=== block 1 ===
### Sequential cells grouped by signal name, block 1

The bar under the picture is 20 um long.
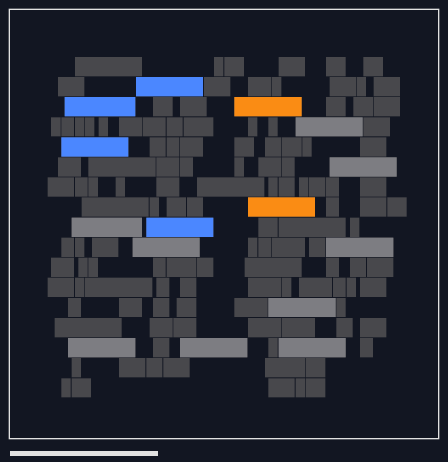

[src/rtl/game_referee.sv]
// rtl/game_referee.sv - tallies counter_main outcome pulses, declares a result, re-arms counter_main
//
// Ports:
//   clk           rising-edge clock
//   reset         asynchronous active-low reset
//   winner/loser  one-cycle outcome pulses from counter_main
//   start         leave IDLE and begin the first game
//   ack           consumer has taken the declared result
//   win_tally     current winner count
//   lose_tally    current loser count
//   who           00 none, 01 win, 10 lose, 11 tie
//   result_valid  who is valid; held until ack
//   restart_init  init strobe to counter_main, high for HOLD_CYCLES after ack
//   restart_load  SEED while restart_init is high, else 0
module game_referee #(
  parameter int         TALLY_W     = 4,
  parameter int         WIN_LIMIT   = 15,
  parameter int         LOSE_LIMIT  = 15,
  parameter int         HOLD_CYCLES = 2,
  parameter logic [7:0] SEED        = 8'h0F
) (
  input  logic               clk,
  input  logic               reset,
  input  logic               winner,
  input  logic               loser,
  input  logic               start,
  input  logic               ack,
  output logic [TALLY_W-1:0] win_tally,
  output logic [TALLY_W-1:0] lose_tally,
  output logic [1:0]         who,
  output logic               result_valid,
  output logic               restart_init,
  output logic [7:0]         restart_load
);

  typedef enum logic [1:0] {IDLE, PLAY, DECLARE, RELOAD} state_t;

  localparam int HOLD_W = (HOLD_CYCLES > 1) ? $clog2(HOLD_CYCLES) : 1;

  state_t              state, state_nx;
  logic [HOLD_W-1:0]   hold_cnt, hold_nx;
  logic [TALLY_W-1:0]  win_nx, lose_nx;
  logic [1:0]          who_nx;
  logic                valid_nx, init_nx;
  logic [7:0]          load_nx;

  // Tallies as they would be after counting this cycle's pulses.
  logic [TALLY_W-1:0]  win_sum, lose_sum;
  logic                hit_w, hit_l;

  assign win_sum  = win_tally + TALLY_W'(winner);
  assign lose_sum = lose_tally + TALLY_W'(loser);
  assign hit_w    = (win_sum == TALLY_W'(WIN_LIMIT));
  assign hit_l    = (lose_sum == TALLY_W'(LOSE_LIMIT));

  always_ff @(posedge clk or negedge reset) begin
    if (!reset) begin
      state        <= IDLE;
      hold_cnt     <= '0;
      win_tally    <= '0;
      lose_tally   <= '0;
      who          <= 2'b00;
      result_valid <= 1'b0;
      restart_init <= 1'b0;
      restart_load <= 8'h00;
    end else begin
      state        <= state_nx;
      hold_cnt     <= hold_nx;
      win_tally    <= win_nx;
      lose_tally   <= lose_nx;
      who          <= who_nx;
      result_valid <= valid_nx;
      restart_init <= init_nx;
      restart_load <= load_nx;
    end
  end

  // Every output is computed here as its next registered value, so nothing
  // reaches an output port without passing through a flop.
  always_comb begin
    state_nx = state;
    hold_nx  = hold_cnt;
    win_nx   = win_tally;
    lose_nx  = lose_tally;
    who_nx   = who;
    valid_nx = result_valid;
    init_nx  = restart_init;
    load_nx  = restart_load;
    case (state)
      IDLE: begin
        win_nx  = '0;
        lose_nx = '0;
        if (start) state_nx = PLAY;
      end
      PLAY: begin
        win_nx  = win_sum;
        lose_nx = lose_sum;
        if (hit_w || hit_l) begin
          state_nx = DECLARE;
          valid_nx = 1'b1;
          who_nx   = {hit_l, hit_w};
        end
      end
      DECLARE: begin
        if (ack) begin
          state_nx = RELOAD;
          valid_nx = 1'b0;
          who_nx   = 2'b00;
          win_nx   = '0;
          lose_nx  = '0;
          init_nx  = 1'b1;
          load_nx  = SEED;
          hold_nx  = '0;
        end
      end
      RELOAD: begin
        // restart_init went high on the ack edge; the count covers the
        // remaining HOLD_CYCLES-1 edges before dropping it.
        if (hold_cnt == HOLD_W'(HOLD_CYCLES - 1)) begin
          state_nx = PLAY;
          init_nx  = 1'b0;
          load_nx  = 8'h00;
          hold_nx  = '0;
        end else begin
          hold_nx = hold_cnt + HOLD_W'(1);
        end
      end
      default: state_nx = IDLE;
    endcase
  end

endmodule
[config.mk]
export PLATFORM = sky130hd
export DESIGN_NAME = game_referee
export DESIGN_NICKNAME = d
export VERILOG_FILES = /design/src/rtl/game_referee.sv
export SDC_FILE = /design/constraint.sdc
export NUM_CORES = 1
export LEC_CHECK = 0
export CAP_MARGIN = 20
export CORE_MARGIN = 4
export CORE_UTILIZATION = 40
export CTS_BUF_LIST = sky130_fd_sc_hd__clkbuf_16
export CTS_CLUSTER_SIZE = 16
export DETAILED_ROUTE_END_ITERATION = 8
export GPL_TIMING_DRIVEN = 0
export PLACE_DENSITY = 0.69
export SETUP_SLACK_MARGIN = 0.15
export SLEW_MARGIN = 30
export SYNTH_ARGS = -nofsm -noshare
export SYNTH_HDL_FRONTEND = slang
export SYNTH_SLANG_ARGS = --single-unit
export TNS_END_PERCENT = 30
[constraint.sdc]
create_clock -name clk -period 2.5 [get_ports clk]
set_clock_uncertainty 0.15 [all_clocks]
set_input_delay 0.5 -clock clk [delete_from_list [all_inputs] [get_ports clk]]
set_output_delay 0.5 -clock clk [all_outputs]
set_load 0.03 [all_outputs]
=== block 2 ===
$ cat src/rtl/phy_tx_link_ctrl.sv
// Two-lane PHY transmit link sequencer: COM alignment, FWFT lane drain,
// periodic COM re-sync, idle fill and clean shutdown.
module phy_tx_link_ctrl #(
    parameter int unsigned SYNC_CYCLES   = 4,
    parameter int unsigned RESYNC_PERIOD = 64,
    parameter int unsigned DRAIN_MAX     = 16,
    parameter logic [7:0]  COM_SYM       = 8'hBC,
    parameter logic [7:0]  IDL_SYM       = 8'h7C
) (
    input  logic       clk_2f,
    input  logic       reset,
    input  logic       start,
    input  logic       fifo_empty_0,
    input  logic [7:0] fifo_data_0,
    input  logic       fifo_empty_1,
    input  logic [7:0] fifo_data_1,
    output logic       pop_0,
    output logic       pop_1,
    output logic [7:0] data_out_0,
    output logic       valid_out_0,
    output logic [7:0] data_out_1,
    output logic       valid_out_1,
    output logic       phy_enable,
    output logic       link_up,
    output logic [1:0] state_out
);

    typedef enum logic [1:0] {
        S_IDLE   = 2'd0,
        S_SYNC   = 2'd1,
        S_ACTIVE = 2'd2,
        S_DRAIN  = 2'd3
    } state_t;

    localparam bit RESYNC_EN = (RESYNC_PERIOD != 0);
    localparam int SW = $clog2(SYNC_CYCLES + 1);
    localparam int RW = RESYNC_EN ? $clog2(RESYNC_PERIOD + 1) : 1;
    localparam int DW = $clog2(DRAIN_MAX + 1);

    localparam logic [SW-1:0] SYNC_LAST   = SW'(SYNC_CYCLES - 1);
    localparam logic [RW-1:0] RESYNC_LAST =
        RW'(RESYNC_EN ? RESYNC_PERIOD - 1 : 0);
    localparam logic [DW-1:0] DRAIN_LAST  = DW'(DRAIN_MAX - 1);

    state_t        state;
    logic [SW-1:0] sync_cnt;
    logic [RW-1:0] resync_cnt;
    logic [DW-1:0] drain_cnt;

    logic       resync_slot;
    logic       lane_ok;
    logic [7:0] lane_d0;
    logic [7:0] lane_d1;

    assign resync_slot = RESYNC_EN && (state == S_ACTIVE) &&
                         (resync_cnt == RESYNC_LAST);

    // Lanes drain in ACTIVE (outside COM slots) and DRAIN only.
    assign lane_ok = !reset &&
                     (((state == S_ACTIVE) && !resync_slot) ||
                      (state == S_DRAIN));

    assign pop_0 = lane_ok && !fifo_empty_0;
    assign pop_1 = lane_ok && !fifo_empty_1;

    assign lane_d0 = pop_0 ? fifo_data_0 : IDL_SYM;
    assign lane_d1 = pop_1 ? fifo_data_1 : IDL_SYM;

    assign state_out = state;

    always_ff @(posedge clk_2f or posedge reset) begin
        if (reset) begin
            state       <= S_IDLE;
            sync_cnt    <= '0;
            resync_cnt  <= '0;
            drain_cnt   <= '0;
            data_out_0  <= 8'h00;
            valid_out_0 <= 1'b0;
            data_out_1  <= 8'h00;
            valid_out_1 <= 1'b0;
            phy_enable  <= 1'b0;
            link_up     <= 1'b0;
        end else begin
            unique case (state)
                S_IDLE: begin
                    data_out_0  <= IDL_SYM;
                    valid_out_0 <= 1'b0;
                    data_out_1  <= IDL_SYM;
                    valid_out_1 <= 1'b0;
                    link_up     <= 1'b0;
                    phy_enable  <= start;
                    if (start) begin
                        state    <= S_SYNC;
                        sync_cnt <= '0;
                    end
                end
                S_SYNC: begin
                    data_out_0  <= COM_SYM;
                    valid_out_0 <= 1'b1;
                    data_out_1  <= COM_SYM;
                    valid_out_1 <= 1'b1;
                    if (!start) begin
                        state      <= S_IDLE;
                        phy_enable <= 1'b0;
                        link_up    <= 1'b0;
                    end else if (sync_cnt == SYNC_LAST) begin
                        state      <= S_ACTIVE;
                        resync_cnt <= '0;
                        phy_enable <= 1'b1;
                        link_up    <= 1'b1;
                    end else begin
                        sync_cnt   <= sync_cnt + 1'b1;
                        phy_enable <= 1'b1;
                        link_up    <= 1'b0;
                    end
                end
                S_ACTIVE: begin
                    if (resync_slot) begin
                        data_out_0  <= COM_SYM;
                        valid_out_0 <= 1'b1;
                        data_out_1  <= COM_SYM;
                        valid_out_1 <= 1'b1;
                        resync_cnt  <= '0;
                    end else begin
                        data_out_0  <= lane_d0;
                        valid_out_0 <= pop_0;
                        data_out_1  <= lane_d1;
                        valid_out_1 <= pop_1;
                        if (RESYNC_EN) begin
                            resync_cnt <= resync_cnt + 1'b1;
                        end
                    end
                    phy_enable <= 1'b1;
                    if (!start) begin
                        state     <= S_DRAIN;
                        drain_cnt <= '0;
                        link_up   <= 1'b0;
                    end else begin
                        link_up   <= 1'b1;
                    end
                end
                S_DRAIN: begin
                    data_out_0  <= lane_d0;
                    valid_out_0 <= pop_0;
                    data_out_1  <= lane_d1;
                    valid_out_1 <= pop_1;
                    link_up     <= 1'b0;
                    // Leave on empty lanes or when the drain budget runs out.
                    if ((fifo_empty_0 && fifo_empty_1) ||
                        (drain_cnt == DRAIN_LAST)) begin
                        state      <= S_IDLE;
                        phy_enable <= 1'b0;
                    end else begin
                        drain_cnt  <= drain_cnt + 1'b1;
                        phy_enable <= 1'b1;
                    end
                end
            endcase
        end
    end

endmodule
$ cat config.mk
export PLATFORM = sky130hd
export DESIGN_NAME = phy_tx_link_ctrl
export DESIGN_NICKNAME = d
export VERILOG_FILES = /design/src/rtl/phy_tx_link_ctrl.sv
export SDC_FILE = /design/constraint.sdc
export NUM_CORES = 1
export LEC_CHECK = 0
export CORE_UTILIZATION = 48
export DETAILED_ROUTE_END_ITERATION = 10
export HOLD_SLACK_MARGIN = 0.1
export PLACE_DENSITY_LB_ADDON = 0.1
export SLEW_MARGIN = 20
export SYNTH_ARGS = -nofsm -noshare
export SYNTH_HDL_FRONTEND = slang
export SYNTH_SLANG_ARGS = --single-unit
$ cat constraint.sdc
create_clock -name clk_2f -period 2.3 [get_ports clk_2f]
set_input_delay 0.46 -clock clk_2f [delete_from_list [all_inputs] [get_ports clk_2f]]
set_output_delay 0.46 -clock clk_2f [all_outputs]
set_load 0.05 [all_outputs]
### Sizing map, block 1

The bar under the picture is 20 um long.
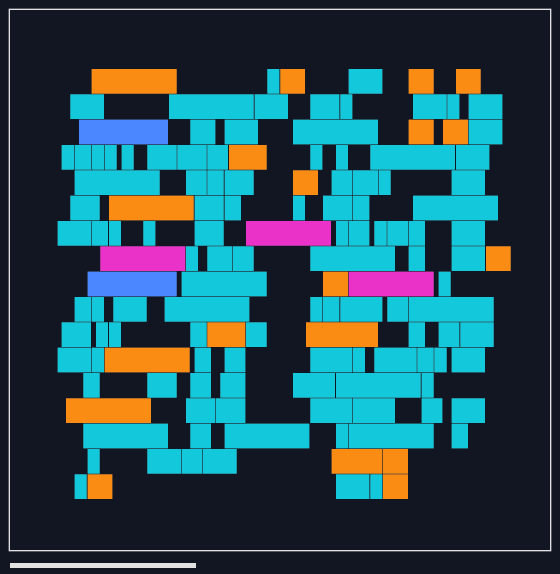
color	size	cells
blue	drive 2	2
magenta	drive 6 and up	3
cyan	drive 1 or less	113
orange	drive 3 to 4	19

Notes on 'Sequential cells grouped by signal name' of block 1 above:
color	name in the netlist	sequential cells
orange	`who`	2
blue	`win_tally`	4

==> Slide: Implementation Results, block 1 <==
Implementation Results

Pwr
  • VDD IR-drop max: 769 uV
  • Int Power: 0.883 mW
  • Register share of total power: 26.5%
  • Seq. pwr: 0.401 mW
  • Switch share: 41.6%
  • Pwr/cell area: 1070 nW/um^2
  • Clock share of power: 20.3%
  • Static Leakage: 0.623 nW

Logic synthesis
  • XOR/XNOR Area Share: 1.75%
  • Cells after Synth: 106
  • Mux frac, synth: 2.13%
  • Area share, top type: 37.5%
  • Cells taking the most area after synthesis: dfrtp_1, ha_1, nand2_1
  • Post-Synthesis Cell Area: 1000 sq um
  • Post-synth ARST share: 100%
  • Ys cells: 106
  • Synth area leader: dfrtp_1

STA
  • Endpoints failing setup: 0
  • Fmax: 430 MHz
  • Final hold violations: 0
  • Least-Margin Pin Slew: 0.712 ns
  • Crit share post-route: 93.0%
  • Max_slew headroom: 52.4%
  • Fin worst setup slack: 0.176 ns
  • Setup TNS: 0 ns
  • Slew Limit Fails: 0

Floorplanning
  • Num ports: 26
  • Fp util: 43.5%

Clock tree
  • Clock Pin Slew Worst Setup and Hold Paths: 0.05 ns
  • CTS Root Cell: clkbuf_16
  • H-Tree Depth: 1
  • Clk sinks: 15
  • Hold_buf cts: 0
  • Postcts setup bufs: 3
  • CTS tree: built

Finish
  • Layout clock buffers: 3
  • Layout area overhead: 41.2%
  • Most numerous logic cells after layout: nand2_1, clkdlybuf4s50_1, dfrtp_1
  • Layout fillers: 205
  • Share of cells above drive strength 1: 17.5%
  • Post-layout util: 61.4%
  • Inverters: 2
  • Diode count: 0
  • Register Area: 378 sq um

GRT
  • Largest net degree at the start of global routing: 16
  • Vias in the first global route: 883
  • Met3 usage: 6.24%
  • Initial antenna violation count: 0

Worst setup path
  • Largest delay contributor family on the critical path: simple AND/OR/NAND/NOR gates
  • Max stage delay on crit path: 0.54 ns
  • CP startpoint kind: input pin
  • Worst setup EP type: flop
  • Critical Setup Path Class: input pin to flop

Detailed routing
  • Met3 WL: 148 um
  • Antenna Nets Post-Route: 0
  • Metal2 WL: 1200 um
  • Final wirelength: 2280 um

Placement
  • Post-DP HPWL: 1780 um
  • Port buffer count: 21
  • DP Cell Count: 158

Run
  • Max Cap Viol: 0

Status
  • Status: completed
## block 1: worst paths after layout
check,startpoint,to,slack [ns],cells after the start
worst max-delay path,loser,state[1]$_DFFE_PN0P_,0.18,7
worst min-delay path,result_valid$_DFFE_PN0P_,result_valid$_DFFE_PN0P_,0.37,2
worst max register to register,lose_tally[0]$_DFFE_PN0P_,state[1]$_DFFE_PN0P_,0.27,6
worst min register to register,result_valid$_DFFE_PN0P_,result_valid$_DFFE_PN0P_,0.37,2
max in group asynchronous,reset,win_tally[0]$_DFFE_PN0P_,1.17,1
min in group asynchronous,reset,state[0]$_DFFE_PN0P_,0.54,1
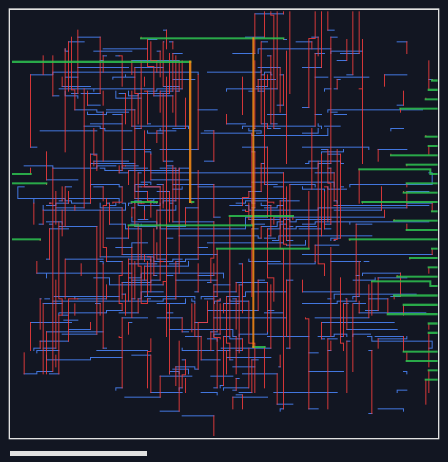
*Metal layers overlaid, block 2*
The bar under the picture is 20 um long.
color	layer	wire length
red	met2	1650 um
green	met3	236 um
blue	met1	1530 um
orange	met4	65.3 um

==> Slide: Implementation Results, block 2 <==
Implementation Results

STA
  • Fmax: 457 MHz
  • Final hold violations: 0
  • Hold WS: 0.480 ns

Pwr
  • Register share of total power: 40.4%

Clock tree
  • Clk sinks: 37

GRT
  • Gr usage total: 20.0%
  • Congestion Overflow GR: 0
  • First-pass GRT wire length: 5900 um

Status
  • Status: completed

Finish
  • Seq area share: 40.0%
  • Nets: 234

Detailed routing
  • Antenna Nets Post-Route: 0

Worst setup path
  • Worst path cell trace: ha_1, nand2b_2, o31ai_4, inv_1, buf_12

Logic synthesis
  • Synth area leader: dfrtp_1

Floorplanning
  • Core area: 3420 sq um
## block 2: power by group through the flow
| stage | sequential [mW] | combinational [mW] | clock (mW) |
|---|---|---|---|
| global placement | 1.06 | 1.16 | 0 |
| CTS | 1.06 | 1.20 | 0.360 |
| floorplan | 1.35 | 0.534 | 0 |
| finish | 1.06 | 1.21 | 0.344 |
| global route | 1.09 | 1.30 | 0.383 |
| detailed placement | 1.07 | 1.19 | 0 |
## block 2: timing repair
item,4_1_cts,5_1_grt
hold endpoints to repair,0,0
buffers inserted,0,1
endpoints found under the setup margin,0,2
resized,0,1

=== block 3 ===
## src/rtl/fifo_pkg.sv

```systemverilog
// Shared FIFO definitions: read-style encodings and the population-width helper
// used by both the single-clock and mixed-clock FIFOs.
package fifo_pkg;

  localparam int FIFO_MODE_FWFT = 0;
  localparam int FIFO_MODE_REG  = 1;

  // Bits needed to count 0..cap inclusive.
  function automatic int fifo_pop_width(input int cap);
    return $clog2(cap + 1);
  endfunction

endpackage

```

## src/rtl/fifo_storage_array.sv

```systemverilog
// FIFO word storage: one synchronous write port, one asynchronous read port.
// Contents are deliberately not reset.
module fifo_storage_array #(
  parameter  int CAPACITY  = 5,
  parameter  int BIT_WIDTH = 16,
  localparam int AW        = (CAPACITY > 1) ? $clog2(CAPACITY) : 1
) (
  input  logic                 clock,
  input  logic                 i_wr_en,
  input  logic [AW-1:0]        i_wr_addr,
  input  logic [BIT_WIDTH-1:0] i_wr_data,
  input  logic [AW-1:0]        i_rd_addr,
  output logic [BIT_WIDTH-1:0] o_rd_data
);

  logic [BIT_WIDTH-1:0] r_mem [CAPACITY];

  always_ff @(posedge clock) begin
    if (i_wr_en) r_mem[i_wr_addr] <= i_wr_data;
  end

  assign o_rd_data = r_mem[i_rd_addr];

endmodule

```

## src/rtl/flagged_sync_fifo.sv

```systemverilog
// Single-clock FIFO with arbitrary depth, population count, threshold flags
// and sticky overflow/underflow; read side is either fall-through or registered.
module flagged_sync_fifo import fifo_pkg::*; #(
  parameter  int CAPACITY           = 5,
  parameter  int BIT_WIDTH          = 16,
  parameter  int OUTPUT_MODE        = FIFO_MODE_FWFT,
  parameter  int ALMOST_FULL_LEVEL  = CAPACITY - 1,
  parameter  int ALMOST_EMPTY_LEVEL = 1,
  localparam int PW                 = fifo_pop_width(CAPACITY)
) (
  input  logic                 clock,
  input  logic                 reset_n,
  input  logic [BIT_WIDTH-1:0] data_in,
  input  logic                 enqueue,
  input  logic                 dequeue,
  input  logic                 flush,
  output logic [BIT_WIDTH-1:0] data_out,
  output logic [PW-1:0]        population,
  output logic                 full,
  output logic                 empty,
  output logic                 almost_full,
  output logic                 almost_empty,
  output logic                 overflow,
  output logic                 underflow
);

  localparam int AW = (CAPACITY > 1) ? $clog2(CAPACITY) : 1;
  localparam logic [AW-1:0] LAST_IDX = AW'(CAPACITY - 1);

  logic [AW-1:0]        r_rd_ptr, r_wr_ptr;
  logic [PW-1:0]        r_population;
  logic                 r_overflow, r_underflow;
  logic                 w_deq_acc, w_enq_acc;
  logic [BIT_WIDTH-1:0] w_rd_data;

  assign full         = (r_population == PW'(CAPACITY));
  assign empty        = (r_population == '0);
  assign almost_full  = (int'(r_population) >= ALMOST_FULL_LEVEL);
  assign almost_empty = (int'(r_population) <= ALMOST_EMPTY_LEVEL);
  assign population   = r_population;
  assign overflow     = r_overflow;
  assign underflow    = r_underflow;

  // A dequeue in the same cycle frees the slot, so a full FIFO can still accept.
  assign w_deq_acc = dequeue & ~flush & ~empty;
  assign w_enq_acc = enqueue & ~flush & (~full | w_deq_acc);

  always_ff @(posedge clock or negedge reset_n) begin
    if (!reset_n) begin
      r_rd_ptr     <= '0;
      r_wr_ptr     <= '0;
      r_population <= '0;
      r_overflow   <= 1'b0;
      r_underflow  <= 1'b0;
    end else if (flush) begin
      r_rd_ptr     <= '0;
      r_wr_ptr     <= '0;
      r_population <= '0;
      r_overflow   <= 1'b0;
      r_underflow  <= 1'b0;
    end else begin
      if (w_deq_acc) r_rd_ptr <= (r_rd_ptr == LAST_IDX) ? '0 : r_rd_ptr + 1'b1;
      if (w_enq_acc) r_wr_ptr <= (r_wr_ptr == LAST_IDX) ? '0 : r_wr_ptr + 1'b1;
      if (w_enq_acc && !w_deq_acc)      r_population <= r_population + 1'b1;
      else if (w_deq_acc && !w_enq_acc) r_population <= r_population - 1'b1;
      if (enqueue && !w_enq_acc) r_overflow  <= 1'b1;
      if (dequeue && empty)      r_underflow <= 1'b1;
    end
  end

  fifo_storage_array #(
    .CAPACITY  (CAPACITY),
    .BIT_WIDTH (BIT_WIDTH)
  ) u_storage (
    .clock     (clock),
    .i_wr_en   (w_enq_acc),
    .i_wr_addr (r_wr_ptr),
    .i_wr_data (data_in),
    .i_rd_addr (r_rd_ptr),
    .o_rd_data (w_rd_data)
  );

  generate
    if (OUTPUT_MODE == FIFO_MODE_REG) begin : g_reg_out
      logic [BIT_WIDTH-1:0] r_data_out;
      // Holds the last dequeued word; flush leaves it alone.
      always_ff @(posedge clock or negedge reset_n) begin
        if (!reset_n)       r_data_out <= '0;
        else if (w_deq_acc) r_data_out <= w_rd_data;
      end
      assign data_out = r_data_out;
    end else begin : g_fwft_out
      assign data_out = w_rd_data;
    end
  endgenerate

endmodule

```

## config.mk

```make
export PLATFORM = sky130hd
export DESIGN_NAME = flagged_sync_fifo
export DESIGN_NICKNAME = d
export VERILOG_FILES = /design/src/rtl/fifo_pkg.sv /design/src/rtl/fifo_storage_array.sv /design/src/rtl/flagged_sync_fifo.sv
export SDC_FILE = /design/constraint.sdc
export NUM_CORES = 1
export LEC_CHECK = 0
export CORE_ASPECT_RATIO = 1.75
export CORE_MARGIN = 4
export CORE_UTILIZATION = 55
export DETAILED_ROUTE_END_ITERATION = 7
export PLACE_DENSITY = 0.91
export RECOVER_POWER = 50
export SYNTH_ARGS = -nofsm -noshare
export SYNTH_HDL_FRONTEND = slang
export SYNTH_SLANG_ARGS = --single-unit
```

## constraint.sdc

```tcl
create_clock -name clock -period 3.8 [get_ports clock]
set_input_delay 0.76 -clock clock [delete_from_list [all_inputs] [get_ports clock]]
set_output_delay 0.76 -clock clock [all_outputs]
set_load 0.05 [all_outputs]
```

=== block 4 ===
File: src/rtl/axi_lite_pkg.sv
// rtl/axi_lite_pkg.sv - state encoding and shared constants for the AXI-lite master
package axi_lite_pkg;
  localparam int unsigned ADDR_W_DEF = 32;
  localparam int unsigned DATA_W_DEF = 32;
  localparam logic        BRESP_OK   = 1'b1;

  typedef enum logic [2:0] {
    IDLE,
    WR_REQ,
    WR_RESP,
    RD_REQ,
    RD_DATA
  } state_e;
endpackage

File: src/rtl/axi_mst_watchdog.sv
// rtl/axi_mst_watchdog.sv - counts in-flight cycles and flags expiry of a stalled transaction
module axi_mst_watchdog #(
  parameter int unsigned TIMEOUT_CYCLES = 256
) (
  input  logic clk_i,
  input  logic rst_i,
  input  logic clear_i,
  input  logic enable_i,
  output logic expired_o
);
  localparam int unsigned CNT_W = (TIMEOUT_CYCLES > 2) ? $clog2(TIMEOUT_CYCLES) : 1;

  logic [CNT_W-1:0] cnt_q, cnt_d;

  always_comb begin
    cnt_d = cnt_q;
    if (clear_i) begin
      cnt_d = '0;
    end else if (enable_i) begin
      cnt_d = cnt_q + 1'b1;
    end
  end

  always_ff @(posedge clk_i) begin
    if (rst_i) begin
      cnt_q <= '0;
    end else begin
      cnt_q <= cnt_d;
    end
  end

  assign expired_o = enable_i && (cnt_q == CNT_W'(TIMEOUT_CYCLES - 1));
endmodule

File: src/rtl/axi_lite_master.sv
// rtl/axi_lite_master.sv - single-outstanding AXI-lite initiator turning commands into AW/W/B or AR/R
// Optional watchdog abort is built when AXI_MST_TIMEOUT_EN is defined.
module axi_lite_master
  import axi_lite_pkg::*;
#(
  parameter int unsigned ADDR_W         = ADDR_W_DEF,
  parameter int unsigned DATA_W         = DATA_W_DEF,
  parameter int unsigned TIMEOUT_CYCLES = 256
) (
  input  logic              aclk,
  input  logic              areset,
  input  logic              cmd_valid,
  output logic              cmd_ready,
  input  logic              cmd_write,
  input  logic [ADDR_W-1:0] cmd_addr,
  input  logic [DATA_W-1:0] cmd_wdata,
  output logic              rsp_valid,
  output logic [DATA_W-1:0] rsp_rdata,
  output logic              rsp_err,
  output logic [ADDR_W-1:0] awaddr,
  output logic              awvalid,
  input  logic              awready,
  output logic [DATA_W-1:0] wdata,
  output logic              wvalid,
  input  logic              wready,
  input  logic              bvalid,
  input  logic              bresp,
  output logic              bready,
  output logic [ADDR_W-1:0] araddr,
  output logic              arvalid,
  input  logic              arready,
  input  logic [DATA_W-1:0] rdata,
  input  logic              rvalid,
  output logic              rready
);
  state_e              state_q, state_d;
  logic [ADDR_W-1:0]   addr_q, addr_d;
  logic [DATA_W-1:0]   wdata_q, wdata_d;
  logic                awvalid_q, awvalid_d;
  logic                wvalid_q, wvalid_d;
  logic                rsp_valid_q, rsp_valid_d;
  logic                rsp_err_q, rsp_err_d;
  logic [DATA_W-1:0]   rsp_rdata_q, rsp_rdata_d;
  logic                done;
  logic                wd_expired;

`ifdef AXI_MST_TIMEOUT_EN
  axi_mst_watchdog #(
    .TIMEOUT_CYCLES(TIMEOUT_CYCLES)
  ) u_watchdog (
    .clk_i    (aclk),
    .rst_i    (areset),
    .clear_i  (state_q == IDLE),
    .enable_i (state_q != IDLE),
    .expired_o(wd_expired)
  );
`else
  logic unused_timeout_cfg;
  assign unused_timeout_cfg = ^TIMEOUT_CYCLES;
  assign wd_expired         = 1'b0;
`endif

  assign done = ((state_q == WR_RESP) && bvalid) || ((state_q == RD_DATA) && rvalid);

  always_comb begin
    state_d     = state_q;
    addr_d      = addr_q;
    wdata_d     = wdata_q;
    awvalid_d   = awvalid_q;
    wvalid_d    = wvalid_q;
    rsp_valid_d = 1'b0;
    rsp_err_d   = 1'b0;
    rsp_rdata_d = '0;
    case (state_q)
      IDLE: begin
        if (cmd_valid) begin
          addr_d  = cmd_addr;
          wdata_d = cmd_wdata;
          if (cmd_write) begin
            state_d   = WR_REQ;
            awvalid_d = 1'b1;
            wvalid_d  = 1'b1;
          end else begin
            state_d = RD_REQ;
          end
        end
      end
      WR_REQ: begin
        // AW and W retire independently; leave once neither is still pending.
        if (awvalid_q && awready) awvalid_d = 1'b0;
        if (wvalid_q && wready)   wvalid_d  = 1'b0;
        if ((!awvalid_q || awready) && (!wvalid_q || wready)) state_d = WR_RESP;
      end
      WR_RESP: begin
        if (bvalid) begin
          rsp_valid_d = 1'b1;
          rsp_err_d   = (bresp != BRESP_OK);
          state_d     = IDLE;
        end
      end
      RD_REQ: begin
        if (arready) state_d = RD_DATA;
      end
      RD_DATA: begin
        if (rvalid) begin
          rsp_valid_d = 1'b1;
          rsp_rdata_d = rdata;
          state_d     = IDLE;
        end
      end
      default: state_d = IDLE;
    endcase
    // A real completion in the expiry cycle takes precedence over the abort.
    if (wd_expired && !done) begin
      state_d     = IDLE;
      awvalid_d   = 1'b0;
      wvalid_d    = 1'b0;
      rsp_valid_d = 1'b1;
      rsp_err_d   = 1'b1;
      rsp_rdata_d = '0;
    end
  end

  always_ff @(posedge aclk) begin
    if (areset) begin
      state_q     <= IDLE;
      addr_q      <= '0;
      wdata_q     <= '0;
      awvalid_q   <= 1'b0;
      wvalid_q    <= 1'b0;
      rsp_valid_q <= 1'b0;
      rsp_err_q   <= 1'b0;
      rsp_rdata_q <= '0;
    end else begin
      state_q     <= state_d;
      addr_q      <= addr_d;
      wdata_q     <= wdata_d;
      awvalid_q   <= awvalid_d;
      wvalid_q    <= wvalid_d;
      rsp_valid_q <= rsp_valid_d;
      rsp_err_q   <= rsp_err_d;
      rsp_rdata_q <= rsp_rdata_d;
    end
  end

  assign cmd_ready = (state_q == IDLE);
  assign arvalid   = (state_q == RD_REQ);
  assign bready    = (state_q == WR_RESP);
  assign rready    = (state_q == RD_DATA);
  assign awvalid   = awvalid_q;
  assign wvalid    = wvalid_q;
  assign awaddr    = addr_q;
  assign araddr    = addr_q;
  assign wdata     = wdata_q;
  assign rsp_valid = rsp_valid_q;
  assign rsp_err   = rsp_err_q;
  assign rsp_rdata = rsp_rdata_q;
endmodule

File: config.mk
export PLATFORM = sky130hd
export DESIGN_NAME = axi_lite_master
export DESIGN_NICKNAME = d
export VERILOG_FILES = /design/src/rtl/axi_lite_pkg.sv /design/src/rtl/axi_mst_watchdog.sv /design/src/rtl/axi_lite_master.sv
export SDC_FILE = /design/constraint.sdc
export NUM_CORES = 1
export LEC_CHECK = 0
export CORE_ASPECT_RATIO = 1.25
export CORE_MARGIN = 3
export CORE_UTILIZATION = 39
export DETAILED_ROUTE_END_ITERATION = 10
export GPL_ROUTABILITY_DRIVEN = 0
export PLACE_DENSITY = 0.92
export SLEW_MARGIN = 25
export SYNTH_ARGS = -nofsm -noshare
export SYNTH_HDL_FRONTEND = slang
export SYNTH_SLANG_ARGS = --single-unit
File: constraint.sdc
create_clock -name aclk -period 2.32 [get_ports aclk]
set_input_delay 0.696 -clock aclk [delete_from_list [all_inputs] [get_ports aclk]]
set_output_delay 0.696 -clock aclk [all_outputs]
set_load 0.02 [all_outputs]
=== block 5 ===
**src/rtl/axi_wr_slave.sv**
```systemverilog
`default_nettype none
// ============================================================================
// Module   : axi_wr_slave
// Brief    : AXI4 write-channel responder. Takes one burst at a time on AW,
//            consumes its W beats onto a byte-strobed local write port and
//            returns a single B response per burst.
//            Optional feature macro: WR_SLV_LAST_CHECK_EN (checks wlast
//            against the beat count and flags SLVERR on mismatch).
// Revision : 1.0 - initial release
// ============================================================================
module axi_wr_slave #(
  parameter int ADDR_W = 64,
  parameter int DATA_W = 512,
  parameter int ID_W   = 8
) (
  input  logic                clk,
  input  logic                resetn,
  input  logic                awvalid,
  output logic                awready,
  input  logic [ID_W-1:0]     awid,
  input  logic [ADDR_W-1:0]   awaddr,
  input  logic [7:0]          awlen,
  input  logic [2:0]          awsize,
  input  logic [1:0]          awburst,
  input  logic                wvalid,
  output logic                wready,
  input  logic [DATA_W-1:0]   wdata,
  input  logic [DATA_W/8-1:0] wstrb,
  input  logic                wlast,
  output logic                bvalid,
  input  logic                bready,
  output logic [ID_W-1:0]     bid,
  output logic [1:0]          bresp,
  output logic                mem_we,
  output logic [ADDR_W-1:0]   mem_addr,
  output logic [DATA_W-1:0]   mem_wdata,
  output logic [DATA_W/8-1:0] mem_wstrb,
  input  logic                mem_ready
);

  localparam logic [ADDR_W-1:0] c_one = ADDR_W'(1);
  localparam logic [1:0] c_burst_fixed = 2'b00;
  localparam logic [1:0] c_burst_incr  = 2'b01;
  localparam logic [1:0] c_burst_wrap  = 2'b10;
  localparam logic [1:0] c_resp_okay   = 2'b00;
  localparam logic [1:0] c_resp_slverr = 2'b10;

  typedef enum logic [1:0] {
    S_IDLE = 2'd0,
    S_DATA = 2'd1,
    S_RESP = 2'd2
  } state_t;

  state_t              state_q;
  logic                awready_q;
  logic                bvalid_q;
  logic [ID_W-1:0]     bid_q;
  logic [1:0]          bresp_q;
  logic [ID_W-1:0]     id_q;
  logic [ADDR_W-1:0]   addr_q;
  logic [ADDR_W-1:0]   addr_d;
  logic [7:0]          len_q;
  logic [2:0]          size_q;
  logic [1:0]          burst_q;
  logic [7:0]          cnt_q;
  logic                err_q;

  logic                w_beat;
  logic                w_last_beat;
  logic                w_last_err;
  logic                w_aw_err;
  logic [ADDR_W-1:0]   w_aw_size;
  logic [ADDR_W-1:0]   w_size;
  logic [ADDR_W-1:0]   w_wrap_mask;
  logic [ADDR_W-1:0]   w_wrap_lower;
  logic [ADDR_W-1:0]   w_inc;

  // A beat is a W handshake while the burst is in its data phase
  assign w_beat      = (state_q == S_DATA) && wvalid && mem_ready;
  assign w_last_beat = (cnt_q == len_q);

`ifdef WR_SLV_LAST_CHECK_EN
  // wlast must appear exactly on the final counted beat
  assign w_last_err = w_beat && (wlast != w_last_beat);
`else
  // wlast carries no meaning here; the burst ends on beat count alone
  logic w_unused_wlast;
  assign w_unused_wlast = wlast;
  assign w_last_err     = 1'b0;
`endif

  // AW-time error decode: reserved burst, oversize beat, illegal WRAP shape
  assign w_aw_size = c_one << awsize;
  assign w_aw_err  = (awburst == 2'b11) || (awsize > 3'd6) ||
                     ((awburst == c_burst_wrap) &&
                      (!((awlen == 8'd1) || (awlen == 8'd3) ||
                         (awlen == 8'd7) || (awlen == 8'd15)) ||
                       ((awaddr & (w_aw_size - c_one)) != '0)));

  // Wrap window size minus one: (len+1)*size-1 == (len<<s) | (size-1)
  assign w_size       = c_one << size_q;
  assign w_wrap_mask  = (ADDR_W'(len_q) << size_q) | (w_size - c_one);
  assign w_wrap_lower = addr_q & ~w_wrap_mask;
  assign w_inc        = addr_q + w_size;

  // Address of the beat following the current one
  always_comb begin
    addr_d = addr_q;
    case (burst_q)
      c_burst_fixed: addr_d = addr_q;
      c_burst_incr:  addr_d = (addr_q & ~(w_size - c_one)) + w_size;
      c_burst_wrap: begin
        if (w_inc == (w_wrap_lower + w_wrap_mask + c_one)) begin
          addr_d = w_wrap_lower;
        end else begin
          addr_d = w_inc;
        end
      end
      default:       addr_d = addr_q;
    endcase
  end

  // Burst FSM: AW capture, beat counting, B response hold
  always_ff @(posedge clk) begin
    if (!resetn) begin
      state_q   <= S_IDLE;
      awready_q <= 1'b0;
      bvalid_q  <= 1'b0;
      bid_q     <= '0;
      bresp_q   <= c_resp_okay;
      id_q      <= '0;
      addr_q    <= '0;
      len_q     <= '0;
      size_q    <= '0;
      burst_q   <= '0;
      cnt_q     <= '0;
      err_q     <= 1'b0;
    end else begin
      case (state_q)
        S_IDLE: begin
          awready_q <= 1'b1;
          if (awvalid && awready_q) begin
            awready_q <= 1'b0;
            id_q      <= awid;
            addr_q    <= awaddr;
            len_q     <= awlen;
            size_q    <= awsize;
            burst_q   <= awburst;
            cnt_q     <= '0;
            err_q     <= w_aw_err;
            state_q   <= S_DATA;
          end
        end
        S_DATA: begin
          if (w_beat) begin
            cnt_q  <= cnt_q + 8'd1;
            addr_q <= addr_d;
            if (w_last_err) begin
              err_q <= 1'b1;
            end
            if (w_last_beat) begin
              state_q  <= S_RESP;
              bvalid_q <= 1'b1;
              bid_q    <= id_q;
              bresp_q  <= (err_q || w_last_err) ? c_resp_slverr : c_resp_okay;
            end
          end
        end
        S_RESP: begin
          if (bready) begin
            bvalid_q  <= 1'b0;
            awready_q <= 1'b1;
            state_q   <= S_IDLE;
          end
        end
        default: state_q <= S_IDLE;
      endcase
    end
  end

  assign awready   = awready_q;
  assign wready    = (state_q == S_DATA) && mem_ready;
  assign bvalid    = bvalid_q;
  assign bid       = bid_q;
  assign bresp     = bresp_q;
  assign mem_we    = w_beat && !err_q;
  assign mem_addr  = addr_q;
  assign mem_wdata = wdata;
  assign mem_wstrb = wstrb;

endmodule
`default_nettype wire

```
**config.mk**
```make
export PLATFORM = sky130hd
export DESIGN_NAME = axi_wr_slave
export DESIGN_NICKNAME = d
export VERILOG_FILES = /design/src/rtl/axi_wr_slave.sv
export SDC_FILE = /design/constraint.sdc
export NUM_CORES = 1
export LEC_CHECK = 0
export CAP_MARGIN = 0
export CORE_AREA = 3 3 510 512
export CTS_CLUSTER_DIAMETER = 80
export DETAILED_ROUTE_END_ITERATION = 7
export DIE_AREA = 0 0 513 515
export GPL_ROUTABILITY_DRIVEN = 0
export GPL_TIMING_DRIVEN = 0
export PLACE_DENSITY = 0.3
export RECOVER_POWER = 100
export SYNTH_ARGS = -nofsm -noshare
export SYNTH_HDL_FRONTEND = slang
export SYNTH_SLANG_ARGS = --single-unit
```
**constraint.sdc**
```tcl
create_clock -name clk -period 6 [get_ports clk]
set_input_delay 0.6 -clock clk [delete_from_list [all_inputs] [get_ports clk]]
set_output_delay 0.6 -clock clk [all_outputs]
set_load 0.005 [all_outputs]
```
=== block 6 ===
File: config.mk
export PLATFORM = sky130hd
export DESIGN_NAME = seq_detector_param_flat
export DESIGN_NICKNAME = d
export VERILOG_FILES = /design/src/rtl/seq_detector_param_if.sv /design/src/rtl/seq_detector_param.sv /design/src/flat_wrapper.sv
export SDC_FILE = /design/constraint.sdc
export NUM_CORES = 1
export LEC_CHECK = 0
export ABC_CLOCK_PERIOD_IN_PS = 4200
export CAP_MARGIN = 20
export CORE_UTILIZATION = 40
export CTS_BUF_LIST = sky130_fd_sc_hd__clkbuf_8
export DETAILED_ROUTE_END_ITERATION = 6
export DONT_BUFFER_PORTS = 1
export PLACE_DENSITY = 0.6
export RECOVER_POWER = 50
export SYNTH_ARGS = -nofsm -noshare
export SYNTH_HDL_FRONTEND = slang
export SYNTH_SLANG_ARGS = --single-unit
File: constraint.sdc
create_clock -name clk -period 4.2 [get_ports clk]
set_input_delay 0.84 -clock clk [delete_from_list [all_inputs] [get_ports clk]]
set_output_delay 0.84 -clock clk [all_outputs]
set_load 0.03 [all_outputs]
File: src/rtl/seq_detector_param_if.sv
// Purpose : bundles the data, configuration and result signals of seq_detector_param.
// Latency : none, wiring only.
// Backpressure: none; din_valid qualifies din, and the sink never stalls.
// Signals : din/din_valid serial input, cfg_load/pattern/pat_len/overlap configuration,
//           dout/match_count/cur_len results. master = stimulus side, slave = detector.
interface seq_detector_param_if #(
   parameter int MAX_LEN = 8,
   parameter int LEN_W   = 4,
   parameter int CNT_W   = 8
);
   logic               din;
   logic               din_valid;
   logic               cfg_load;
   logic [MAX_LEN-1:0] pattern;
   logic [LEN_W-1:0]   pat_len;
   logic               overlap;
   logic               dout;
   logic [CNT_W-1:0]   match_count;
   logic [LEN_W-1:0]   cur_len;

   modport master (
      output din, din_valid, cfg_load, pattern, pat_len, overlap,
      input  dout, match_count, cur_len
   );

   modport slave (
      input  din, din_valid, cfg_load, pattern, pat_len, overlap,
      output dout, match_count, cur_len
   );
endinterface

File: src/rtl/seq_detector_param.sv
// Purpose : runtime-programmable serial pattern detector, overlapping or non-overlapping.
// Latency : dout is registered and rises on the edge that samples the last pattern bit.
// Backpressure: none; bits are taken only when din_valid=1, idle cycles hold all state.
// Ports   : clk, reset (synchronous, active high), bus (slave side of seq_detector_param_if).
//           The pattern is right-aligned: pattern[len-1] is the first bit, pattern[0] the last.
module seq_detector_param #(
   parameter int                 MAX_LEN     = 8,
   parameter int                 LEN_W       = 4,
   parameter int                 CNT_W       = 8,
   parameter logic [MAX_LEN-1:0] DEF_PATTERN = MAX_LEN'(4'b1001),
   parameter int                 DEF_LEN     = 4,
   parameter bit                 DEF_OVERLAP = 1'b0
) (
   input logic                clk,
   input logic                reset,
   seq_detector_param_if.slave bus
);

   localparam logic [LEN_W-1:0] MAX_L = LEN_W'(MAX_LEN);

   logic [MAX_LEN-1:0] pat_q;
   logic [LEN_W-1:0]   len_q;
   logic               ov_q;
   logic [MAX_LEN-1:0] hist;
   logic [LEN_W-1:0]   fill;
   logic               dout_q;
   logic [CNT_W-1:0]   cnt_q;

   logic [MAX_LEN-1:0] nh;
   logic [MAX_LEN-1:0] mask;
   logic [LEN_W-1:0]   nf;
   logic [LEN_W-1:0]   len_in;
   logic               hit;

   always_comb begin
      len_in = (bus.pat_len > MAX_L) ? MAX_L : bus.pat_len;
      // shift in the new bit; the cast drops the oldest bit off the top
      nh     = MAX_LEN'({hist, bus.din});
      nf     = (fill >= MAX_L) ? MAX_L : fill + LEN_W'(1);
      mask   = '0;
      for (int i = 0; i < MAX_LEN; i++) begin
         mask[i] = (i < int'(len_q));
      end
      // fill guards against matching on stale or cleared history;
      // a zero length never matches, otherwise an empty mask would match every bit
      hit    = (len_q != '0) && (nf >= len_q) && (((nh ^ pat_q) & mask) == '0);
   end

   always_ff @(posedge clk) begin
      if (reset) begin
         pat_q  <= DEF_PATTERN;
         len_q  <= LEN_W'(DEF_LEN);
         ov_q   <= DEF_OVERLAP;
         hist   <= '0;
         fill   <= '0;
         dout_q <= 1'b0;
         cnt_q  <= '0;
      end else if (bus.cfg_load) begin
         // a din bit arriving with cfg_load is deliberately discarded
         pat_q  <= bus.pattern;
         len_q  <= len_in;
         ov_q   <= bus.overlap;
         hist   <= '0;
         fill   <= '0;
         dout_q <= 1'b0;
      end else if (bus.din_valid) begin
         hist   <= nh;
         dout_q <= hit;
         // non-overlapping: the next match must be built from fresh bits only
         fill   <= (hit && !ov_q) ? '0 : nf;
         if (hit && (cnt_q != '1)) begin
            cnt_q <= cnt_q + CNT_W'(1);
         end
      end else begin
         dout_q <= 1'b0;
      end
   end

   assign bus.dout        = dout_q;
   assign bus.match_count = cnt_q;
   assign bus.cur_len     = len_q;

endmodule

File: src/flat_wrapper.sv
// flat-port wrapper written by rule: the top's interface ports become plain ports
module seq_detector_param_flat 
#(
   parameter int                 MAX_LEN     = 8,
   parameter int                 LEN_W       = 4,
   parameter int                 CNT_W       = 8,
   parameter logic [MAX_LEN-1:0] DEF_PATTERN = MAX_LEN'(4'b1001),
   parameter int                 DEF_LEN     = 4,
   parameter bit                 DEF_OVERLAP = 1'b0
)
  (clk, reset, bus_din, bus_din_valid, bus_cfg_load, bus_pattern, bus_pat_len, bus_overlap, bus_dout, bus_match_count, bus_cur_len);
  seq_detector_param_if #(.MAX_LEN(MAX_LEN), .LEN_W(LEN_W), .CNT_W(CNT_W)) bus_i ();
  input logic clk;
  input logic reset;
  input wire logic [$bits(bus_i.din)-1:0] bus_din;
  input wire logic [$bits(bus_i.din_valid)-1:0] bus_din_valid;
  input wire logic [$bits(bus_i.cfg_load)-1:0] bus_cfg_load;
  input wire logic [$bits(bus_i.pattern)-1:0] bus_pattern;
  input wire logic [$bits(bus_i.pat_len)-1:0] bus_pat_len;
  input wire logic [$bits(bus_i.overlap)-1:0] bus_overlap;
  output wire logic [$bits(bus_i.dout)-1:0] bus_dout;
  output wire logic [$bits(bus_i.match_count)-1:0] bus_match_count;
  output wire logic [$bits(bus_i.cur_len)-1:0] bus_cur_len;
  assign bus_i.din = bus_din;
  assign bus_i.din_valid = bus_din_valid;
  assign bus_i.cfg_load = bus_cfg_load;
  assign bus_i.pattern = bus_pattern;
  assign bus_i.pat_len = bus_pat_len;
  assign bus_i.overlap = bus_overlap;
  assign bus_dout = bus_i.dout;
  assign bus_match_count = bus_i.match_count;
  assign bus_cur_len = bus_i.cur_len;
  seq_detector_param #(.MAX_LEN(MAX_LEN), .LEN_W(LEN_W), .CNT_W(CNT_W), .DEF_PATTERN(DEF_PATTERN), .DEF_LEN(DEF_LEN), .DEF_OVERLAP(DEF_OVERLAP)) u_core (.clk(clk), .reset(reset), .bus(bus_i));
endmodule
### Sequential cells grouped by signal name, block 5

The bar under the picture is 200 um long.
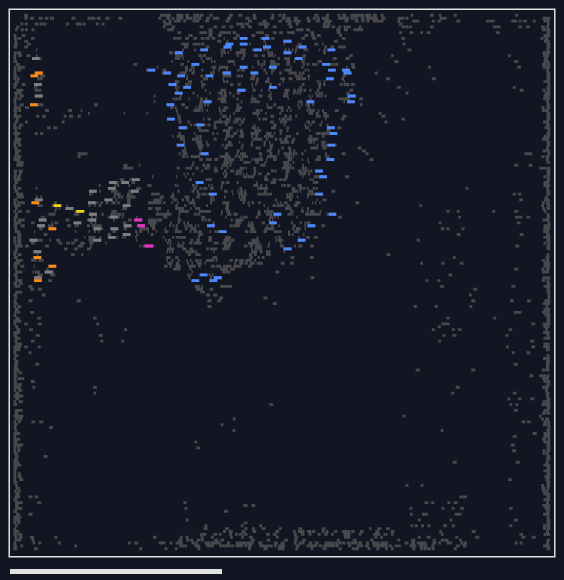
color	name in the netlist	sequential cells
orange	`bid`	8
blue	`mem_addr`	64
magenta	`size_q`	3
yellow	`state_q`	2
not colored	30

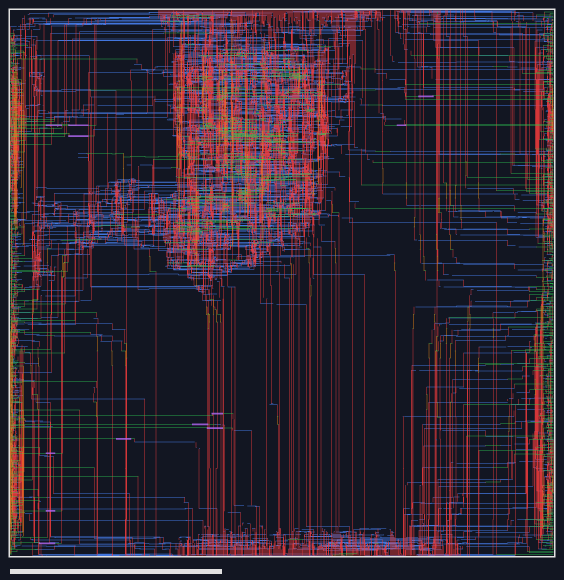
*Metal layers overlaid, block 5*
The bar under the picture is 200 um long.
color	layer	wire length
red	met2	85.6 mm
blue	met1	58.9 mm
orange	met4	4940 um
green	met3	13800 um
purple	met5	147 um

==> Slide: Implementation Results, block 5 <==
Implementation Results

Status
  • Status: finished with violations
  • Failing checks: max-capacitance violations, max-slew violations

Pwr
  • Int Power: 1.82 mW
  • Psw: 1.31 mW
  • Static Leakage: 9.71 nW
  • Clk. pwr: 0.708 mW
  • Seq. pwr: 0.833 mW

Worst setup path
  • Max stage delay on crit path: 0.55 ns
  • Slowest CP cell: or4_1

Logic synthesis
  • Post-Syn Nets: 2735
  • Most numerous cell in the Yosys netlist: buf_4
  • Post-synth ARST share: 0%

STA
  • Slew Limit Fails: 11

Run
  • Max Cap Viol: 1

Finish
  • Logic share of the area: 28.8%

GRT
  • Initial antenna violation count: 103
[block 5: cells by family after synthesis]
kind of cell | after synthesis | synth area share [%]
and+or+nand+nor | 687 | 23.9
xor gates and xnor gates | 55 | 3.40
adders and majority gates | 18 | 1.60
DFF | 107 | 14.7
other | 1 | 0.0257
muxes | 41 | 3.46
buffers and inverters | 721 | 33.7
AOI/OAI and AO/OA | 419 | 19.2
[block 5: through the flow]
step,std cells,TNS (ns)
global route,6202,0
global placement,6176,-86.12
finish,6207,0
floorplan,2049,0
detailed placement,6177,-82.39
CTS,6199,0
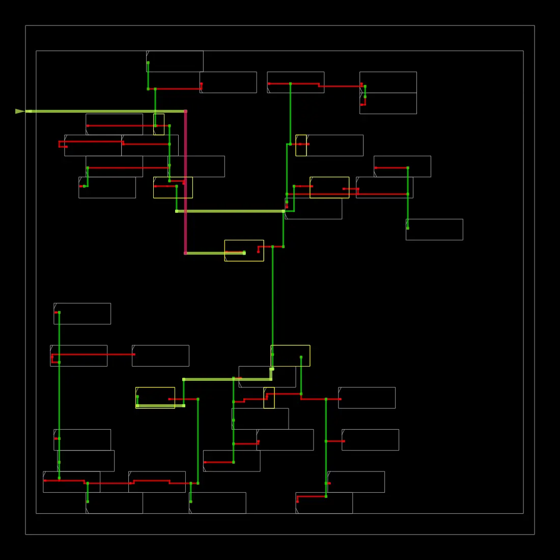
*Clock nets, block 6*
Layout clock buffers: 5
clk sinks: 33

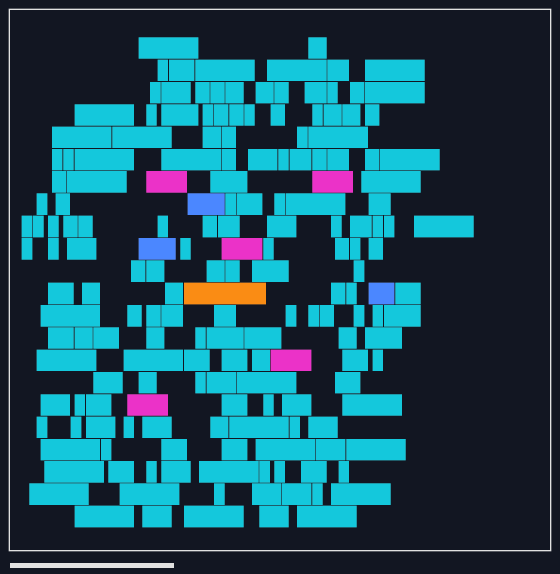
*Sizing map, block 6*
The bar under the picture is 20 um long.
color	size	cells
orange	drive 3 to 4	1
cyan	drive 1 or less	171
blue	drive 2	3
magenta	drive 6 and up	5

==> Slide: Implementation Results, block 6 <==
Implementation Results

Status
  • Status: completed

Finish
  • Register Area: 661 sq um
  • Non-CTS buffers: 0
  • Multi-input gate count: 129
  • Post-layout util: 45.7%
  • Non-filler cells in the finished layout: 228
  • Diode count: 0

Floorplanning
  • Height of the die: 65.8 um
  • Fp util: 43.2%

STA
  • Endpoints failing setup: 0
  • RSZ-0062 raised after global routing: false
  • Fin worst setup slack: 1.40 ns
  • Least-Margin Pin Slew: 0.794 ns
  • Min Tclk post-route: 2.80 ns

Pwr
  • VDD IR-drop max: 204 uV
  • Final Power: 0.594 mW

Worst setup path
  • Worst path cell trace: inv_1, ha_1, o21a_1, o22ai_1, a2111oi_4, nand4_2, or4_1, a21oi_1
  • Reg2Reg Setup Slack: 1.40 ns
  • CP startpoint kind: flop
  • Largest delay contributor family on the critical path: simple AND/OR/NAND/NOR gates
  • Worst-path fanout max: 14
  • Crit path to: u_core.bus.match_count[5]$_SDFFE_PP0P_
  • Arrival @ worst endpoint: 3.01 ns
  • Worst Setup SP: u_core.bus.cur_len[3]$_SDFFE_PP0P_
  • Crit path DRT: 4.41 ns

GRT
  • Gr usage total: 16.9%
  • Met2 Use GR: 26.7%
  • Met3 usage: 5.52%
  • Busiest grt layer: met2
  • Largest net degree at the start of global routing: 24

Clock tree
  • Hold_buf cts: 0
  • Worst skew pair latency: 0.27 ns
  • Cts bufs inserted: 5

Detailed routing
  • WL met1: 1500 um

Logic synthesis
  • Main flop type: dfxtp_1
  • Post-synth ARST share: 0%
  • Post-Synthesis Cell Area: 1630 sq um
  • #FFs+latches synth: 33
  • Adder Share, Synth: 5.37%
  • Count of yosys warnings during synthesis: 0
  • Synth area leader: dfxtp_1

Placement
  • Final GP Congestion: 0.809
  • Dpl cell area: 1640 sq um

Run
  • Tool Warnings: 28
## block 6: synthesized netlist by cell type (2+ instances only)
cell type	count
xnor2_1	4
inv_1	10
o32ai_1	2
nor2b_1	3
o31ai_1	2
o22ai_1	2
dfxtp_1	33
or4_1	2
xor2_1	6
nand2_1	7
ha_1	7
buf_6	2
a21o_1	2
clkbuf_1	7
o21ai_1	5
o21ai_0	3
a211o_1	2
a21oi_1	9
nor2_1	28
nand3_1	6
nor3_1	2
mux2i_1	16
or3_1	5
nand2b_1	3
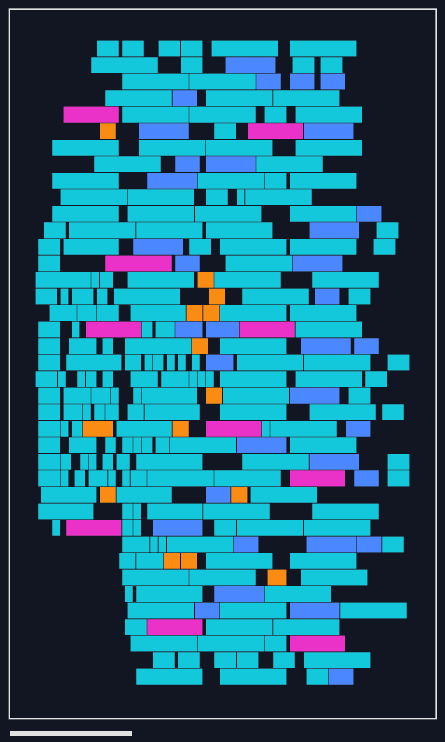
*Sizing map, block 3*
The bar under the picture is 20 um long.
color	size	cells
blue	drive 2	35
cyan	drive 1 or less	205
magenta	drive 6 and up	10
orange	drive 3 to 4	14

==> Slide: Implementation Results, block 3 <==
Implementation Results

Logic synthesis
  • Cells taking the most area after synthesis: edfxtp_1, mux4_2, dfrtp_1

Finish
  • Dominant class by area: sequential cells
  • Most numerous logic cells after layout: edfxtp_1, clkdlybuf4s50_1, dlygate4sd3_1
  • Multi-input gate count: 94
  • Comb area: 965 sq um

Pwr
  • Final Power: 3.10 mW
  • Power of the combinational group: 1.06 mW
  • Seq. pwr: 1.20 mW
  • Clock share of power: 27.4%

STA
  • Final hold violations: 0
  • Least-Margin Pin Slew: 0.860 ns

Worst setup path
  • Largest delay contributor family on the critical path: flip-flops

Clock tree
  • CTS Root Cell: clkbuf_16

Run
  • Tool Warnings: 31

Detailed routing
  • DRC Markers: 0
  • Final wirelength: 6560 um

Status
  • Status: completed
-- block 3: stage by stage --
step	utilization, %	cell area, sq um	worst slack [ns]
global route	70.2	4590	0.340
CTS	70.2	4590	0.398
floorplan	-	3700	0.221
detailed placement	65.7	4300	0.792
finish	70.2	4590	0.469
global placement	65.7	4300	0.792
-- block 3: metal layers --
metal  up-vias  global-route usage [%]  part of all wire [%]
li1        903                       -                     -
met1       985                    19.5                    37
met2        68                    30.3                    54
met3        22                    5.86                   5.3
met4         0                    12.1                   4.2
met5         -                       0                     0
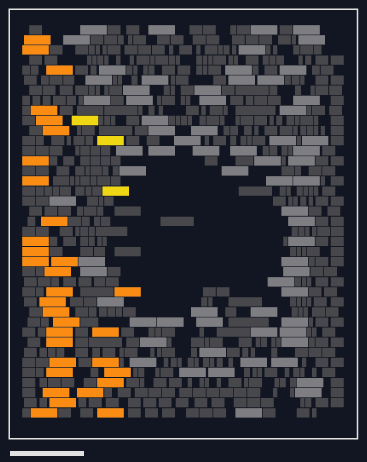
*Sequential cells grouped by signal name, block 4*
The bar under the picture is 20 um long.
color	name in the netlist	sequential cells
orange	`rsp_rdata`	32
yellow	`state_q`	3
not colored	68

==> Slide: Implementation Results, block 4 <==
Implementation Results

Status
  • Status: completed

STA
  • Fin worst setup slack: 0.218 ns

Finish
  • Most numerous logic cell after layout: clkdlybuf4s50_1
  • Inverters: 4
  • Non-filler cells in the finished layout: 756
  • Post-route design area: 6350 sq um
  • Non-CTS buffers: 252
  • Diode count: 0

GRT
  • Vias in the first global route: 3542

Worst setup path
  • Reg2Reg Setup Slack: 0.59 ns
  • Arrival @ worst endpoint: 1.41 ns

Floorplanning
  • Fp util: 40.6%
  • Die X-Extent: 93.6 um

Logic synthesis
  • Average cell area after synthesis: 8.80 sq um
  • Yosys synthesis chip area: 3740 sq um
  • Main flop type: dfxtp_1
  • Seq share, synth: 55.1%
  • #FFs+latches synth: 103
  • Post-synth ARST share: 0%
  • Post-Synthesis Cell Area: 3740 sq um

Clock tree
  • Resized Gates After CTS: 3
  • Postcts setup bufs: 0
  • Max clock buf depth: 2

Pwr
  • Final Power: 4.74 mW
  • Combinational power share: 24.1%
  • Switch share: 26.9%
  • Register share of total power: 41.5%

Detailed routing
  • Final wirelength: 10900 um
  • WL met1: 3620 um
  • Routed via count: 3554
## block 4: critical path, cell delays in order (launching register included)
cell and delay [ns]:
dfxtp_1 0.33, buf_4 0.17, nor3_1 0.19, dlygate4sd2_1 0.37
## block 4: flip-flops by register name (all words and copies together) (netlist names)
name	cells
state_q	3
awvalid	1
rsp_err	1
araddr	32
rsp_valid	1
wvalid	1
wdata	32
rsp_rdata	32
## block 4: metal layers
layer / vias up / global-route usage [%]
met5: - / 0
met4: 0 / 9.15
met3: 21 / 6.69
met2: 180 / 37.4
met1: 1619 / 18.3
li1: 1734 / -

=== block 7 ===
**src/rtl/uart_tx_if.sv**
```systemverilog
// Request/status bundle between a byte producer and the UART transmitter.
//   start_uart   : transmit request (producer -> transmitter)
//   urt_tx_data  : byte to send, captured when the request is accepted
//   busy_uart    : frame in progress (transmitter -> producer)
//   tx_done      : one-enabled-cycle pulse at frame completion
interface uart_tx_if;

    logic       start_uart;
    logic [7:0] urt_tx_data;
    logic       busy_uart;
    logic       tx_done;

    // Producer side.
    modport master (
        output start_uart,
        output urt_tx_data,
        input  busy_uart,
        input  tx_done
    );

    // Transmitter side.
    modport slave (
        input  start_uart,
        input  urt_tx_data,
        output busy_uart,
        output tx_done
    );

endinterface

```
**src/rtl/uart_tx.sv**
```systemverilog
// Serial UART transmitter: start bit, 8 data bits LSB first, optional parity,
// one or two stop bits. All activity is qualified by clock_enable.
//   system_clock : sole clock, rising edge
//   rst          : asynchronous active-high reset
//   clock_enable : qualifies every register update
//   bus          : request/status bundle (start_uart, urt_tx_data, busy_uart, tx_done)
//   tx_serial    : serial line, idle high, driven straight from a flop
module uart_tx #(
    parameter int unsigned CLKS_PER_BIT = 868,
    parameter int unsigned PARITY_EN    = 0,
    parameter int unsigned PARITY_ODD   = 0,
    parameter int unsigned STOP_BITS    = 1
) (
    input  logic      system_clock,
    input  logic      rst,
    input  logic      clock_enable,
    uart_tx_if.slave  bus,
    output logic      tx_serial
);

    localparam int unsigned CNT_W  = 16;
    localparam int unsigned IDX_W  = 3;
    localparam int unsigned DATA_W = 8;

    localparam logic [CNT_W-1:0] BAUD_LAST = CNT_W'(CLKS_PER_BIT - 1);
    localparam logic [IDX_W-1:0] IDX_LAST  = IDX_W'(DATA_W - 1);

    typedef enum logic [2:0] {
        IDLE      = 3'd0,
        START_BIT = 3'd1,
        DATA      = 3'd2,
        PARITY    = 3'd3,
        STOP      = 3'd4
    } state_t;

    state_t             state_q,   state_d;
    logic [CNT_W-1:0]   baud_q,    baud_d;
    logic [IDX_W-1:0]   idx_q,     idx_d;
    logic [DATA_W-1:0]  tx_byte_q, tx_byte_d;
    logic               stop_q,    stop_d;
    logic               tx_q,      tx_d;
    logic               busy_q,    busy_d;
    logic               done_q,    done_d;

    logic               baud_term_c;
    logic               stop_last_c;
    logic               parity_bit_c;
    logic [IDX_W-1:0]   idx_next_c;
    logic [CNT_W-1:0]   baud_next_c;

    assign tx_serial     = tx_q;
    assign bus.busy_uart = busy_q;
    assign bus.tx_done   = done_q;

    // Bit-period bookkeeping shared by every non-idle state.
    assign baud_term_c  = (baud_q == BAUD_LAST);
    assign baud_next_c  = baud_term_c ? '0 : baud_q + CNT_W'(1);
    assign idx_next_c   = idx_q + IDX_W'(1);
    // Second stop bit only exists when two are configured.
    assign stop_last_c  = (STOP_BITS == 2) ? stop_q : 1'b1;
    assign parity_bit_c = (^tx_byte_q) ^ (PARITY_ODD != 0);

    // State and output registers.
    always_ff @(posedge system_clock or posedge rst) begin
        if (rst) begin
            state_q   <= IDLE;
            baud_q    <= '0;
            idx_q     <= '0;
            tx_byte_q <= '0;
            stop_q    <= 1'b0;
            tx_q      <= 1'b1;
            busy_q    <= 1'b0;
            done_q    <= 1'b0;
        end else begin
            state_q   <= state_d;
            baud_q    <= baud_d;
            idx_q     <= idx_d;
            tx_byte_q <= tx_byte_d;
            stop_q    <= stop_d;
            tx_q      <= tx_d;
            busy_q    <= busy_d;
            done_q    <= done_d;
        end
    end

    // Next-state and next-output logic; everything holds while clock_enable is low.
    always_comb begin
        state_d   = state_q;
        baud_d    = baud_q;
        idx_d     = idx_q;
        tx_byte_d = tx_byte_q;
        stop_d    = stop_q;
        tx_d      = tx_q;
        busy_d    = busy_q;
        done_d    = done_q;

        if (clock_enable) begin
            done_d = 1'b0;
            case (state_q)
                IDLE: begin
                    tx_d   = 1'b1;
                    busy_d = 1'b0;
                    baud_d = '0;
                    idx_d  = '0;
                    stop_d = 1'b0;
                    if (bus.start_uart) begin
                        // Start bit goes out on the accepting edge itself.
                        tx_byte_d = bus.urt_tx_data;
                        busy_d    = 1'b1;
                        tx_d      = 1'b0;
                        state_d   = START_BIT;
                    end
                end

                START_BIT: begin
                    baud_d = baud_next_c;
                    if (baud_term_c) begin
                        idx_d   = '0;
                        tx_d    = tx_byte_q[0];
                        state_d = DATA;
                    end
                end

                DATA: begin
                    baud_d = baud_next_c;
                    if (baud_term_c) begin
                        if (idx_q == IDX_LAST) begin
                            idx_d = '0;
                            if (PARITY_EN != 0) begin
                                tx_d    = parity_bit_c;
                                state_d = PARITY;
                            end else begin
                                tx_d    = 1'b1;
                                stop_d  = 1'b0;
                                state_d = STOP;
                            end
                        end else begin
                            idx_d = idx_next_c;
                            tx_d  = tx_byte_q[idx_next_c];
                        end
                    end
                end

                PARITY: begin
                    baud_d = baud_next_c;
                    if (baud_term_c) begin
                        tx_d    = 1'b1;
                        stop_d  = 1'b0;
                        state_d = STOP;
                    end
                end

                STOP: begin
                    baud_d = baud_next_c;
                    tx_d   = 1'b1;
                    if (baud_term_c) begin
                        if (stop_last_c) begin
                            stop_d  = 1'b0;
                            busy_d  = 1'b0;
                            done_d  = 1'b1;
                            state_d = IDLE;
                        end else begin
                            stop_d = 1'b1;
                        end
                    end
                end

                default: begin
                    // Unused encodings recover to a clean idle line.
                    tx_d    = 1'b1;
                    busy_d  = 1'b0;
                    baud_d  = '0;
                    idx_d   = '0;
                    stop_d  = 1'b0;
                    state_d = IDLE;
                end
            endcase
        end
    end

endmodule

```
**src/flat_wrapper.sv**
```systemverilog
// flat-port wrapper written by rule: the top's interface ports become plain ports
module uart_tx_flat 
#(
    parameter int unsigned CLKS_PER_BIT = 868,
    parameter int unsigned PARITY_EN    = 0,
    parameter int unsigned PARITY_ODD   = 0,
    parameter int unsigned STOP_BITS    = 1
)
  (system_clock, rst, clock_enable, tx_serial, bus_start_uart, bus_urt_tx_data, bus_busy_uart, bus_tx_done);
  uart_tx_if bus_i ();
  input  logic system_clock;
  input  logic rst;
  input  logic clock_enable;
  output logic tx_serial;
  input wire logic [$bits(bus_i.start_uart)-1:0] bus_start_uart;
  input wire logic [$bits(bus_i.urt_tx_data)-1:0] bus_urt_tx_data;
  output wire logic [$bits(bus_i.busy_uart)-1:0] bus_busy_uart;
  output wire logic [$bits(bus_i.tx_done)-1:0] bus_tx_done;
  assign bus_i.start_uart = bus_start_uart;
  assign bus_i.urt_tx_data = bus_urt_tx_data;
  assign bus_busy_uart = bus_i.busy_uart;
  assign bus_tx_done = bus_i.tx_done;
  uart_tx #(.CLKS_PER_BIT(CLKS_PER_BIT), .PARITY_EN(PARITY_EN), .PARITY_ODD(PARITY_ODD), .STOP_BITS(STOP_BITS)) u_core (.system_clock(system_clock), .rst(rst), .clock_enable(clock_enable), .bus(bus_i), .tx_serial(tx_serial));
endmodule
```
**config.mk**
```make
export PLATFORM = sky130hd
export DESIGN_NAME = uart_tx_flat
export DESIGN_NICKNAME = d
export VERILOG_FILES = /design/src/rtl/uart_tx_if.sv /design/src/rtl/uart_tx.sv /design/src/flat_wrapper.sv
export SDC_FILE = /design/constraint.sdc
export NUM_CORES = 1
export LEC_CHECK = 0
export ABC_AREA = 1
export CAP_MARGIN = 40
export CORE_AREA = 2 2 62 64
export DETAILED_ROUTE_END_ITERATION = 6
export DIE_AREA = 0 0 64 66
export PLACE_DENSITY = 0.75
export SLEW_MARGIN = 20
export SYNTH_ARGS = -nofsm -noshare
export SYNTH_HDL_FRONTEND = slang
export SYNTH_SLANG_ARGS = --single-unit
```
**constraint.sdc**
```tcl
create_clock -name system_clock -period 1.65 [get_ports system_clock]
set_input_delay 0.165 -clock system_clock [delete_from_list [all_inputs] [get_ports system_clock]]
set_output_delay 0.165 -clock system_clock [all_outputs]
set_load 0.02 [all_outputs]
```
=== block 8 ===
## config.mk

```make
export PLATFORM = sky130hd
export DESIGN_NAME = keypad_scanner
export DESIGN_NICKNAME = d
export VERILOG_FILES = /design/src/rtl/keypad_scanner.sv
export SDC_FILE = /design/constraint.sdc
export NUM_CORES = 1
export LEC_CHECK = 0
export CELL_PAD_IN_SITES_DETAIL_PLACEMENT = 1
export CELL_PAD_IN_SITES_GLOBAL_PLACEMENT = 1
export CORE_MARGIN = 3
export CORE_UTILIZATION = 40
export CTS_CLUSTER_SIZE = 25
export DETAILED_ROUTE_END_ITERATION = 10
export GPL_TIMING_DRIVEN = 0
export PLACE_DENSITY_LB_ADDON = 0.12
export SYNTH_ARGS = -nofsm -noshare
export SYNTH_HDL_FRONTEND = slang
export SYNTH_SLANG_ARGS = --single-unit
export TNS_END_PERCENT = 50
```

## constraint.sdc

```tcl
create_clock -name clk -period 2.6 [get_ports clk]
set_clock_uncertainty 0.2 [all_clocks]
set_input_delay 0.39 -clock clk [delete_from_list [all_inputs] [get_ports clk]]
set_output_delay 0.39 -clock clk [all_outputs]
set_load 0.005 [all_outputs]
```

## src/rtl/keypad_scanner.sv

```systemverilog
// rtl/keypad_scanner.sv - 4x4 keypad row scanner with column synchronizer and press/release debounce
`timescale 1ns/1ps
module keypad_scanner #(
    parameter int SCAN_CYCLES     = 4,
    parameter int DEBOUNCE_CYCLES = 8
) (
    input  logic       clk,
    input  logic       reset,
    input  logic [3:0] cols_raw,
    output logic [3:0] rows,
    output logic [3:0] key_rows,
    output logic [3:0] key_cols,
    output logic       key_valid,
    output logic       key_held
);

    localparam int DW_W = $clog2(SCAN_CYCLES);
    localparam int DB_W = (DEBOUNCE_CYCLES > 1) ? $clog2(DEBOUNCE_CYCLES) : 1;
    localparam logic [DW_W-1:0] DWELL_LAST = DW_W'(SCAN_CYCLES - 1);
    localparam logic [DB_W-1:0] DB_LAST    = DB_W'(DEBOUNCE_CYCLES - 1);

    localparam logic [1:0] ST_SCAN       = 2'd0;
    localparam logic [1:0] ST_PRESS_DB   = 2'd1;
    localparam logic [1:0] ST_HELD       = 2'd2;
    localparam logic [1:0] ST_RELEASE_DB = 2'd3;

    logic [1:0]      r_state;
    logic [3:0]      r_cols_meta;
    logic [3:0]      r_cols_s;
    logic [3:0]      r_rows;
    logic [3:0]      r_cand_rows;
    logic [3:0]      r_cand_cols;
    logic [3:0]      r_key_rows;
    logic [3:0]      r_key_cols;
    logic            r_key_valid;
    logic            r_key_held;
    logic [DW_W-1:0] r_dwell;
    logic [DB_W-1:0] r_db;

    logic [3:0] w_rows_next;
    logic       w_cols_onehot;
    logic       w_cand_match;
    logic       w_key_released;

    assign w_rows_next    = {r_rows[2:0], r_rows[3]};
    assign w_cols_onehot  = (r_cols_s != 4'd0) && ((r_cols_s & (r_cols_s - 4'd1)) == 4'd0);
    assign w_cand_match   = (r_cols_s == r_cand_cols);
    assign w_key_released = ((r_cols_s & r_key_cols) == 4'd0);

    always_ff @(posedge clk) begin
        if (reset) begin
            r_state     <= ST_SCAN;
            r_cols_meta <= 4'd0;
            r_cols_s    <= 4'd0;
            r_rows      <= 4'b0001;
            r_cand_rows <= 4'd0;
            r_cand_cols <= 4'd0;
            r_key_rows  <= 4'd0;
            r_key_cols  <= 4'd0;
            r_key_valid <= 1'b0;
            r_key_held  <= 1'b0;
            r_dwell     <= '0;
            r_db        <= '0;
        end else begin
            r_cols_meta <= cols_raw;
            r_cols_s    <= r_cols_meta;
            r_key_valid <= 1'b0;
            case (r_state)
                ST_SCAN: begin
                    if (r_dwell == DWELL_LAST) begin
                        r_dwell <= '0;
                        // A single column on the driven row is a candidate; anything else is ambiguous
                        if (w_cols_onehot) begin
                            r_cand_rows <= r_rows;
                            r_cand_cols <= r_cols_s;
                            r_db        <= '0;
                            r_state     <= ST_PRESS_DB;
                        end else begin
                            r_rows <= w_rows_next;
                        end
                    end else begin
                        r_dwell <= r_dwell + DW_W'(1);
                    end
                end
                ST_PRESS_DB: begin
                    if (!w_cand_match) begin
                        r_rows  <= w_rows_next;
                        r_dwell <= '0;
                        r_state <= ST_SCAN;
                    end else if (r_db == DB_LAST) begin
                        r_key_rows  <= r_cand_rows;
                        r_key_cols  <= r_cand_cols;
                        r_key_valid <= 1'b1;
                        r_key_held  <= 1'b1;
                        r_state     <= ST_HELD;
                    end else begin
                        r_db <= r_db + DB_W'(1);
                    end
                end
                ST_HELD: begin
                    if (w_key_released) begin
                        r_db    <= '0;
                        r_state <= ST_RELEASE_DB;
                    end
                end
                default: begin
                    if (!w_key_released) begin
                        r_state <= ST_HELD;
                    end else if (r_db == DB_LAST) begin
                        r_key_held <= 1'b0;
                        r_rows     <= w_rows_next;
                        r_dwell    <= '0;
                        r_state    <= ST_SCAN;
                    end else begin
                        r_db <= r_db + DB_W'(1);
                    end
                end
            endcase
        end
    end

    assign rows      = r_rows;
    assign key_rows  = r_key_rows;
    assign key_cols  = r_key_cols;
    assign key_valid = r_key_valid;
    assign key_held  = r_key_held;

endmodule

```

=== block 9 ===
**src/rtl/ps2_rx.sv**
```systemverilog
// ---------------------------------------------------------------------------
// ps2_rx
//   PS/2 receiver front-end. Synchronises and glitch-filters the raw PS/2
//   clock, deframes 11-bit packets (start, 8 data LSB-first, odd parity,
//   stop) and presents each good scan code as a one-cycle strobe. Bad
//   frames (parity, stop bit or inter-edge timeout) are dropped and flagged.
//
// Ports
//   clk         in   system clock
//   rst_n       in   asynchronous active-low reset
//   ps2_clk     in   raw PS/2 clock pin (asynchronous)
//   ps2_data    in   raw PS/2 data pin (asynchronous)
//   code        out  last good scan code, held until the next good frame
//   code_valid  out  one-cycle pulse: code updated this cycle
//   frame_err   out  one-cycle pulse: frame rejected
//   busy        out  high while a frame is in progress
// ---------------------------------------------------------------------------
module ps2_rx #(
    parameter int FILTER_LEN     = 8,
    parameter int TIMEOUT_CYCLES = 50000
) (
    input  logic       clk,
    input  logic       rst_n,
    input  logic       ps2_clk,
    input  logic       ps2_data,
    output logic [7:0] code,
    output logic       code_valid,
    output logic       frame_err,
    output logic       busy
);

    localparam int TW = $clog2(TIMEOUT_CYCLES);

    localparam logic [1:0] IDLE   = 2'd0;
    localparam logic [1:0] RECV   = 2'd1;
    localparam logic [1:0] PARITY = 2'd2;
    localparam logic [1:0] STOP   = 2'd3;

    logic                  clk_s1, clk_s2;
    logic                  dat_s1, dat_s2;
    logic [FILTER_LEN-1:0] hist;
    logic                  filt, filt_d;
    logic                  fall;

    logic [1:0]            state;
    logic [3:0]            bit_cnt;
    logic [7:0]            sr;
    logic                  par;
    logic [TW-1:0]         to_cnt;
    logic                  to_hit;

    // Two-flop synchronisers for both pins
    always_ff @(posedge clk or negedge rst_n) begin
        if (!rst_n) begin
            clk_s1 <= 1'b1;
            clk_s2 <= 1'b1;
            dat_s1 <= 1'b1;
            dat_s2 <= 1'b1;
        end else begin
            clk_s1 <= ps2_clk;
            clk_s2 <= clk_s1;
            dat_s1 <= ps2_data;
            dat_s2 <= dat_s1;
        end
    end

    // Filtered clock only changes after FILTER_LEN identical samples;
    // shorter pulses leave it holding its previous level.
    always_ff @(posedge clk or negedge rst_n) begin
        if (!rst_n) begin
            hist   <= '1;
            filt   <= 1'b1;
            filt_d <= 1'b1;
        end else begin
            hist <= {hist[FILTER_LEN-2:0], clk_s2};
            if (hist == '0)
                filt <= 1'b0;
            else if (hist == '1)
                filt <= 1'b1;
            filt_d <= filt;
        end
    end

    assign fall   = filt_d & ~filt;
    assign to_hit = (to_cnt == TW'(TIMEOUT_CYCLES - 1));
    assign busy   = (state != IDLE);

    // Deframing FSM. A falling edge takes priority over timeout expiry in
    // the same cycle: the counter clears and the frame continues.
    always_ff @(posedge clk or negedge rst_n) begin
        if (!rst_n) begin
            state      <= IDLE;
            bit_cnt    <= '0;
            sr         <= '0;
            par        <= 1'b0;
            to_cnt     <= '0;
            code       <= '0;
            code_valid <= 1'b0;
            frame_err  <= 1'b0;
        end else begin
            code_valid <= 1'b0;
            frame_err  <= 1'b0;
            if (state == IDLE) begin
                to_cnt <= '0;
                // A high data level on a falling edge is line noise, not an error
                if (fall && !dat_s2) begin
                    state   <= RECV;
                    bit_cnt <= '0;
                end
            end else if (fall) begin
                to_cnt <= '0;
                case (state)
                    RECV: begin
                        sr      <= {dat_s2, sr[7:1]};
                        bit_cnt <= bit_cnt + 4'd1;
                        if (bit_cnt == 4'd7)
                            state <= PARITY;
                    end
                    PARITY: begin
                        par   <= dat_s2;
                        state <= STOP;
                    end
                    default: begin
                        if (dat_s2 && (^{sr, par})) begin
                            code       <= sr;
                            code_valid <= 1'b1;
                        end else begin
                            frame_err  <= 1'b1;
                        end
                        state <= IDLE;
                    end
                endcase
            end else if (to_hit) begin
                state     <= IDLE;
                frame_err <= 1'b1;
                to_cnt    <= '0;
            end else begin
                to_cnt <= to_cnt + TW'(1);
            end
        end
    end

endmodule

```
**config.mk**
```make
export PLATFORM = sky130hd
export DESIGN_NAME = ps2_rx
export DESIGN_NICKNAME = d
export VERILOG_FILES = /design/src/rtl/ps2_rx.sv
export SDC_FILE = /design/constraint.sdc
export NUM_CORES = 1
export LEC_CHECK = 0
export CORE_ASPECT_RATIO = 1.75
export CORE_MARGIN = 2
export CORE_UTILIZATION = 62
export DETAILED_ROUTE_END_ITERATION = 7
export GPL_ROUTABILITY_DRIVEN = 1
export PLACE_DENSITY = 0.83
export SLEW_MARGIN = 20
export SYNTH_ARGS = -nofsm -noshare
export SYNTH_HDL_FRONTEND = slang
export SYNTH_SLANG_ARGS = --single-unit
export TNS_END_PERCENT = 50
```
**constraint.sdc**
```tcl
create_clock -name clk -period 2.93 [get_ports clk]
set_input_delay 0.879 -clock clk [delete_from_list [all_inputs] [get_ports clk]]
set_output_delay 0.879 -clock clk [all_outputs]
set_load 0.01 [all_outputs]
```
=== block 10 ===
File: config.mk
export PLATFORM = sky130hd
export DESIGN_NAME = elevator_scheduler_flat
export DESIGN_NICKNAME = d
export VERILOG_FILES = /design/src/rtl/elevator_scheduler_if.sv /design/src/rtl/elevator_scheduler.sv /design/src/flat_wrapper.sv
export SDC_FILE = /design/constraint.sdc
export NUM_CORES = 1
export LEC_CHECK = 0
export CORE_MARGIN = 3
export CORE_UTILIZATION = 51
export CTS_BUF_LIST = sky130_fd_sc_hd__clkbuf_8
export CTS_CLUSTER_DIAMETER = 30
export DETAILED_ROUTE_END_ITERATION = 10
export HOLD_SLACK_MARGIN = 0.03
export PLACE_DENSITY = 0.77
export RECOVER_POWER = 50
export SETUP_SLACK_MARGIN = 0.5
export SYNTH_ARGS = -nofsm -noshare
export SYNTH_HDL_FRONTEND = slang
export SYNTH_SLANG_ARGS = --single-unit
File: constraint.sdc
create_clock -name clk -period 3.05 [get_ports clk]
set_clock_uncertainty 0.05 [all_clocks]
set_input_delay 0.61 -clock clk [delete_from_list [all_inputs] [get_ports clk]]
set_output_delay 0.61 -clock clk [all_outputs]
set_load 0.05 [all_outputs]
File: src/rtl/elevator_scheduler_if.sv
// rtl/elevator_scheduler_if.sv - button/interlock inputs and car status outputs of the elevator scheduler
interface elevator_scheduler_if #(
    parameter int FLOORS = 3
);
    logic [FLOORS-1:0] button;
    logic              sos;
    logic              overweight;
    logic [FLOORS-1:0] call_led;
    logic [FLOORS-1:0] floor;
    logic              door;
    logic              moving;
    logic              dir_up;
    logic              sos_mode;
    logic              weight_limit_exceeded;

    modport master (
        output button, sos, overweight,
        input  call_led, floor, door, moving, dir_up, sos_mode, weight_limit_exceeded
    );

    modport slave (
        input  button, sos, overweight,
        output call_led, floor, door, moving, dir_up, sos_mode, weight_limit_exceeded
    );
endinterface

File: src/rtl/elevator_scheduler.sv
// rtl/elevator_scheduler.sv - SCAN elevator sequencer with SOS/overweight interlocks; DOOR_REOPEN_EN extends dwell on a same-floor press
module elevator_scheduler #(
    parameter int FLOORS       = 3,
    parameter int TRAVEL_TICKS = 2,
    parameter int DOOR_TICKS   = 3
) (
    input  logic                 clk,
    input  logic                 rst_n,
    elevator_scheduler_if.slave  bus
);
    localparam int CUR_W    = (FLOORS > 1) ? $clog2(FLOORS) : 1;
    localparam int MAX_TICK = (TRAVEL_TICKS > DOOR_TICKS) ? TRAVEL_TICKS : DOOR_TICKS;
    localparam int TW       = $clog2(MAX_TICK) + 1;
    localparam logic [TW-1:0] TRAVEL_LAST = TW'(TRAVEL_TICKS - 1);
    localparam logic [TW-1:0] DOOR_LAST   = TW'(DOOR_TICKS - 1);

    typedef enum logic [1:0] {
        IDLE      = 2'd0,
        MOVING    = 2'd1,
        DOOR_OPEN = 2'd2
    } state_t;

    state_t            state, state_next;
    logic [CUR_W-1:0]  cur, cur_next;
    logic [TW-1:0]     travel_cnt, travel_next;
    logic [TW-1:0]     door_cnt, door_next;
    logic [FLOORS-1:0] calls, calls_next;
    logic              dir_up_r, dir_next;
    logic              sos_r;
    logic              wle_r, wle_next;

    logic              above, below;
    logic [FLOORS-1:0] cur_mask, press, clear;
    logic [CUR_W-1:0]  step_floor;

    always_ff @(posedge clk) begin
        if (!rst_n) begin
            state      <= IDLE;
            cur        <= '0;
            travel_cnt <= '0;
            door_cnt   <= '0;
            calls      <= '0;
            dir_up_r   <= 1'b1;
            sos_r      <= 1'b0;
            wle_r      <= 1'b0;
        end else begin
            state      <= state_next;
            cur        <= cur_next;
            travel_cnt <= travel_next;
            door_cnt   <= door_next;
            calls      <= calls_next;
            dir_up_r   <= dir_next;
            sos_r      <= bus.sos;
            wle_r      <= wle_next;
        end
    end

    // Pending calls strictly above / below the current floor drive the SCAN choice.
    always_comb begin
        above = 1'b0;
        below = 1'b0;
        for (int i = 0; i < FLOORS; i++) begin
            if (calls[i] && (i > int'(cur))) above = 1'b1;
            if (calls[i] && (i < int'(cur))) below = 1'b1;
        end
    end

    always_comb begin
        state_next  = state;
        cur_next    = cur;
        travel_next = travel_cnt;
        door_next   = door_cnt;
        dir_next    = dir_up_r;
        clear       = '0;
        cur_mask    = FLOORS'(1) << cur;
        step_floor  = dir_up_r ? (cur + CUR_W'(1)) : (cur - CUR_W'(1));
        press       = bus.button;
        wle_next    = (state == DOOR_OPEN) && bus.overweight;

        // The floor being served never re-latches its own call.
        if (state == DOOR_OPEN) begin
            press = bus.button & ~cur_mask;
        end

        if (!bus.sos) begin
            case (state)
                IDLE: begin
                    if (calls[cur]) begin
                        state_next = DOOR_OPEN;
                        door_next  = '0;
                        clear      = cur_mask;
                    end else if (above && (dir_up_r || !below)) begin
                        state_next  = MOVING;
                        dir_next    = 1'b1;
                        travel_next = '0;
                    end else if (below) begin
                        state_next  = MOVING;
                        dir_next    = 1'b0;
                        travel_next = '0;
                    end
                end
                MOVING: begin
                    if (travel_cnt == TRAVEL_LAST) begin
                        travel_next = '0;
                        cur_next    = step_floor;
                        if (calls[step_floor]) begin
                            state_next = DOOR_OPEN;
                            door_next  = '0;
                            clear      = FLOORS'(1) << step_floor;
                        end
                    end else begin
                        travel_next = travel_cnt + TW'(1);
                    end
                end
                DOOR_OPEN: begin
`ifdef DOOR_REOPEN_EN
                    if (bus.button[cur]) begin
                        door_next = '0;
                    end else
`endif
                    if (bus.overweight) begin
                        door_next = door_cnt;
                    end else if (door_cnt == DOOR_LAST) begin
                        state_next = IDLE;
                        door_next  = '0;
                    end else begin
                        door_next = door_cnt + TW'(1);
                    end
                end
                default: begin
                    state_next = IDLE;
                end
            endcase
        end

        calls_next = (calls | press) & ~clear;
    end

    assign bus.call_led              = calls;
    assign bus.floor                 = FLOORS'(1) << cur;
    assign bus.door                  = (state == DOOR_OPEN);
    assign bus.moving                = (state == MOVING) && !sos_r;
    assign bus.dir_up                = dir_up_r;
    assign bus.sos_mode              = sos_r;
    assign bus.weight_limit_exceeded = wle_r;
endmodule

File: src/flat_wrapper.sv
// flat-port wrapper written by rule: the top's interface ports become plain ports
module elevator_scheduler_flat 
#(
    parameter int FLOORS       = 3,
    parameter int TRAVEL_TICKS = 2,
    parameter int DOOR_TICKS   = 3
)
  (clk, rst_n, bus_button, bus_sos, bus_overweight, bus_call_led, bus_floor, bus_door, bus_moving, bus_dir_up, bus_sos_mode, bus_weight_limit_exceeded);
  elevator_scheduler_if #(.FLOORS(FLOORS)) bus_i ();
  input  logic clk;
  input  logic rst_n;
  input wire logic [$bits(bus_i.button)-1:0] bus_button;
  input wire logic [$bits(bus_i.sos)-1:0] bus_sos;
  input wire logic [$bits(bus_i.overweight)-1:0] bus_overweight;
  output wire logic [$bits(bus_i.call_led)-1:0] bus_call_led;
  output wire logic [$bits(bus_i.floor)-1:0] bus_floor;
  output wire logic [$bits(bus_i.door)-1:0] bus_door;
  output wire logic [$bits(bus_i.moving)-1:0] bus_moving;
  output wire logic [$bits(bus_i.dir_up)-1:0] bus_dir_up;
  output wire logic [$bits(bus_i.sos_mode)-1:0] bus_sos_mode;
  output wire logic [$bits(bus_i.weight_limit_exceeded)-1:0] bus_weight_limit_exceeded;
  assign bus_i.button = bus_button;
  assign bus_i.sos = bus_sos;
  assign bus_i.overweight = bus_overweight;
  assign bus_call_led = bus_i.call_led;
  assign bus_floor = bus_i.floor;
  assign bus_door = bus_i.door;
  assign bus_moving = bus_i.moving;
  assign bus_dir_up = bus_i.dir_up;
  assign bus_sos_mode = bus_i.sos_mode;
  assign bus_weight_limit_exceeded = bus_i.weight_limit_exceeded;
  elevator_scheduler #(.FLOORS(FLOORS), .TRAVEL_TICKS(TRAVEL_TICKS), .DOOR_TICKS(DOOR_TICKS)) u_core (.clk(clk), .rst_n(rst_n), .bus(bus_i));
endmodule

==> screenshots <==
Sizing map.
The bar under the picture is 20 um long.
image #1
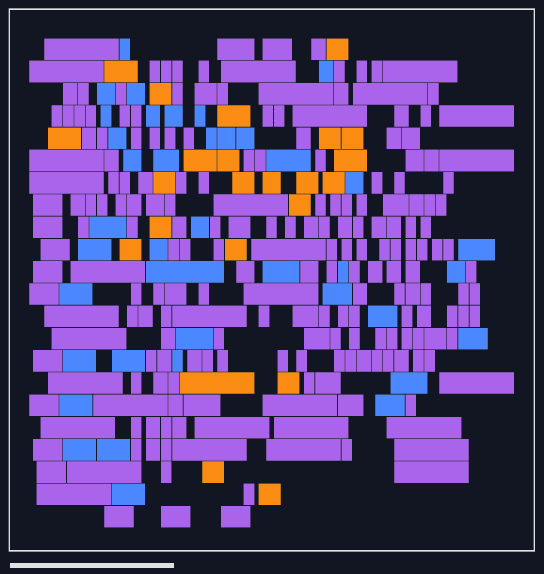
image #2
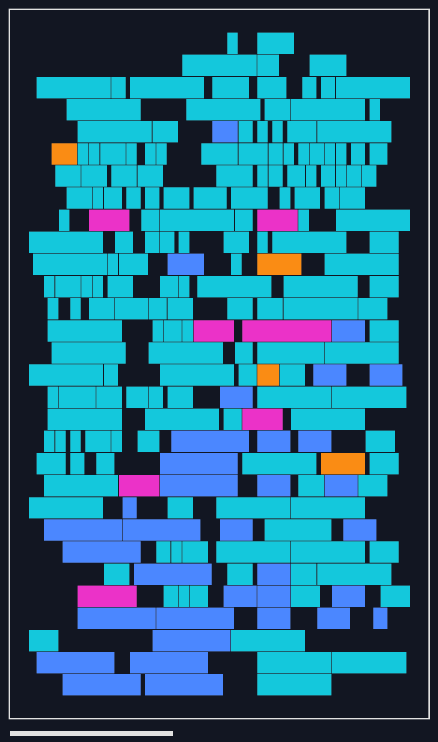
image #3
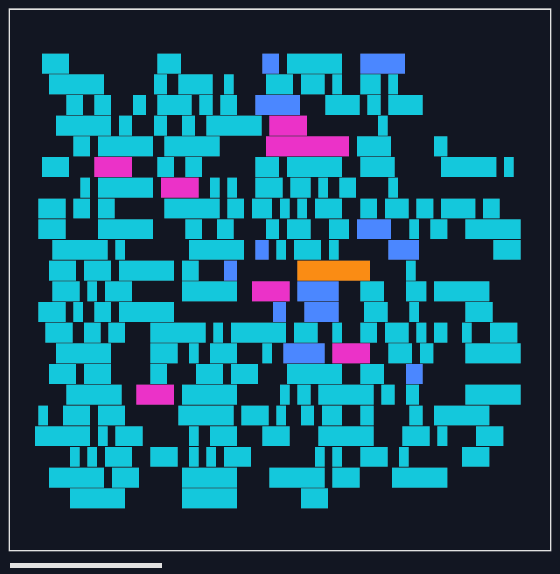
image #4
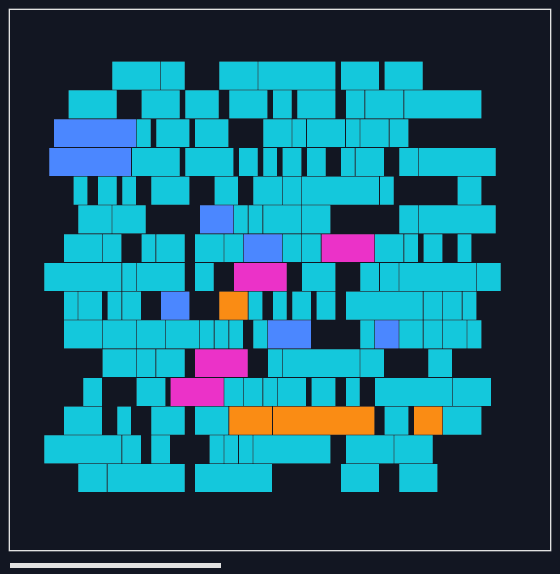
- fewest cells: image #4
- most cells: image #1
Block 7 is image #1.
Block 8 is image #3.
Block 9 is image #2.
Block 10 is image #4.

### Clock nets, block 9

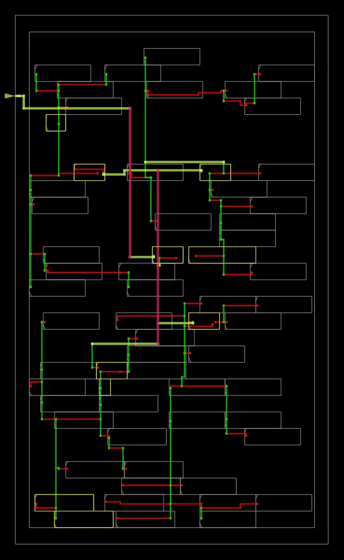
cts bufs inserted: 5
Final Skew: 0.0106 ns

==> Slide: Implementation Results, block 9 <==
Implementation Results

STA
  • Least-Margin Pin Slew: 0.847 ns
  • Hold WS: 0.360 ns

Status
  • Status: completed

Logic synthesis
  • Average cell area after synthesis: 12.3 sq um
  • Yosys synthesis chip area: 2440 sq um
  • Ao+oa area frac: 4.35%
  • Count of yosys warnings during synthesis: 0

Finish
  • Max FFs per register: 16
  • Non-CTS buffers: 16
  • Clock buf/inv share: 4.09%
  • Diode count: 0
  • Register Area: 1390 sq um
  • Dominant class by area: sequential cells
  • Share of cells above drive strength 1: 20.6%

Pwr
  • Clk. pwr: 0.493 mW
  • Pwr/cell area: 490 nW/um^2
  • Switch share: 21.9%

Floorplanning
  • Die X-Extent: 51.5 um
  • Height of the die: 87.1 um

Detailed routing
  • Metal2 WL: 2480 um
  • Met3 WL: 146 um
  • Final wirelength: 4370 um

GRT
  • First-pass GRT wire length: 7560 um
  • Largest net degree at the start of global routing: 30

Placement
  • Final GP Congestion: 0.880

Clock tree
  • Resized Gates After CTS: 0
block 9: path summary, 6_finish.rpt:
check                                     start              endpoint  slack, ns  cells after the start
setup / recovery           state[0]$_DFFE_PN0P_                  busy       0.14                      4
hold / removal                 clk_s1$_DFF_PN1_      clk_s2$_DFF_PN1_       0.36                      0
setup reg to reg           state[1]$_DFFE_PN0P_  state[1]$_DFFE_PN0P_       0.78                      6
hold reg to reg                clk_s1$_DFF_PN1_      clk_s2$_DFF_PN1_       0.36                      0
max in group asynchronous                 rst_n      dat_s1$_DFF_PN1_       1.70                      2
min in group asynchronous                 rst_n   code[4]$_DFFE_PN0P_       0.58                      1
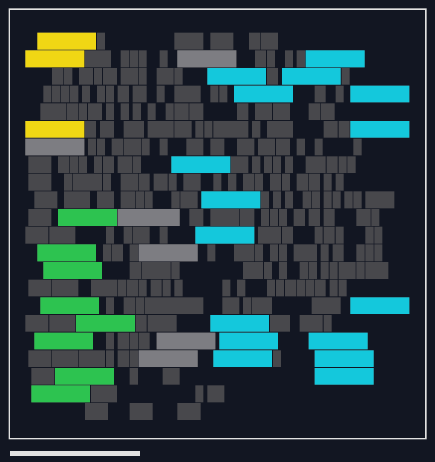
*Sequential cells grouped by signal name, block 7*
The bar under the picture is 20 um long.
color	name in the netlist	sequential cells
green	`u_core.tx_byte_q`	8
yellow	`u_core.state_q`	3
cyan	`u_core.baud_q`	16
not colored	6

==> Slide: Implementation Results, block 7 <==
Implementation Results

Detailed routing
  • Met3 WL: 126 um
  • Pre-antenna DRT Iters: 4
  • Vias/cell: 5.09

Logic synthesis
  • Simple-Gate Area Share: 34.4%
  • Yosys synthesis chip area: 1910 sq um
  • Main flop type: dfrtp_1
  • Count of yosys warnings during synthesis: 0
  • XOR/XNOR Area Share: 2.29%

Finish
  • Layout area overhead: 19.8%
  • Most flops, register: u_core.baud_q
  • Post-layout util: 64.4%
  • Most numerous logic cell after layout: nand2_1

Placement
  • Post-place setup slack: 0.0178 ns

Worst setup path
  • Critical Setup Path Class: flop to flop
  • Worst Setup SP: u_core.baud_q[1]$_DFFE_PP0P_
  • Max stage delay on crit path: 0.40 ns

STA
  • Final hold violations: 0
  • Slew Limit Fails: 0
  • Fmax: 628 MHz
  • Crit share post-route: 96.5%

GRT
  • M1 GR Usage: 22.5%
  • Congestion Overflow GR: 0
  • Vias in the first global route: 1613

Clock tree
  • Clk sinks: 33
  • Hold_buf cts: 0

Status
  • Status: completed

Floorplanning
  • # rows: 22
-- block 7: critical path: cells and delay by family (launching register included) --
family        cells  cell delay (ns)
flops             1             0.40
simple gates      8             0.69
fa+ha+maj         1             0.20
buf+inv           2             0.19
-- block 7: final cells by class --
cell class | instances | area, sq um
sequential | 33 | 827
timing repair buffer | 25 | 225
clock buffer | 6 | 41.3
tap | 48 | 60.1
multi-input combinational | 173 | 986
inverter | 36 | 138
fill | 313 | 1260
clock inverter | 2 | 10.0
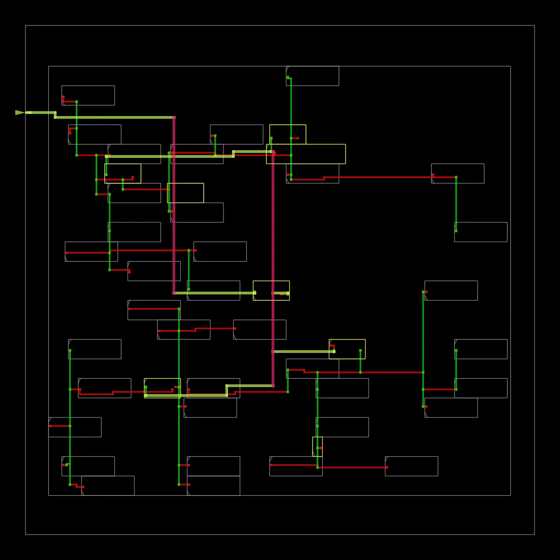
*Clock nets, block 8*
cts bufs inserted: 5
Layout clock buffers: 7
worst skew pair latency: 0.29 ns
Seq cells: 37
Clk. pwr: 0.516 mW

==> Slide: Implementation Results, block 8 <==
Implementation Results

Placement
  • Port buffer count: 19

Finish
  • Non-CTS buffers: 29
  • Clock buf/inv share: 5.66%
  • Post-layout util: 53.3%
  • Inverters: 3
  • Comb area: 895 sq um
  • Post-route design area: 2050 sq um
  • Share of cells above drive strength 1: 10.1%

Logic synthesis
  • XOR/XNOR Area Share: 2.59%
  • Ao+oa area frac: 16.8%
  • Main logic family after synthesis: simple AND/OR/NAND/NOR gates
  • Post-synth ARST share: 0%
  • #FFs+latches synth: 37
  • Post-Synthesis Cell Area: 1690 sq um
  • Synth area leader: dfxtp_1
  • Post-Syn Nets: 184
  • Area share, top type: 43.9%

GRT
  • Met2 Use GR: 26.9%

Detailed routing
  • Pre-antenna DRT Iters: 4
  • Final wirelength: 4000 um
  • Met3 WL: 141 um
  • DRC Markers: 0
  • WL met1: 1890 um

Worst setup path
  • Crit path DRT: 2.62 ns
  • FF-to-FF End: rows[2]$_SDFFE_PP0P_
  • Slowest CP cell: a21boi_2

Floorplanning
  • Chip footprint: 5040 sq um
  • Height of the die: 71.0 um
  • Die X-Extent: 71.0 um

Pwr
  • VDD IR-drop max: 431 uV
  • Register share of total power: 45.5%
  • Clock share of power: 37.4%

STA
  • Fmax: 421 MHz
  • Hold WS: 0.239 ns
  • Crit share post-route: 91.3%
  • Min Tclk post-route: 2.37 ns

Run
  • Tool Warnings: 30

Clock tree
  • CTS Root Cell: clkbuf_8

Status
  • Status: completed
-- block 8: flip-flops by register name, indices dropped and copies added, names as in the netlist, 3 cells and up --
name         cells
r_cols_s         4
key_cols         4
r_cand_rows      4
r_cand_cols      4
rows             4
r_db             3
key_rows         4
r_cols_meta      4
-- block 8: critical path: cells and delay by family, from the launching register on --
family          cells  cell delay [ns]
fa+ha+maj           2             0.28
compound gates      4             0.94
flops               1             0.36
mux                 1             0.22
buf+inv             1             0.30
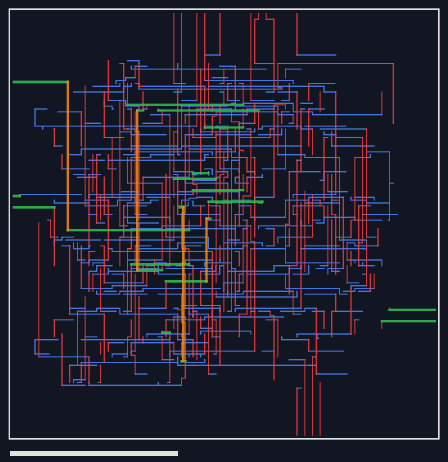
*Metal layers overlaid, block 10*
The bar under the picture is 20 um long.
color	layer	wire length
blue	met1	1140 um
red	met2	1170 um
orange	met4	62.6 um
green	met3	105 um

==> Slide: Implementation Results, block 10 <==
Implementation Results

Worst setup path
  • Crit path depth: 7
  • Worst path cell trace: inv_1, ha_1, xnor2_1, mux2i_1, o21ai_0, or4_1, a21oi_1
  • CP startpoint kind: flop
  • Worst setup EP type: flop
  • Slowest CP cell: or4_1
  • Crit path to: u_core.door_cnt[0]$_SDFFE_PN0P_
  • Worst Setup SP: u_core.cur[0]$_SDFFE_PN0P_
  • Crit path DRT: 3.18 ns

Finish
  • Clock buf/inv share: 4.26%
  • Most numerous logic cell after layout: nand2_1
  • Comb area: 673 sq um
  • Dominant class by area: logic gates
  • Post-layout util: 71.1%
  • Inverters: 7
  • Layout clock buffers: 4
  • Non-filler cells in the finished layout: 175

Pwr
  • Pwr/cell area: 488 nW/um^2
  • Register share of total power: 38.9%
  • Clk. pwr: 0.190 mW
  • Switch share: 34.6%

STA
  • Crit share post-route: 84.3%
  • Min Tclk post-route: 2.57 ns
  • Fin worst setup slack: 0.478 ns
  • Final hold violations: 0
  • Setup TNS: 0 ns
  • Max_slew headroom: 66.0%

Logic synthesis
  • #FFs+latches synth: 16
  • Distinct lib cells used: 41
  • Post-synth EDFFs: 0
  • Main flop type: dfxtp_1
  • XOR/XNOR Area Share: 1.69%
  • Main logic family after synthesis: simple AND/OR/NAND/NOR gates
  • Average cell area after synthesis: 7.92 sq um
  • Simple-Gate Area Share: 27.7%

Clock tree
  • Clk sinks: 16
  • Worst skew pair latency: 0.25 ns
  • CTS tree: built
  • Max clock buf depth: 2

Run
  • Max Cap Viol: 0

Placement
  • DP Cell Count: 171
  • Port buffer count: 17

Floorplanning
  • Chip footprint: 2610 sq um
  • # rows: 15
  • Well-Tap Cells: 25

GRT
  • Gr usage total: 21.6%

Detailed routing
  • DR iter-0 viols: 35

Hold path
  • WHS Path Cells: 2
  • Hold endpoint: u_core.door_cnt[1]$_SDFFE_PN0P_

Status
  • Status: completed
block 10: layer usage:
metal	global-route usage, %	vias to the layer above	share of wire, %
met2	35.2	32	47
li1	-	518	-
met5	0	-	0
met4	10.8	0	2.5
met3	4.37	8	4.2
met1	26.8	499	46
block 10: flip-flops by register name (all words and copies together), names as in the netlist:
name,flops
u_core.cur,2
u_core.door_cnt,3
u_core.state,2
u_core.bus.call_led,3
u_core.bus.weight_limit_exceeded,1
u_core.travel_cnt,3
u_core.bus.dir_up,1
u_core.bus.sos_mode,1

=== block 11 ===
### Sequential cells grouped by signal name, block 11

The bar under the picture is 20 um long.
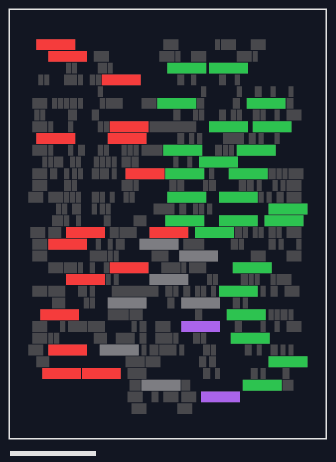

## src/rtl/fifo_pkg.sv

```systemverilog
// Shared definitions for the synchronous FIFO and the blocks that drain it.
package fifo_pkg;

    localparam int FIFO_WIDTH    = 8;
    localparam int MIN_BUF_DEPTH = 2;

    typedef logic [FIFO_WIDTH-1:0] word_t;

    // Pointer width that stays at least 1 bit for depths of 1 or 2.
    function automatic int ptr_w(input int depth);
        return (depth <= 2) ? 1 : $clog2(depth);
    endfunction

endpackage

```

## src/rtl/fifo_stream_reader_buf.sv

```systemverilog
// Circular buffer of DEPTH entries; depth need not be a power of two.
module stream_buf
    import fifo_pkg::*;
#(
    parameter int WIDTH = 8,
    parameter int DEPTH = 3,
    localparam int PTR_W = ptr_w(DEPTH),
    localparam int OCC_W = $clog2(DEPTH + 1)
) (
    input  logic             clk,
    input  logic             nrst,
    input  logic             push,
    input  logic [WIDTH-1:0] push_data,
    input  logic             pop,
    output logic [WIDTH-1:0] pop_data,
    output logic [OCC_W-1:0] occ
);

    logic [WIDTH-1:0] mem [DEPTH];
    logic [PTR_W-1:0] wr_ptr;
    logic [PTR_W-1:0] rd_ptr;

    function automatic logic [PTR_W-1:0] ptr_inc(input logic [PTR_W-1:0] p);
        return (p == PTR_W'(DEPTH - 1)) ? '0 : p + 1'b1;
    endfunction

    always_ff @(posedge clk or negedge nrst) begin
        if (!nrst) begin
            for (int i = 0; i < DEPTH; i++) begin
                mem[i] <= '0;
            end
            wr_ptr <= '0;
            rd_ptr <= '0;
            occ    <= '0;
        end else begin
            if (push) begin
                mem[wr_ptr] <= push_data;
                wr_ptr      <= ptr_inc(wr_ptr);
            end
            if (pop) begin
                rd_ptr <= ptr_inc(rd_ptr);
            end
            occ <= occ + OCC_W'(push) - OCC_W'(pop);
        end
    end

    assign pop_data = mem[rd_ptr];

endmodule

```

## src/rtl/fifo_stream_reader.sv

```systemverilog
// Drains a registered-read FIFO into a framed valid/ready stream at up to one word per cycle.
module fifo_stream_reader
    import fifo_pkg::*;
#(
    parameter int WIDTH     = 8,
    parameter int BUF_DEPTH = 3,
    parameter int PKT_LEN   = 4,
    parameter int CNT_W     = 16
) (
    input  logic             clk,
    input  logic             nrst,
    input  logic             en,
    input  logic             fifo_valid,
    output logic             fifo_rd_en,
    input  logic [WIDTH-1:0] fifo_data,
    output logic [WIDTH-1:0] out_data,
    output logic             out_valid,
    input  logic             out_ready,
    output logic             out_last,
    output logic [CNT_W-1:0] pkt_cnt,
    output logic             busy
);

    localparam int OCC_W = $clog2(BUF_DEPTH + 1);
    localparam int IDX_W = ptr_w(PKT_LEN);

    if (BUF_DEPTH < MIN_BUF_DEPTH || PKT_LEN < 1) begin : g_bad_param
        $error("fifo_stream_reader: BUF_DEPTH must be >= 2 and PKT_LEN >= 1");
    end

    logic             inflight;
    logic [OCC_W-1:0] occ;
    logic [OCC_W:0]   credit;
    logic             handshake;
    logic [IDX_W-1:0] word_idx;

    // Reserve a slot for every read in flight so a landing word never overflows the buffer.
    assign credit     = {1'b0, occ} + (OCC_W + 1)'(inflight);
    assign fifo_rd_en = nrst && en && fifo_valid && (credit < (OCC_W + 1)'(BUF_DEPTH));

    assign out_valid  = (occ != '0);
    assign handshake  = out_valid && out_ready;
    assign out_last   = out_valid && (word_idx == IDX_W'(PKT_LEN - 1));
    assign busy       = out_valid || inflight;

    always_ff @(posedge clk or negedge nrst) begin
        if (!nrst) begin
            inflight <= 1'b0;
        end else begin
            inflight <= fifo_rd_en;
        end
    end

    stream_buf #(
        .WIDTH (WIDTH),
        .DEPTH (BUF_DEPTH)
    ) u_buf (
        .clk       (clk),
        .nrst      (nrst),
        .push      (inflight),
        .push_data (fifo_data),
        .pop       (handshake),
        .pop_data  (out_data),
        .occ       (occ)
    );

    always_ff @(posedge clk or negedge nrst) begin
        if (!nrst) begin
            word_idx <= '0;
            pkt_cnt  <= '0;
        end else if (handshake) begin
            if (out_last) begin
                word_idx <= '0;
                pkt_cnt  <= pkt_cnt + 1'b1;
            end else begin
                word_idx <= word_idx + 1'b1;
            end
        end
    end

endmodule

```

## config.mk

```make
export PLATFORM = sky130hd
export DESIGN_NAME = fifo_stream_reader
export DESIGN_NICKNAME = d
export VERILOG_FILES = /design/src/rtl/fifo_pkg.sv /design/src/rtl/fifo_stream_reader_buf.sv /design/src/rtl/fifo_stream_reader.sv
export SDC_FILE = /design/constraint.sdc
export NUM_CORES = 1
export LEC_CHECK = 0
export ABC_AREA = 1
export CAP_MARGIN = 25
export CORE_ASPECT_RATIO = 1.4
export CORE_MARGIN = 4
export CORE_UTILIZATION = 40
export DETAILED_ROUTE_END_ITERATION = 10
export GPL_TIMING_DRIVEN = 1
export SLEW_MARGIN = 10
export SYNTH_ARGS = -nofsm -noshare
export SYNTH_HDL_FRONTEND = slang
export SYNTH_SLANG_ARGS = --single-unit
export TNS_END_PERCENT = 50
```

## constraint.sdc

```tcl
create_clock -name clk -period 4.09 [get_ports clk]
set_input_delay 1.227 -clock clk [delete_from_list [all_inputs] [get_ports clk]]
set_output_delay 1.227 -clock clk [all_outputs]
set_load 0.01 [all_outputs]
```

=== block 12 ===
==> src/rtl/mult_pkg.sv <==
// mult_pkg: FSM state encoding and default widths shared by the multiplier arbiter.
package mult_pkg;
    typedef enum logic [1:0] {IDLE = 2'b00, ISSUE = 2'b01, WAIT = 2'b10, DONE = 2'b11} state_e;
    localparam int N_REQ_DEF = 4;
    localparam int A_W_DEF = 16;
    localparam int B_W_DEF = 8;
    localparam int Y_W_DEF = 24;
endpackage

==> src/rtl/mult_arbiter_rr.sv <==
// rr_arbiter: combinational round-robin pick of the first request at or after ptr_i.
module rr_arbiter #(
    parameter int N_REQ = 4,
    parameter int IW = $clog2(N_REQ)
) (
    input  logic [N_REQ-1:0] req_i,
    input  logic [IW-1:0]    ptr_i,
    output logic [N_REQ-1:0] gnt_o,
    output logic [IW-1:0]    idx_o
);
    logic [IW:0] s;
    // Scan offsets from farthest to nearest so the nearest hit wins.
    always_comb begin
        idx_o = '0;
        s = '0;
        for (int k = N_REQ - 1; k >= 0; k--) begin
            s = {1'b0, ptr_i} + (IW + 1)'(k);
            if (s >= (IW + 1)'(N_REQ)) s = s - (IW + 1)'(N_REQ);
            if (req_i[s[IW-1:0]]) idx_o = s[IW-1:0];
        end
    end
    assign gnt_o = (|req_i) ? N_REQ'(1) << idx_o : '0;
endmodule

==> src/rtl/mult_arbiter.sv <==
// mult_arbiter: round-robin sequencer sharing one external multiplier between N_REQ requesters.
module mult_arbiter
    import mult_pkg::*;
#(
    parameter int N_REQ = N_REQ_DEF,
    parameter int A_W = A_W_DEF,
    parameter int B_W = B_W_DEF,
    parameter int Y_W = Y_W_DEF
) (
    input  logic               clk_i,
    input  logic               rst_i,
    input  logic [N_REQ-1:0]   req_i,
    input  logic [N_REQ*A_W-1:0] a_bi,
    input  logic [N_REQ*B_W-1:0] b_bi,
    output logic [N_REQ-1:0]   gnt_o,
    output logic [N_REQ-1:0]   done_o,
    output logic [Y_W-1:0]     y_bo,
    output logic [1:0]         busy_o,
    output logic [A_W-1:0]     m_a_bo,
    output logic [B_W-1:0]     m_b_bo,
    output logic               m_start_o,
    input  logic               m_busy_i,
    input  logic [Y_W-1:0]     m_y_bi
);
    localparam int IW = $clog2(N_REQ);
    state_e           state_q;
    logic [N_REQ-1:0] gnt_q, done_q, arb_gnt;
    logic [IW-1:0]    ptr_q, idx_q, arb_idx;
    logic [Y_W-1:0]   y_q;
    logic [A_W-1:0]   m_a_q;
    logic [B_W-1:0]   m_b_q;
    logic             m_start_q, cnt_q;

    rr_arbiter #(.N_REQ(N_REQ), .IW(IW)) u_rr (
        .req_i(req_i),
        .ptr_i(ptr_q),
        .gnt_o(arb_gnt),
        .idx_o(arb_idx)
    );

    always_ff @(posedge clk_i or posedge rst_i) begin
        if (rst_i) begin
            state_q <= IDLE;
            gnt_q <= '0;
            done_q <= '0;
            ptr_q <= '0;
            idx_q <= '0;
            y_q <= '0;
            m_a_q <= '0;
            m_b_q <= '0;
            m_start_q <= 1'b0;
            cnt_q <= 1'b0;
        end else begin
            case (state_q)
                IDLE: if (|req_i) begin
                    gnt_q <= arb_gnt;
                    idx_q <= arb_idx;
                    m_a_q <= a_bi[arb_idx*A_W +: A_W];
                    m_b_q <= b_bi[arb_idx*B_W +: B_W];
                    m_start_q <= 1'b1;
                    cnt_q <= 1'b0;
                    state_q <= ISSUE;
                end
                // Start stays high for two cycles so the multiplier is sure to sample it.
                ISSUE: begin
                    cnt_q <= 1'b1;
                    if (cnt_q) begin
                        m_start_q <= 1'b0;
                        state_q <= WAIT;
                    end
                end
                WAIT: if (!m_busy_i && !m_start_q) begin
                    y_q <= m_y_bi;
                    done_q <= gnt_q;
                    state_q <= DONE;
                end
                DONE: begin
                    done_q <= '0;
                    gnt_q <= '0;
                    ptr_q <= (idx_q == IW'(N_REQ - 1)) ? '0 : idx_q + 1'b1;
                    state_q <= IDLE;
                end
                default: state_q <= IDLE;
            endcase
        end
    end

    assign gnt_o = gnt_q;
    assign done_o = done_q;
    assign y_bo = y_q;
    assign busy_o = state_q;
    assign m_a_bo = m_a_q;
    assign m_b_bo = m_b_q;
    assign m_start_o = m_start_q;
endmodule

==> config.mk <==
export PLATFORM = sky130hd
export DESIGN_NAME = mult_arbiter
export DESIGN_NICKNAME = d
export VERILOG_FILES = /design/src/rtl/mult_pkg.sv /design/src/rtl/mult_arbiter_rr.sv /design/src/rtl/mult_arbiter.sv
export SDC_FILE = /design/constraint.sdc
export NUM_CORES = 1
export LEC_CHECK = 0
export CAP_MARGIN = 15
export CORE_MARGIN = 2
export CORE_UTILIZATION = 42
export DETAILED_ROUTE_END_ITERATION = 12
export GPL_TIMING_DRIVEN = 0
export HOLD_SLACK_MARGIN = 0.1
export PLACE_DENSITY = 0.84
export SYNTH_ARGS = -nofsm -noshare
export SYNTH_HDL_FRONTEND = slang
export SYNTH_SLANG_ARGS = --single-unit
==> constraint.sdc <==
create_clock -name clk_i -period 4.9 [get_ports clk_i]
set_clock_uncertainty 0.15 [all_clocks]
set_input_delay 0.735 -clock clk_i [delete_from_list [all_inputs] [get_ports clk_i]]
set_output_delay 0.735 -clock clk_i [all_outputs]
set_load 0.01 [all_outputs]

==> notes/layouts.md <==
Pictures saved along the way, in no particular order.

Sizing map.
The bar under the picture is 20 um long.
(a)
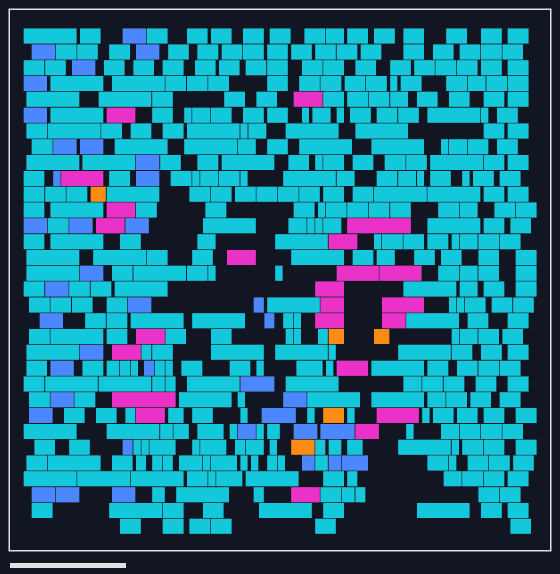
(b)
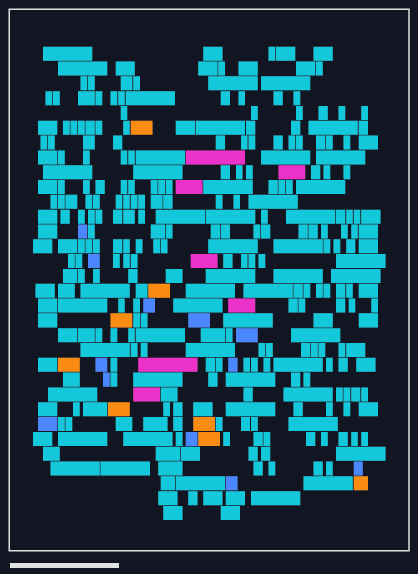
(b) comes from block 11.
(a) comes from block 12.

Key to (b):
color	size	cells
cyan	drive 1 or less	300
orange	drive 3 to 4	8
blue	drive 2	12
magenta	drive 6 and up	7

### Clock nets, block 11

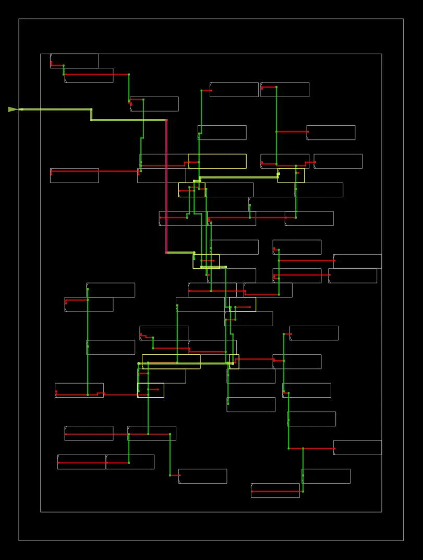
clk sinks: 49
Layout clock buffers: 5
Clk. pwr: 0.404 mW
Seq cells: 49

About 'Sequential cells grouped by signal name' of block 11:
color	name in the netlist	sequential cells
purple	`u_buf.wr_ptr`	2
red	`pkt_cnt`	16
green	`u_buf.mem`	24

==> Slide: Implementation Results, block 11 <==
Implementation Results

Floorplanning
  • Height of the die: 99.1 um
  • Num ports: 41
  • Core area: 5650 sq um

Worst setup path
  • Most used cell, CP: clkdlybuf4s50_1
  • Crit path to: fifo_rd_en
  • Reg2Reg Setup Slack: 2.62 ns
  • Reg2Reg Depth: 8

Hold path
  • Worst min path class: flop to flop
  • Hold_sp: u_buf.mem[1]$_DFFE_PN0P_
  • Hold endpoint: u_buf.mem[1]$_DFFE_PN0P_

Finish
  • Seq area share: 41.3%
  • Nets: 344
  • Share of cells above drive strength 1: 8.26%
  • Register Area: 1230 sq um
  • Comb area: 1010 sq um
  • Diode count: 0
  • Layout area overhead: 25.1%
  • Biggest regs: u_buf.mem: 24 flops, pkt_cnt: 16 flops
  • Most flops, register: u_buf.mem
  • Most numerous logic cells after layout: nand2_1, dfrtp_1, clkdlybuf4s50_1
  • Post-layout util: 52.6%

GRT
  • Met2 Use GR: 27.4%
  • First-pass GRT wire length: 9030 um
  • Congestion Overflow GR: 0
  • Initial antenna violation count: 0

Clock tree
  • Worst skew pair latency: 0.30 ns
  • H-Tree Depth: 2
  • CTS Root Cell: clkbuf_8

Detailed routing
  • Pre-antenna DRT Iters: 4
  • DRC Markers: 0
  • Wire per inst: 12.6 um

Logic synthesis
  • Count of yosys warnings during synthesis: 0
  • Average cell area after synthesis: 8.42 sq um
  • Cells taking the most area after synthesis: dfrtp_1, nand2_1, o21ai_0
  • Main flop type: dfrtp_1
  • Seq share, synth: 51.7%
  • XOR/XNOR Area Share: 2.95%
  • Adder Share, Synth: 2.64%
  • Synth area leader: dfrtp_1
  • Area share, top type: 51.7%
  • Post-synth ARST share: 100%
  • Post-Synthesis Cell Area: 2370 sq um
  • Mux frac, synth: 0.949%
  • Post-Syn Nets: 300

Pwr
  • Static Leakage: 1.42 nW
  • VDD IR-drop max: 251 uV
  • Seq. pwr: 0.763 mW
  • Max power group: registers
  • Pwr/cell area: 622 nW/um^2
  • Clock share of power: 21.9%

STA
  • Endpoints failing setup: 0
  • Hold WS: 0.492 ns
  • Slew Limit Fails: 0
  • Final hold violations: 0
  • Final Skew: 0.00590 ns
  • Max_slew headroom: 57.3%
  • Fin worst setup slack: 0.304 ns

Status
  • Status: completed

Placement
  • Port buffer count: 40
  • Dpl cell area: 2840 sq um
  • Post-place setup slack: 0.281 ns

Run
  • Max Cap Viol: 0
[block 11: cells in the mapped netlist (4+ instances only)]
cell / n
nand3_1: 21
nor2_4: 6
ha_1: 5
dfrtp_1: 49
xor2_1: 4
xnor2_1: 4
o21ai_0: 28
nor2_1: 13
nand2_1: 99
inv_1: 27
nand4_1: 6
[block 11: critical path: cells and delay by family]
kind	cells	cell delay (ns)
simple gates	1	0.07
compound gates	1	0.22
buf+inv	2	1.04
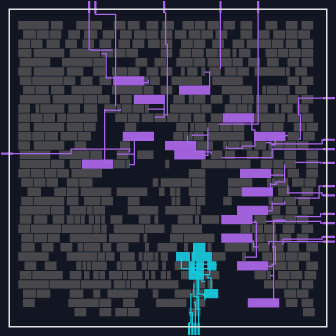
*Port wiring, block 12*
color	port	bits	direction	edge	end cells	buffers	wire
cyan	`req_i`	4	input	bottom	10	4	128 um
purple	`m_a_bo`	16	output	10 right, 5 top, 1 left	16	16	568 um

==> Slide: Implementation Results, block 12 <==
Implementation Results

Worst setup path
  • Worst Setup SP: req_i[3]
  • Worst path cell trace: clkdlybuf4s50_1, nor4_1, nand2b_1, clkbuf_1, nand2_1, o221ai_1
  • Crit path buffers/inverters: 2
  • Worst setup EP type: flop
  • Crit path to: m_a_bo[15]$_DFFE_PP0P_
  • Critical Setup Path Class: input pin to flop
  • Largest delay contributor family on the critical path: buffers and inverters

Logic synthesis
  • Area share, top type: 48.3%
  • Post-synth EDFFs: 0
  • Most numerous cell in the Yosys netlist: dfrtp_1
  • Cells taking the most area after synthesis: dfrtp_1, mux2i_1, mux2_2
  • Count of yosys warnings during synthesis: 0
  • Ys cells: 272
  • Synth area leader: dfrtp_1
  • Synth top cells by count: dfrtp_1, mux2i_1, nand2_1, mux2_2, o221ai_1
  • Main flop type: dfrtp_1

Finish
  • Nets: 602
  • Layout area overhead: 67.3%

Pwr
  • Max power group: combinational logic
  • Psw: 1.09 mW

Floorplanning
  • Chip footprint: 8630 sq um
  • Num ports: 186
  • # rows: 32
  • Die X-Extent: 92.9 um
  • Fp util: 43.2%

STA
  • Slew Limit Fails: 0
  • Endpoints failing setup: 0
  • Fin worst setup slack: 2.37 ns
  • Setup TNS: 0 ns

Run
  • Max Cap Viol: 0

Detailed routing
  • Met3 WL: 983 um
  • Antenna Nets Post-Route: 0
  • Top Layer Used: met4
  • Routed via count: 2950
  • Wire per inst: 17.4 um

GRT
  • Congestion Overflow GR: 0
  • Busiest grt layer: met2
  • Initial antenna violation count: 0
  • First-pass GRT wire length: 15500 um

Status
  • Status: completed
## block 12: flip-flops by register name, summed over array words and instances, names as in the netlist
register   cells
m_b_bo         8
done_o         4
cnt_q          1
y_bo          24
m_start_o      1
gnt_o          4
ptr_q          2
idx_q          2
busy_o         2
m_a_bo        16
## block 12: final cells by class
type | count | share of cell area, %
timing repair buffer | 186 | 33.7
sequential | 64 | 28.9
multi-input combinational | 185 | 27.3
buffer | 17 | 3.22
clock buffer | 14 | 3.11
tap | 102 | 2.30
clock inverter | 2 | 1.08
inverter | 6 | 0.406


==> gallery <==
Clock nets.
panel A
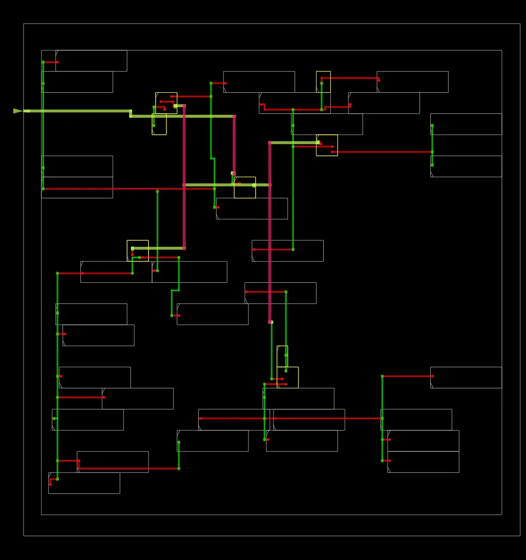
panel B
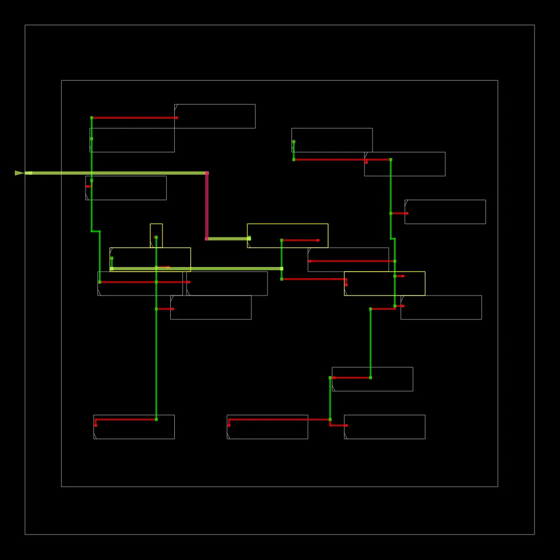
panel C
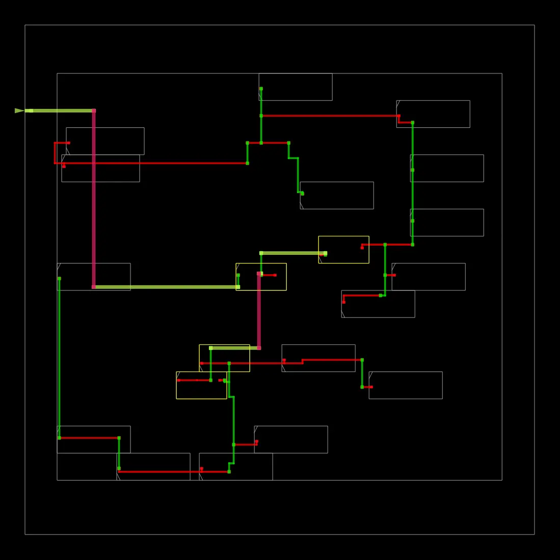
panel D
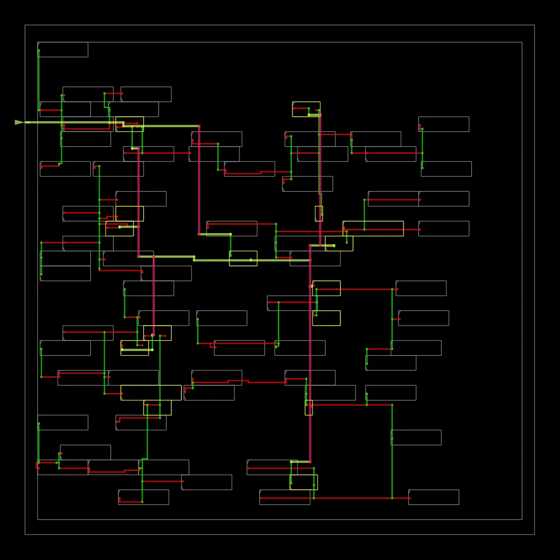
panel E
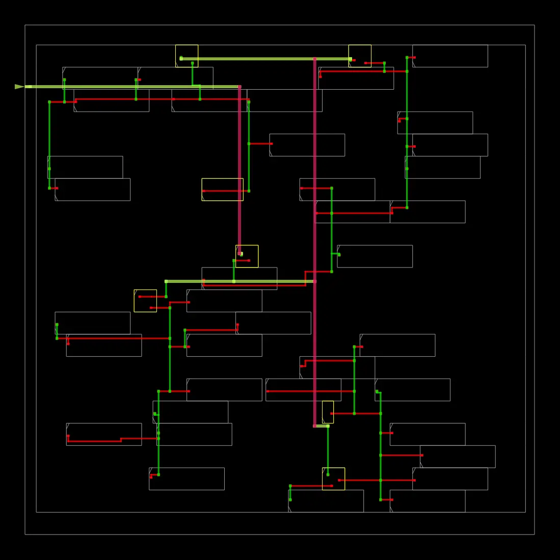
panel F
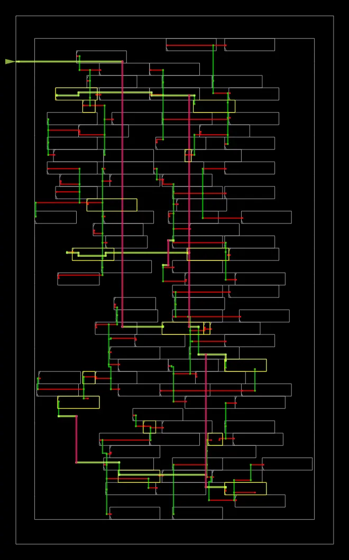
block 12: panel D
block 7: panel A
block 3: panel F
block 10: panel C
block 1: panel B
block 2: panel E


## Gallery

Port wiring.
shot_01.png
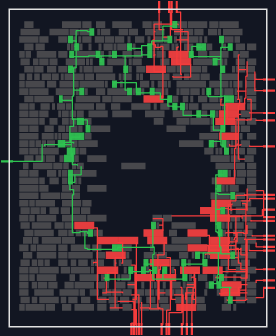
shot_02.png
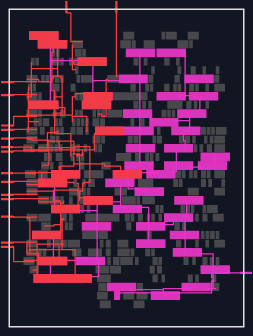
shot_03.png
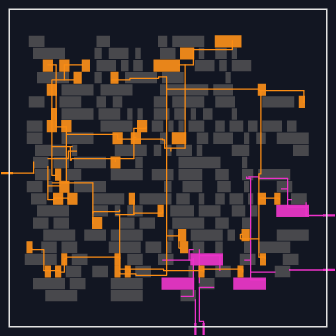
shot_04.png
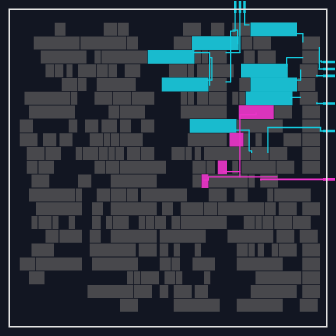
shot_05.png
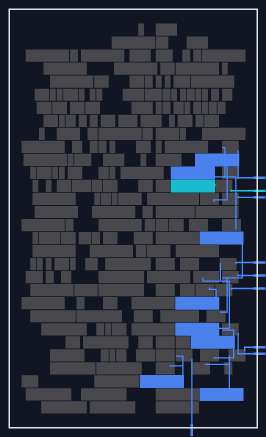
shot_06.png
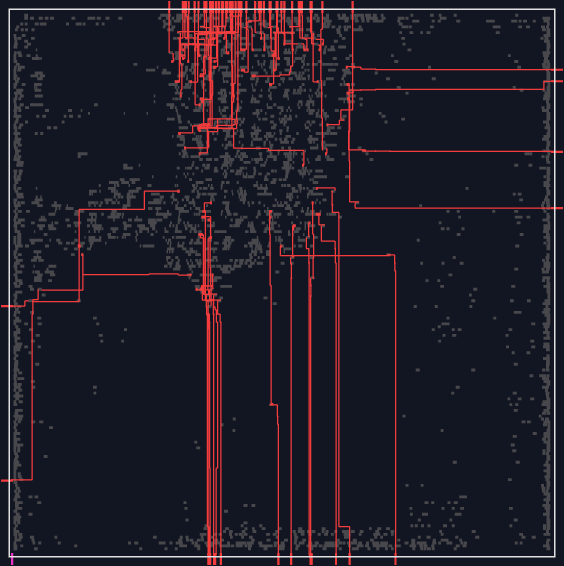
shot_04.png -> block 2
shot_02.png -> block 11
shot_06.png -> block 5
shot_01.png -> block 4
shot_03.png -> block 8
shot_05.png -> block 9
- most cells: shot_06.png

Key to shot_01.png:
color	port	bits	direction	edge	end cells	buffers	wire
green	`areset`	1	input	left	74	3	579 um
red	`awaddr`	32	output	17 right, 11 bottom, 4 top	32	32	1080 um

Power and IR drop assume default switching activity.
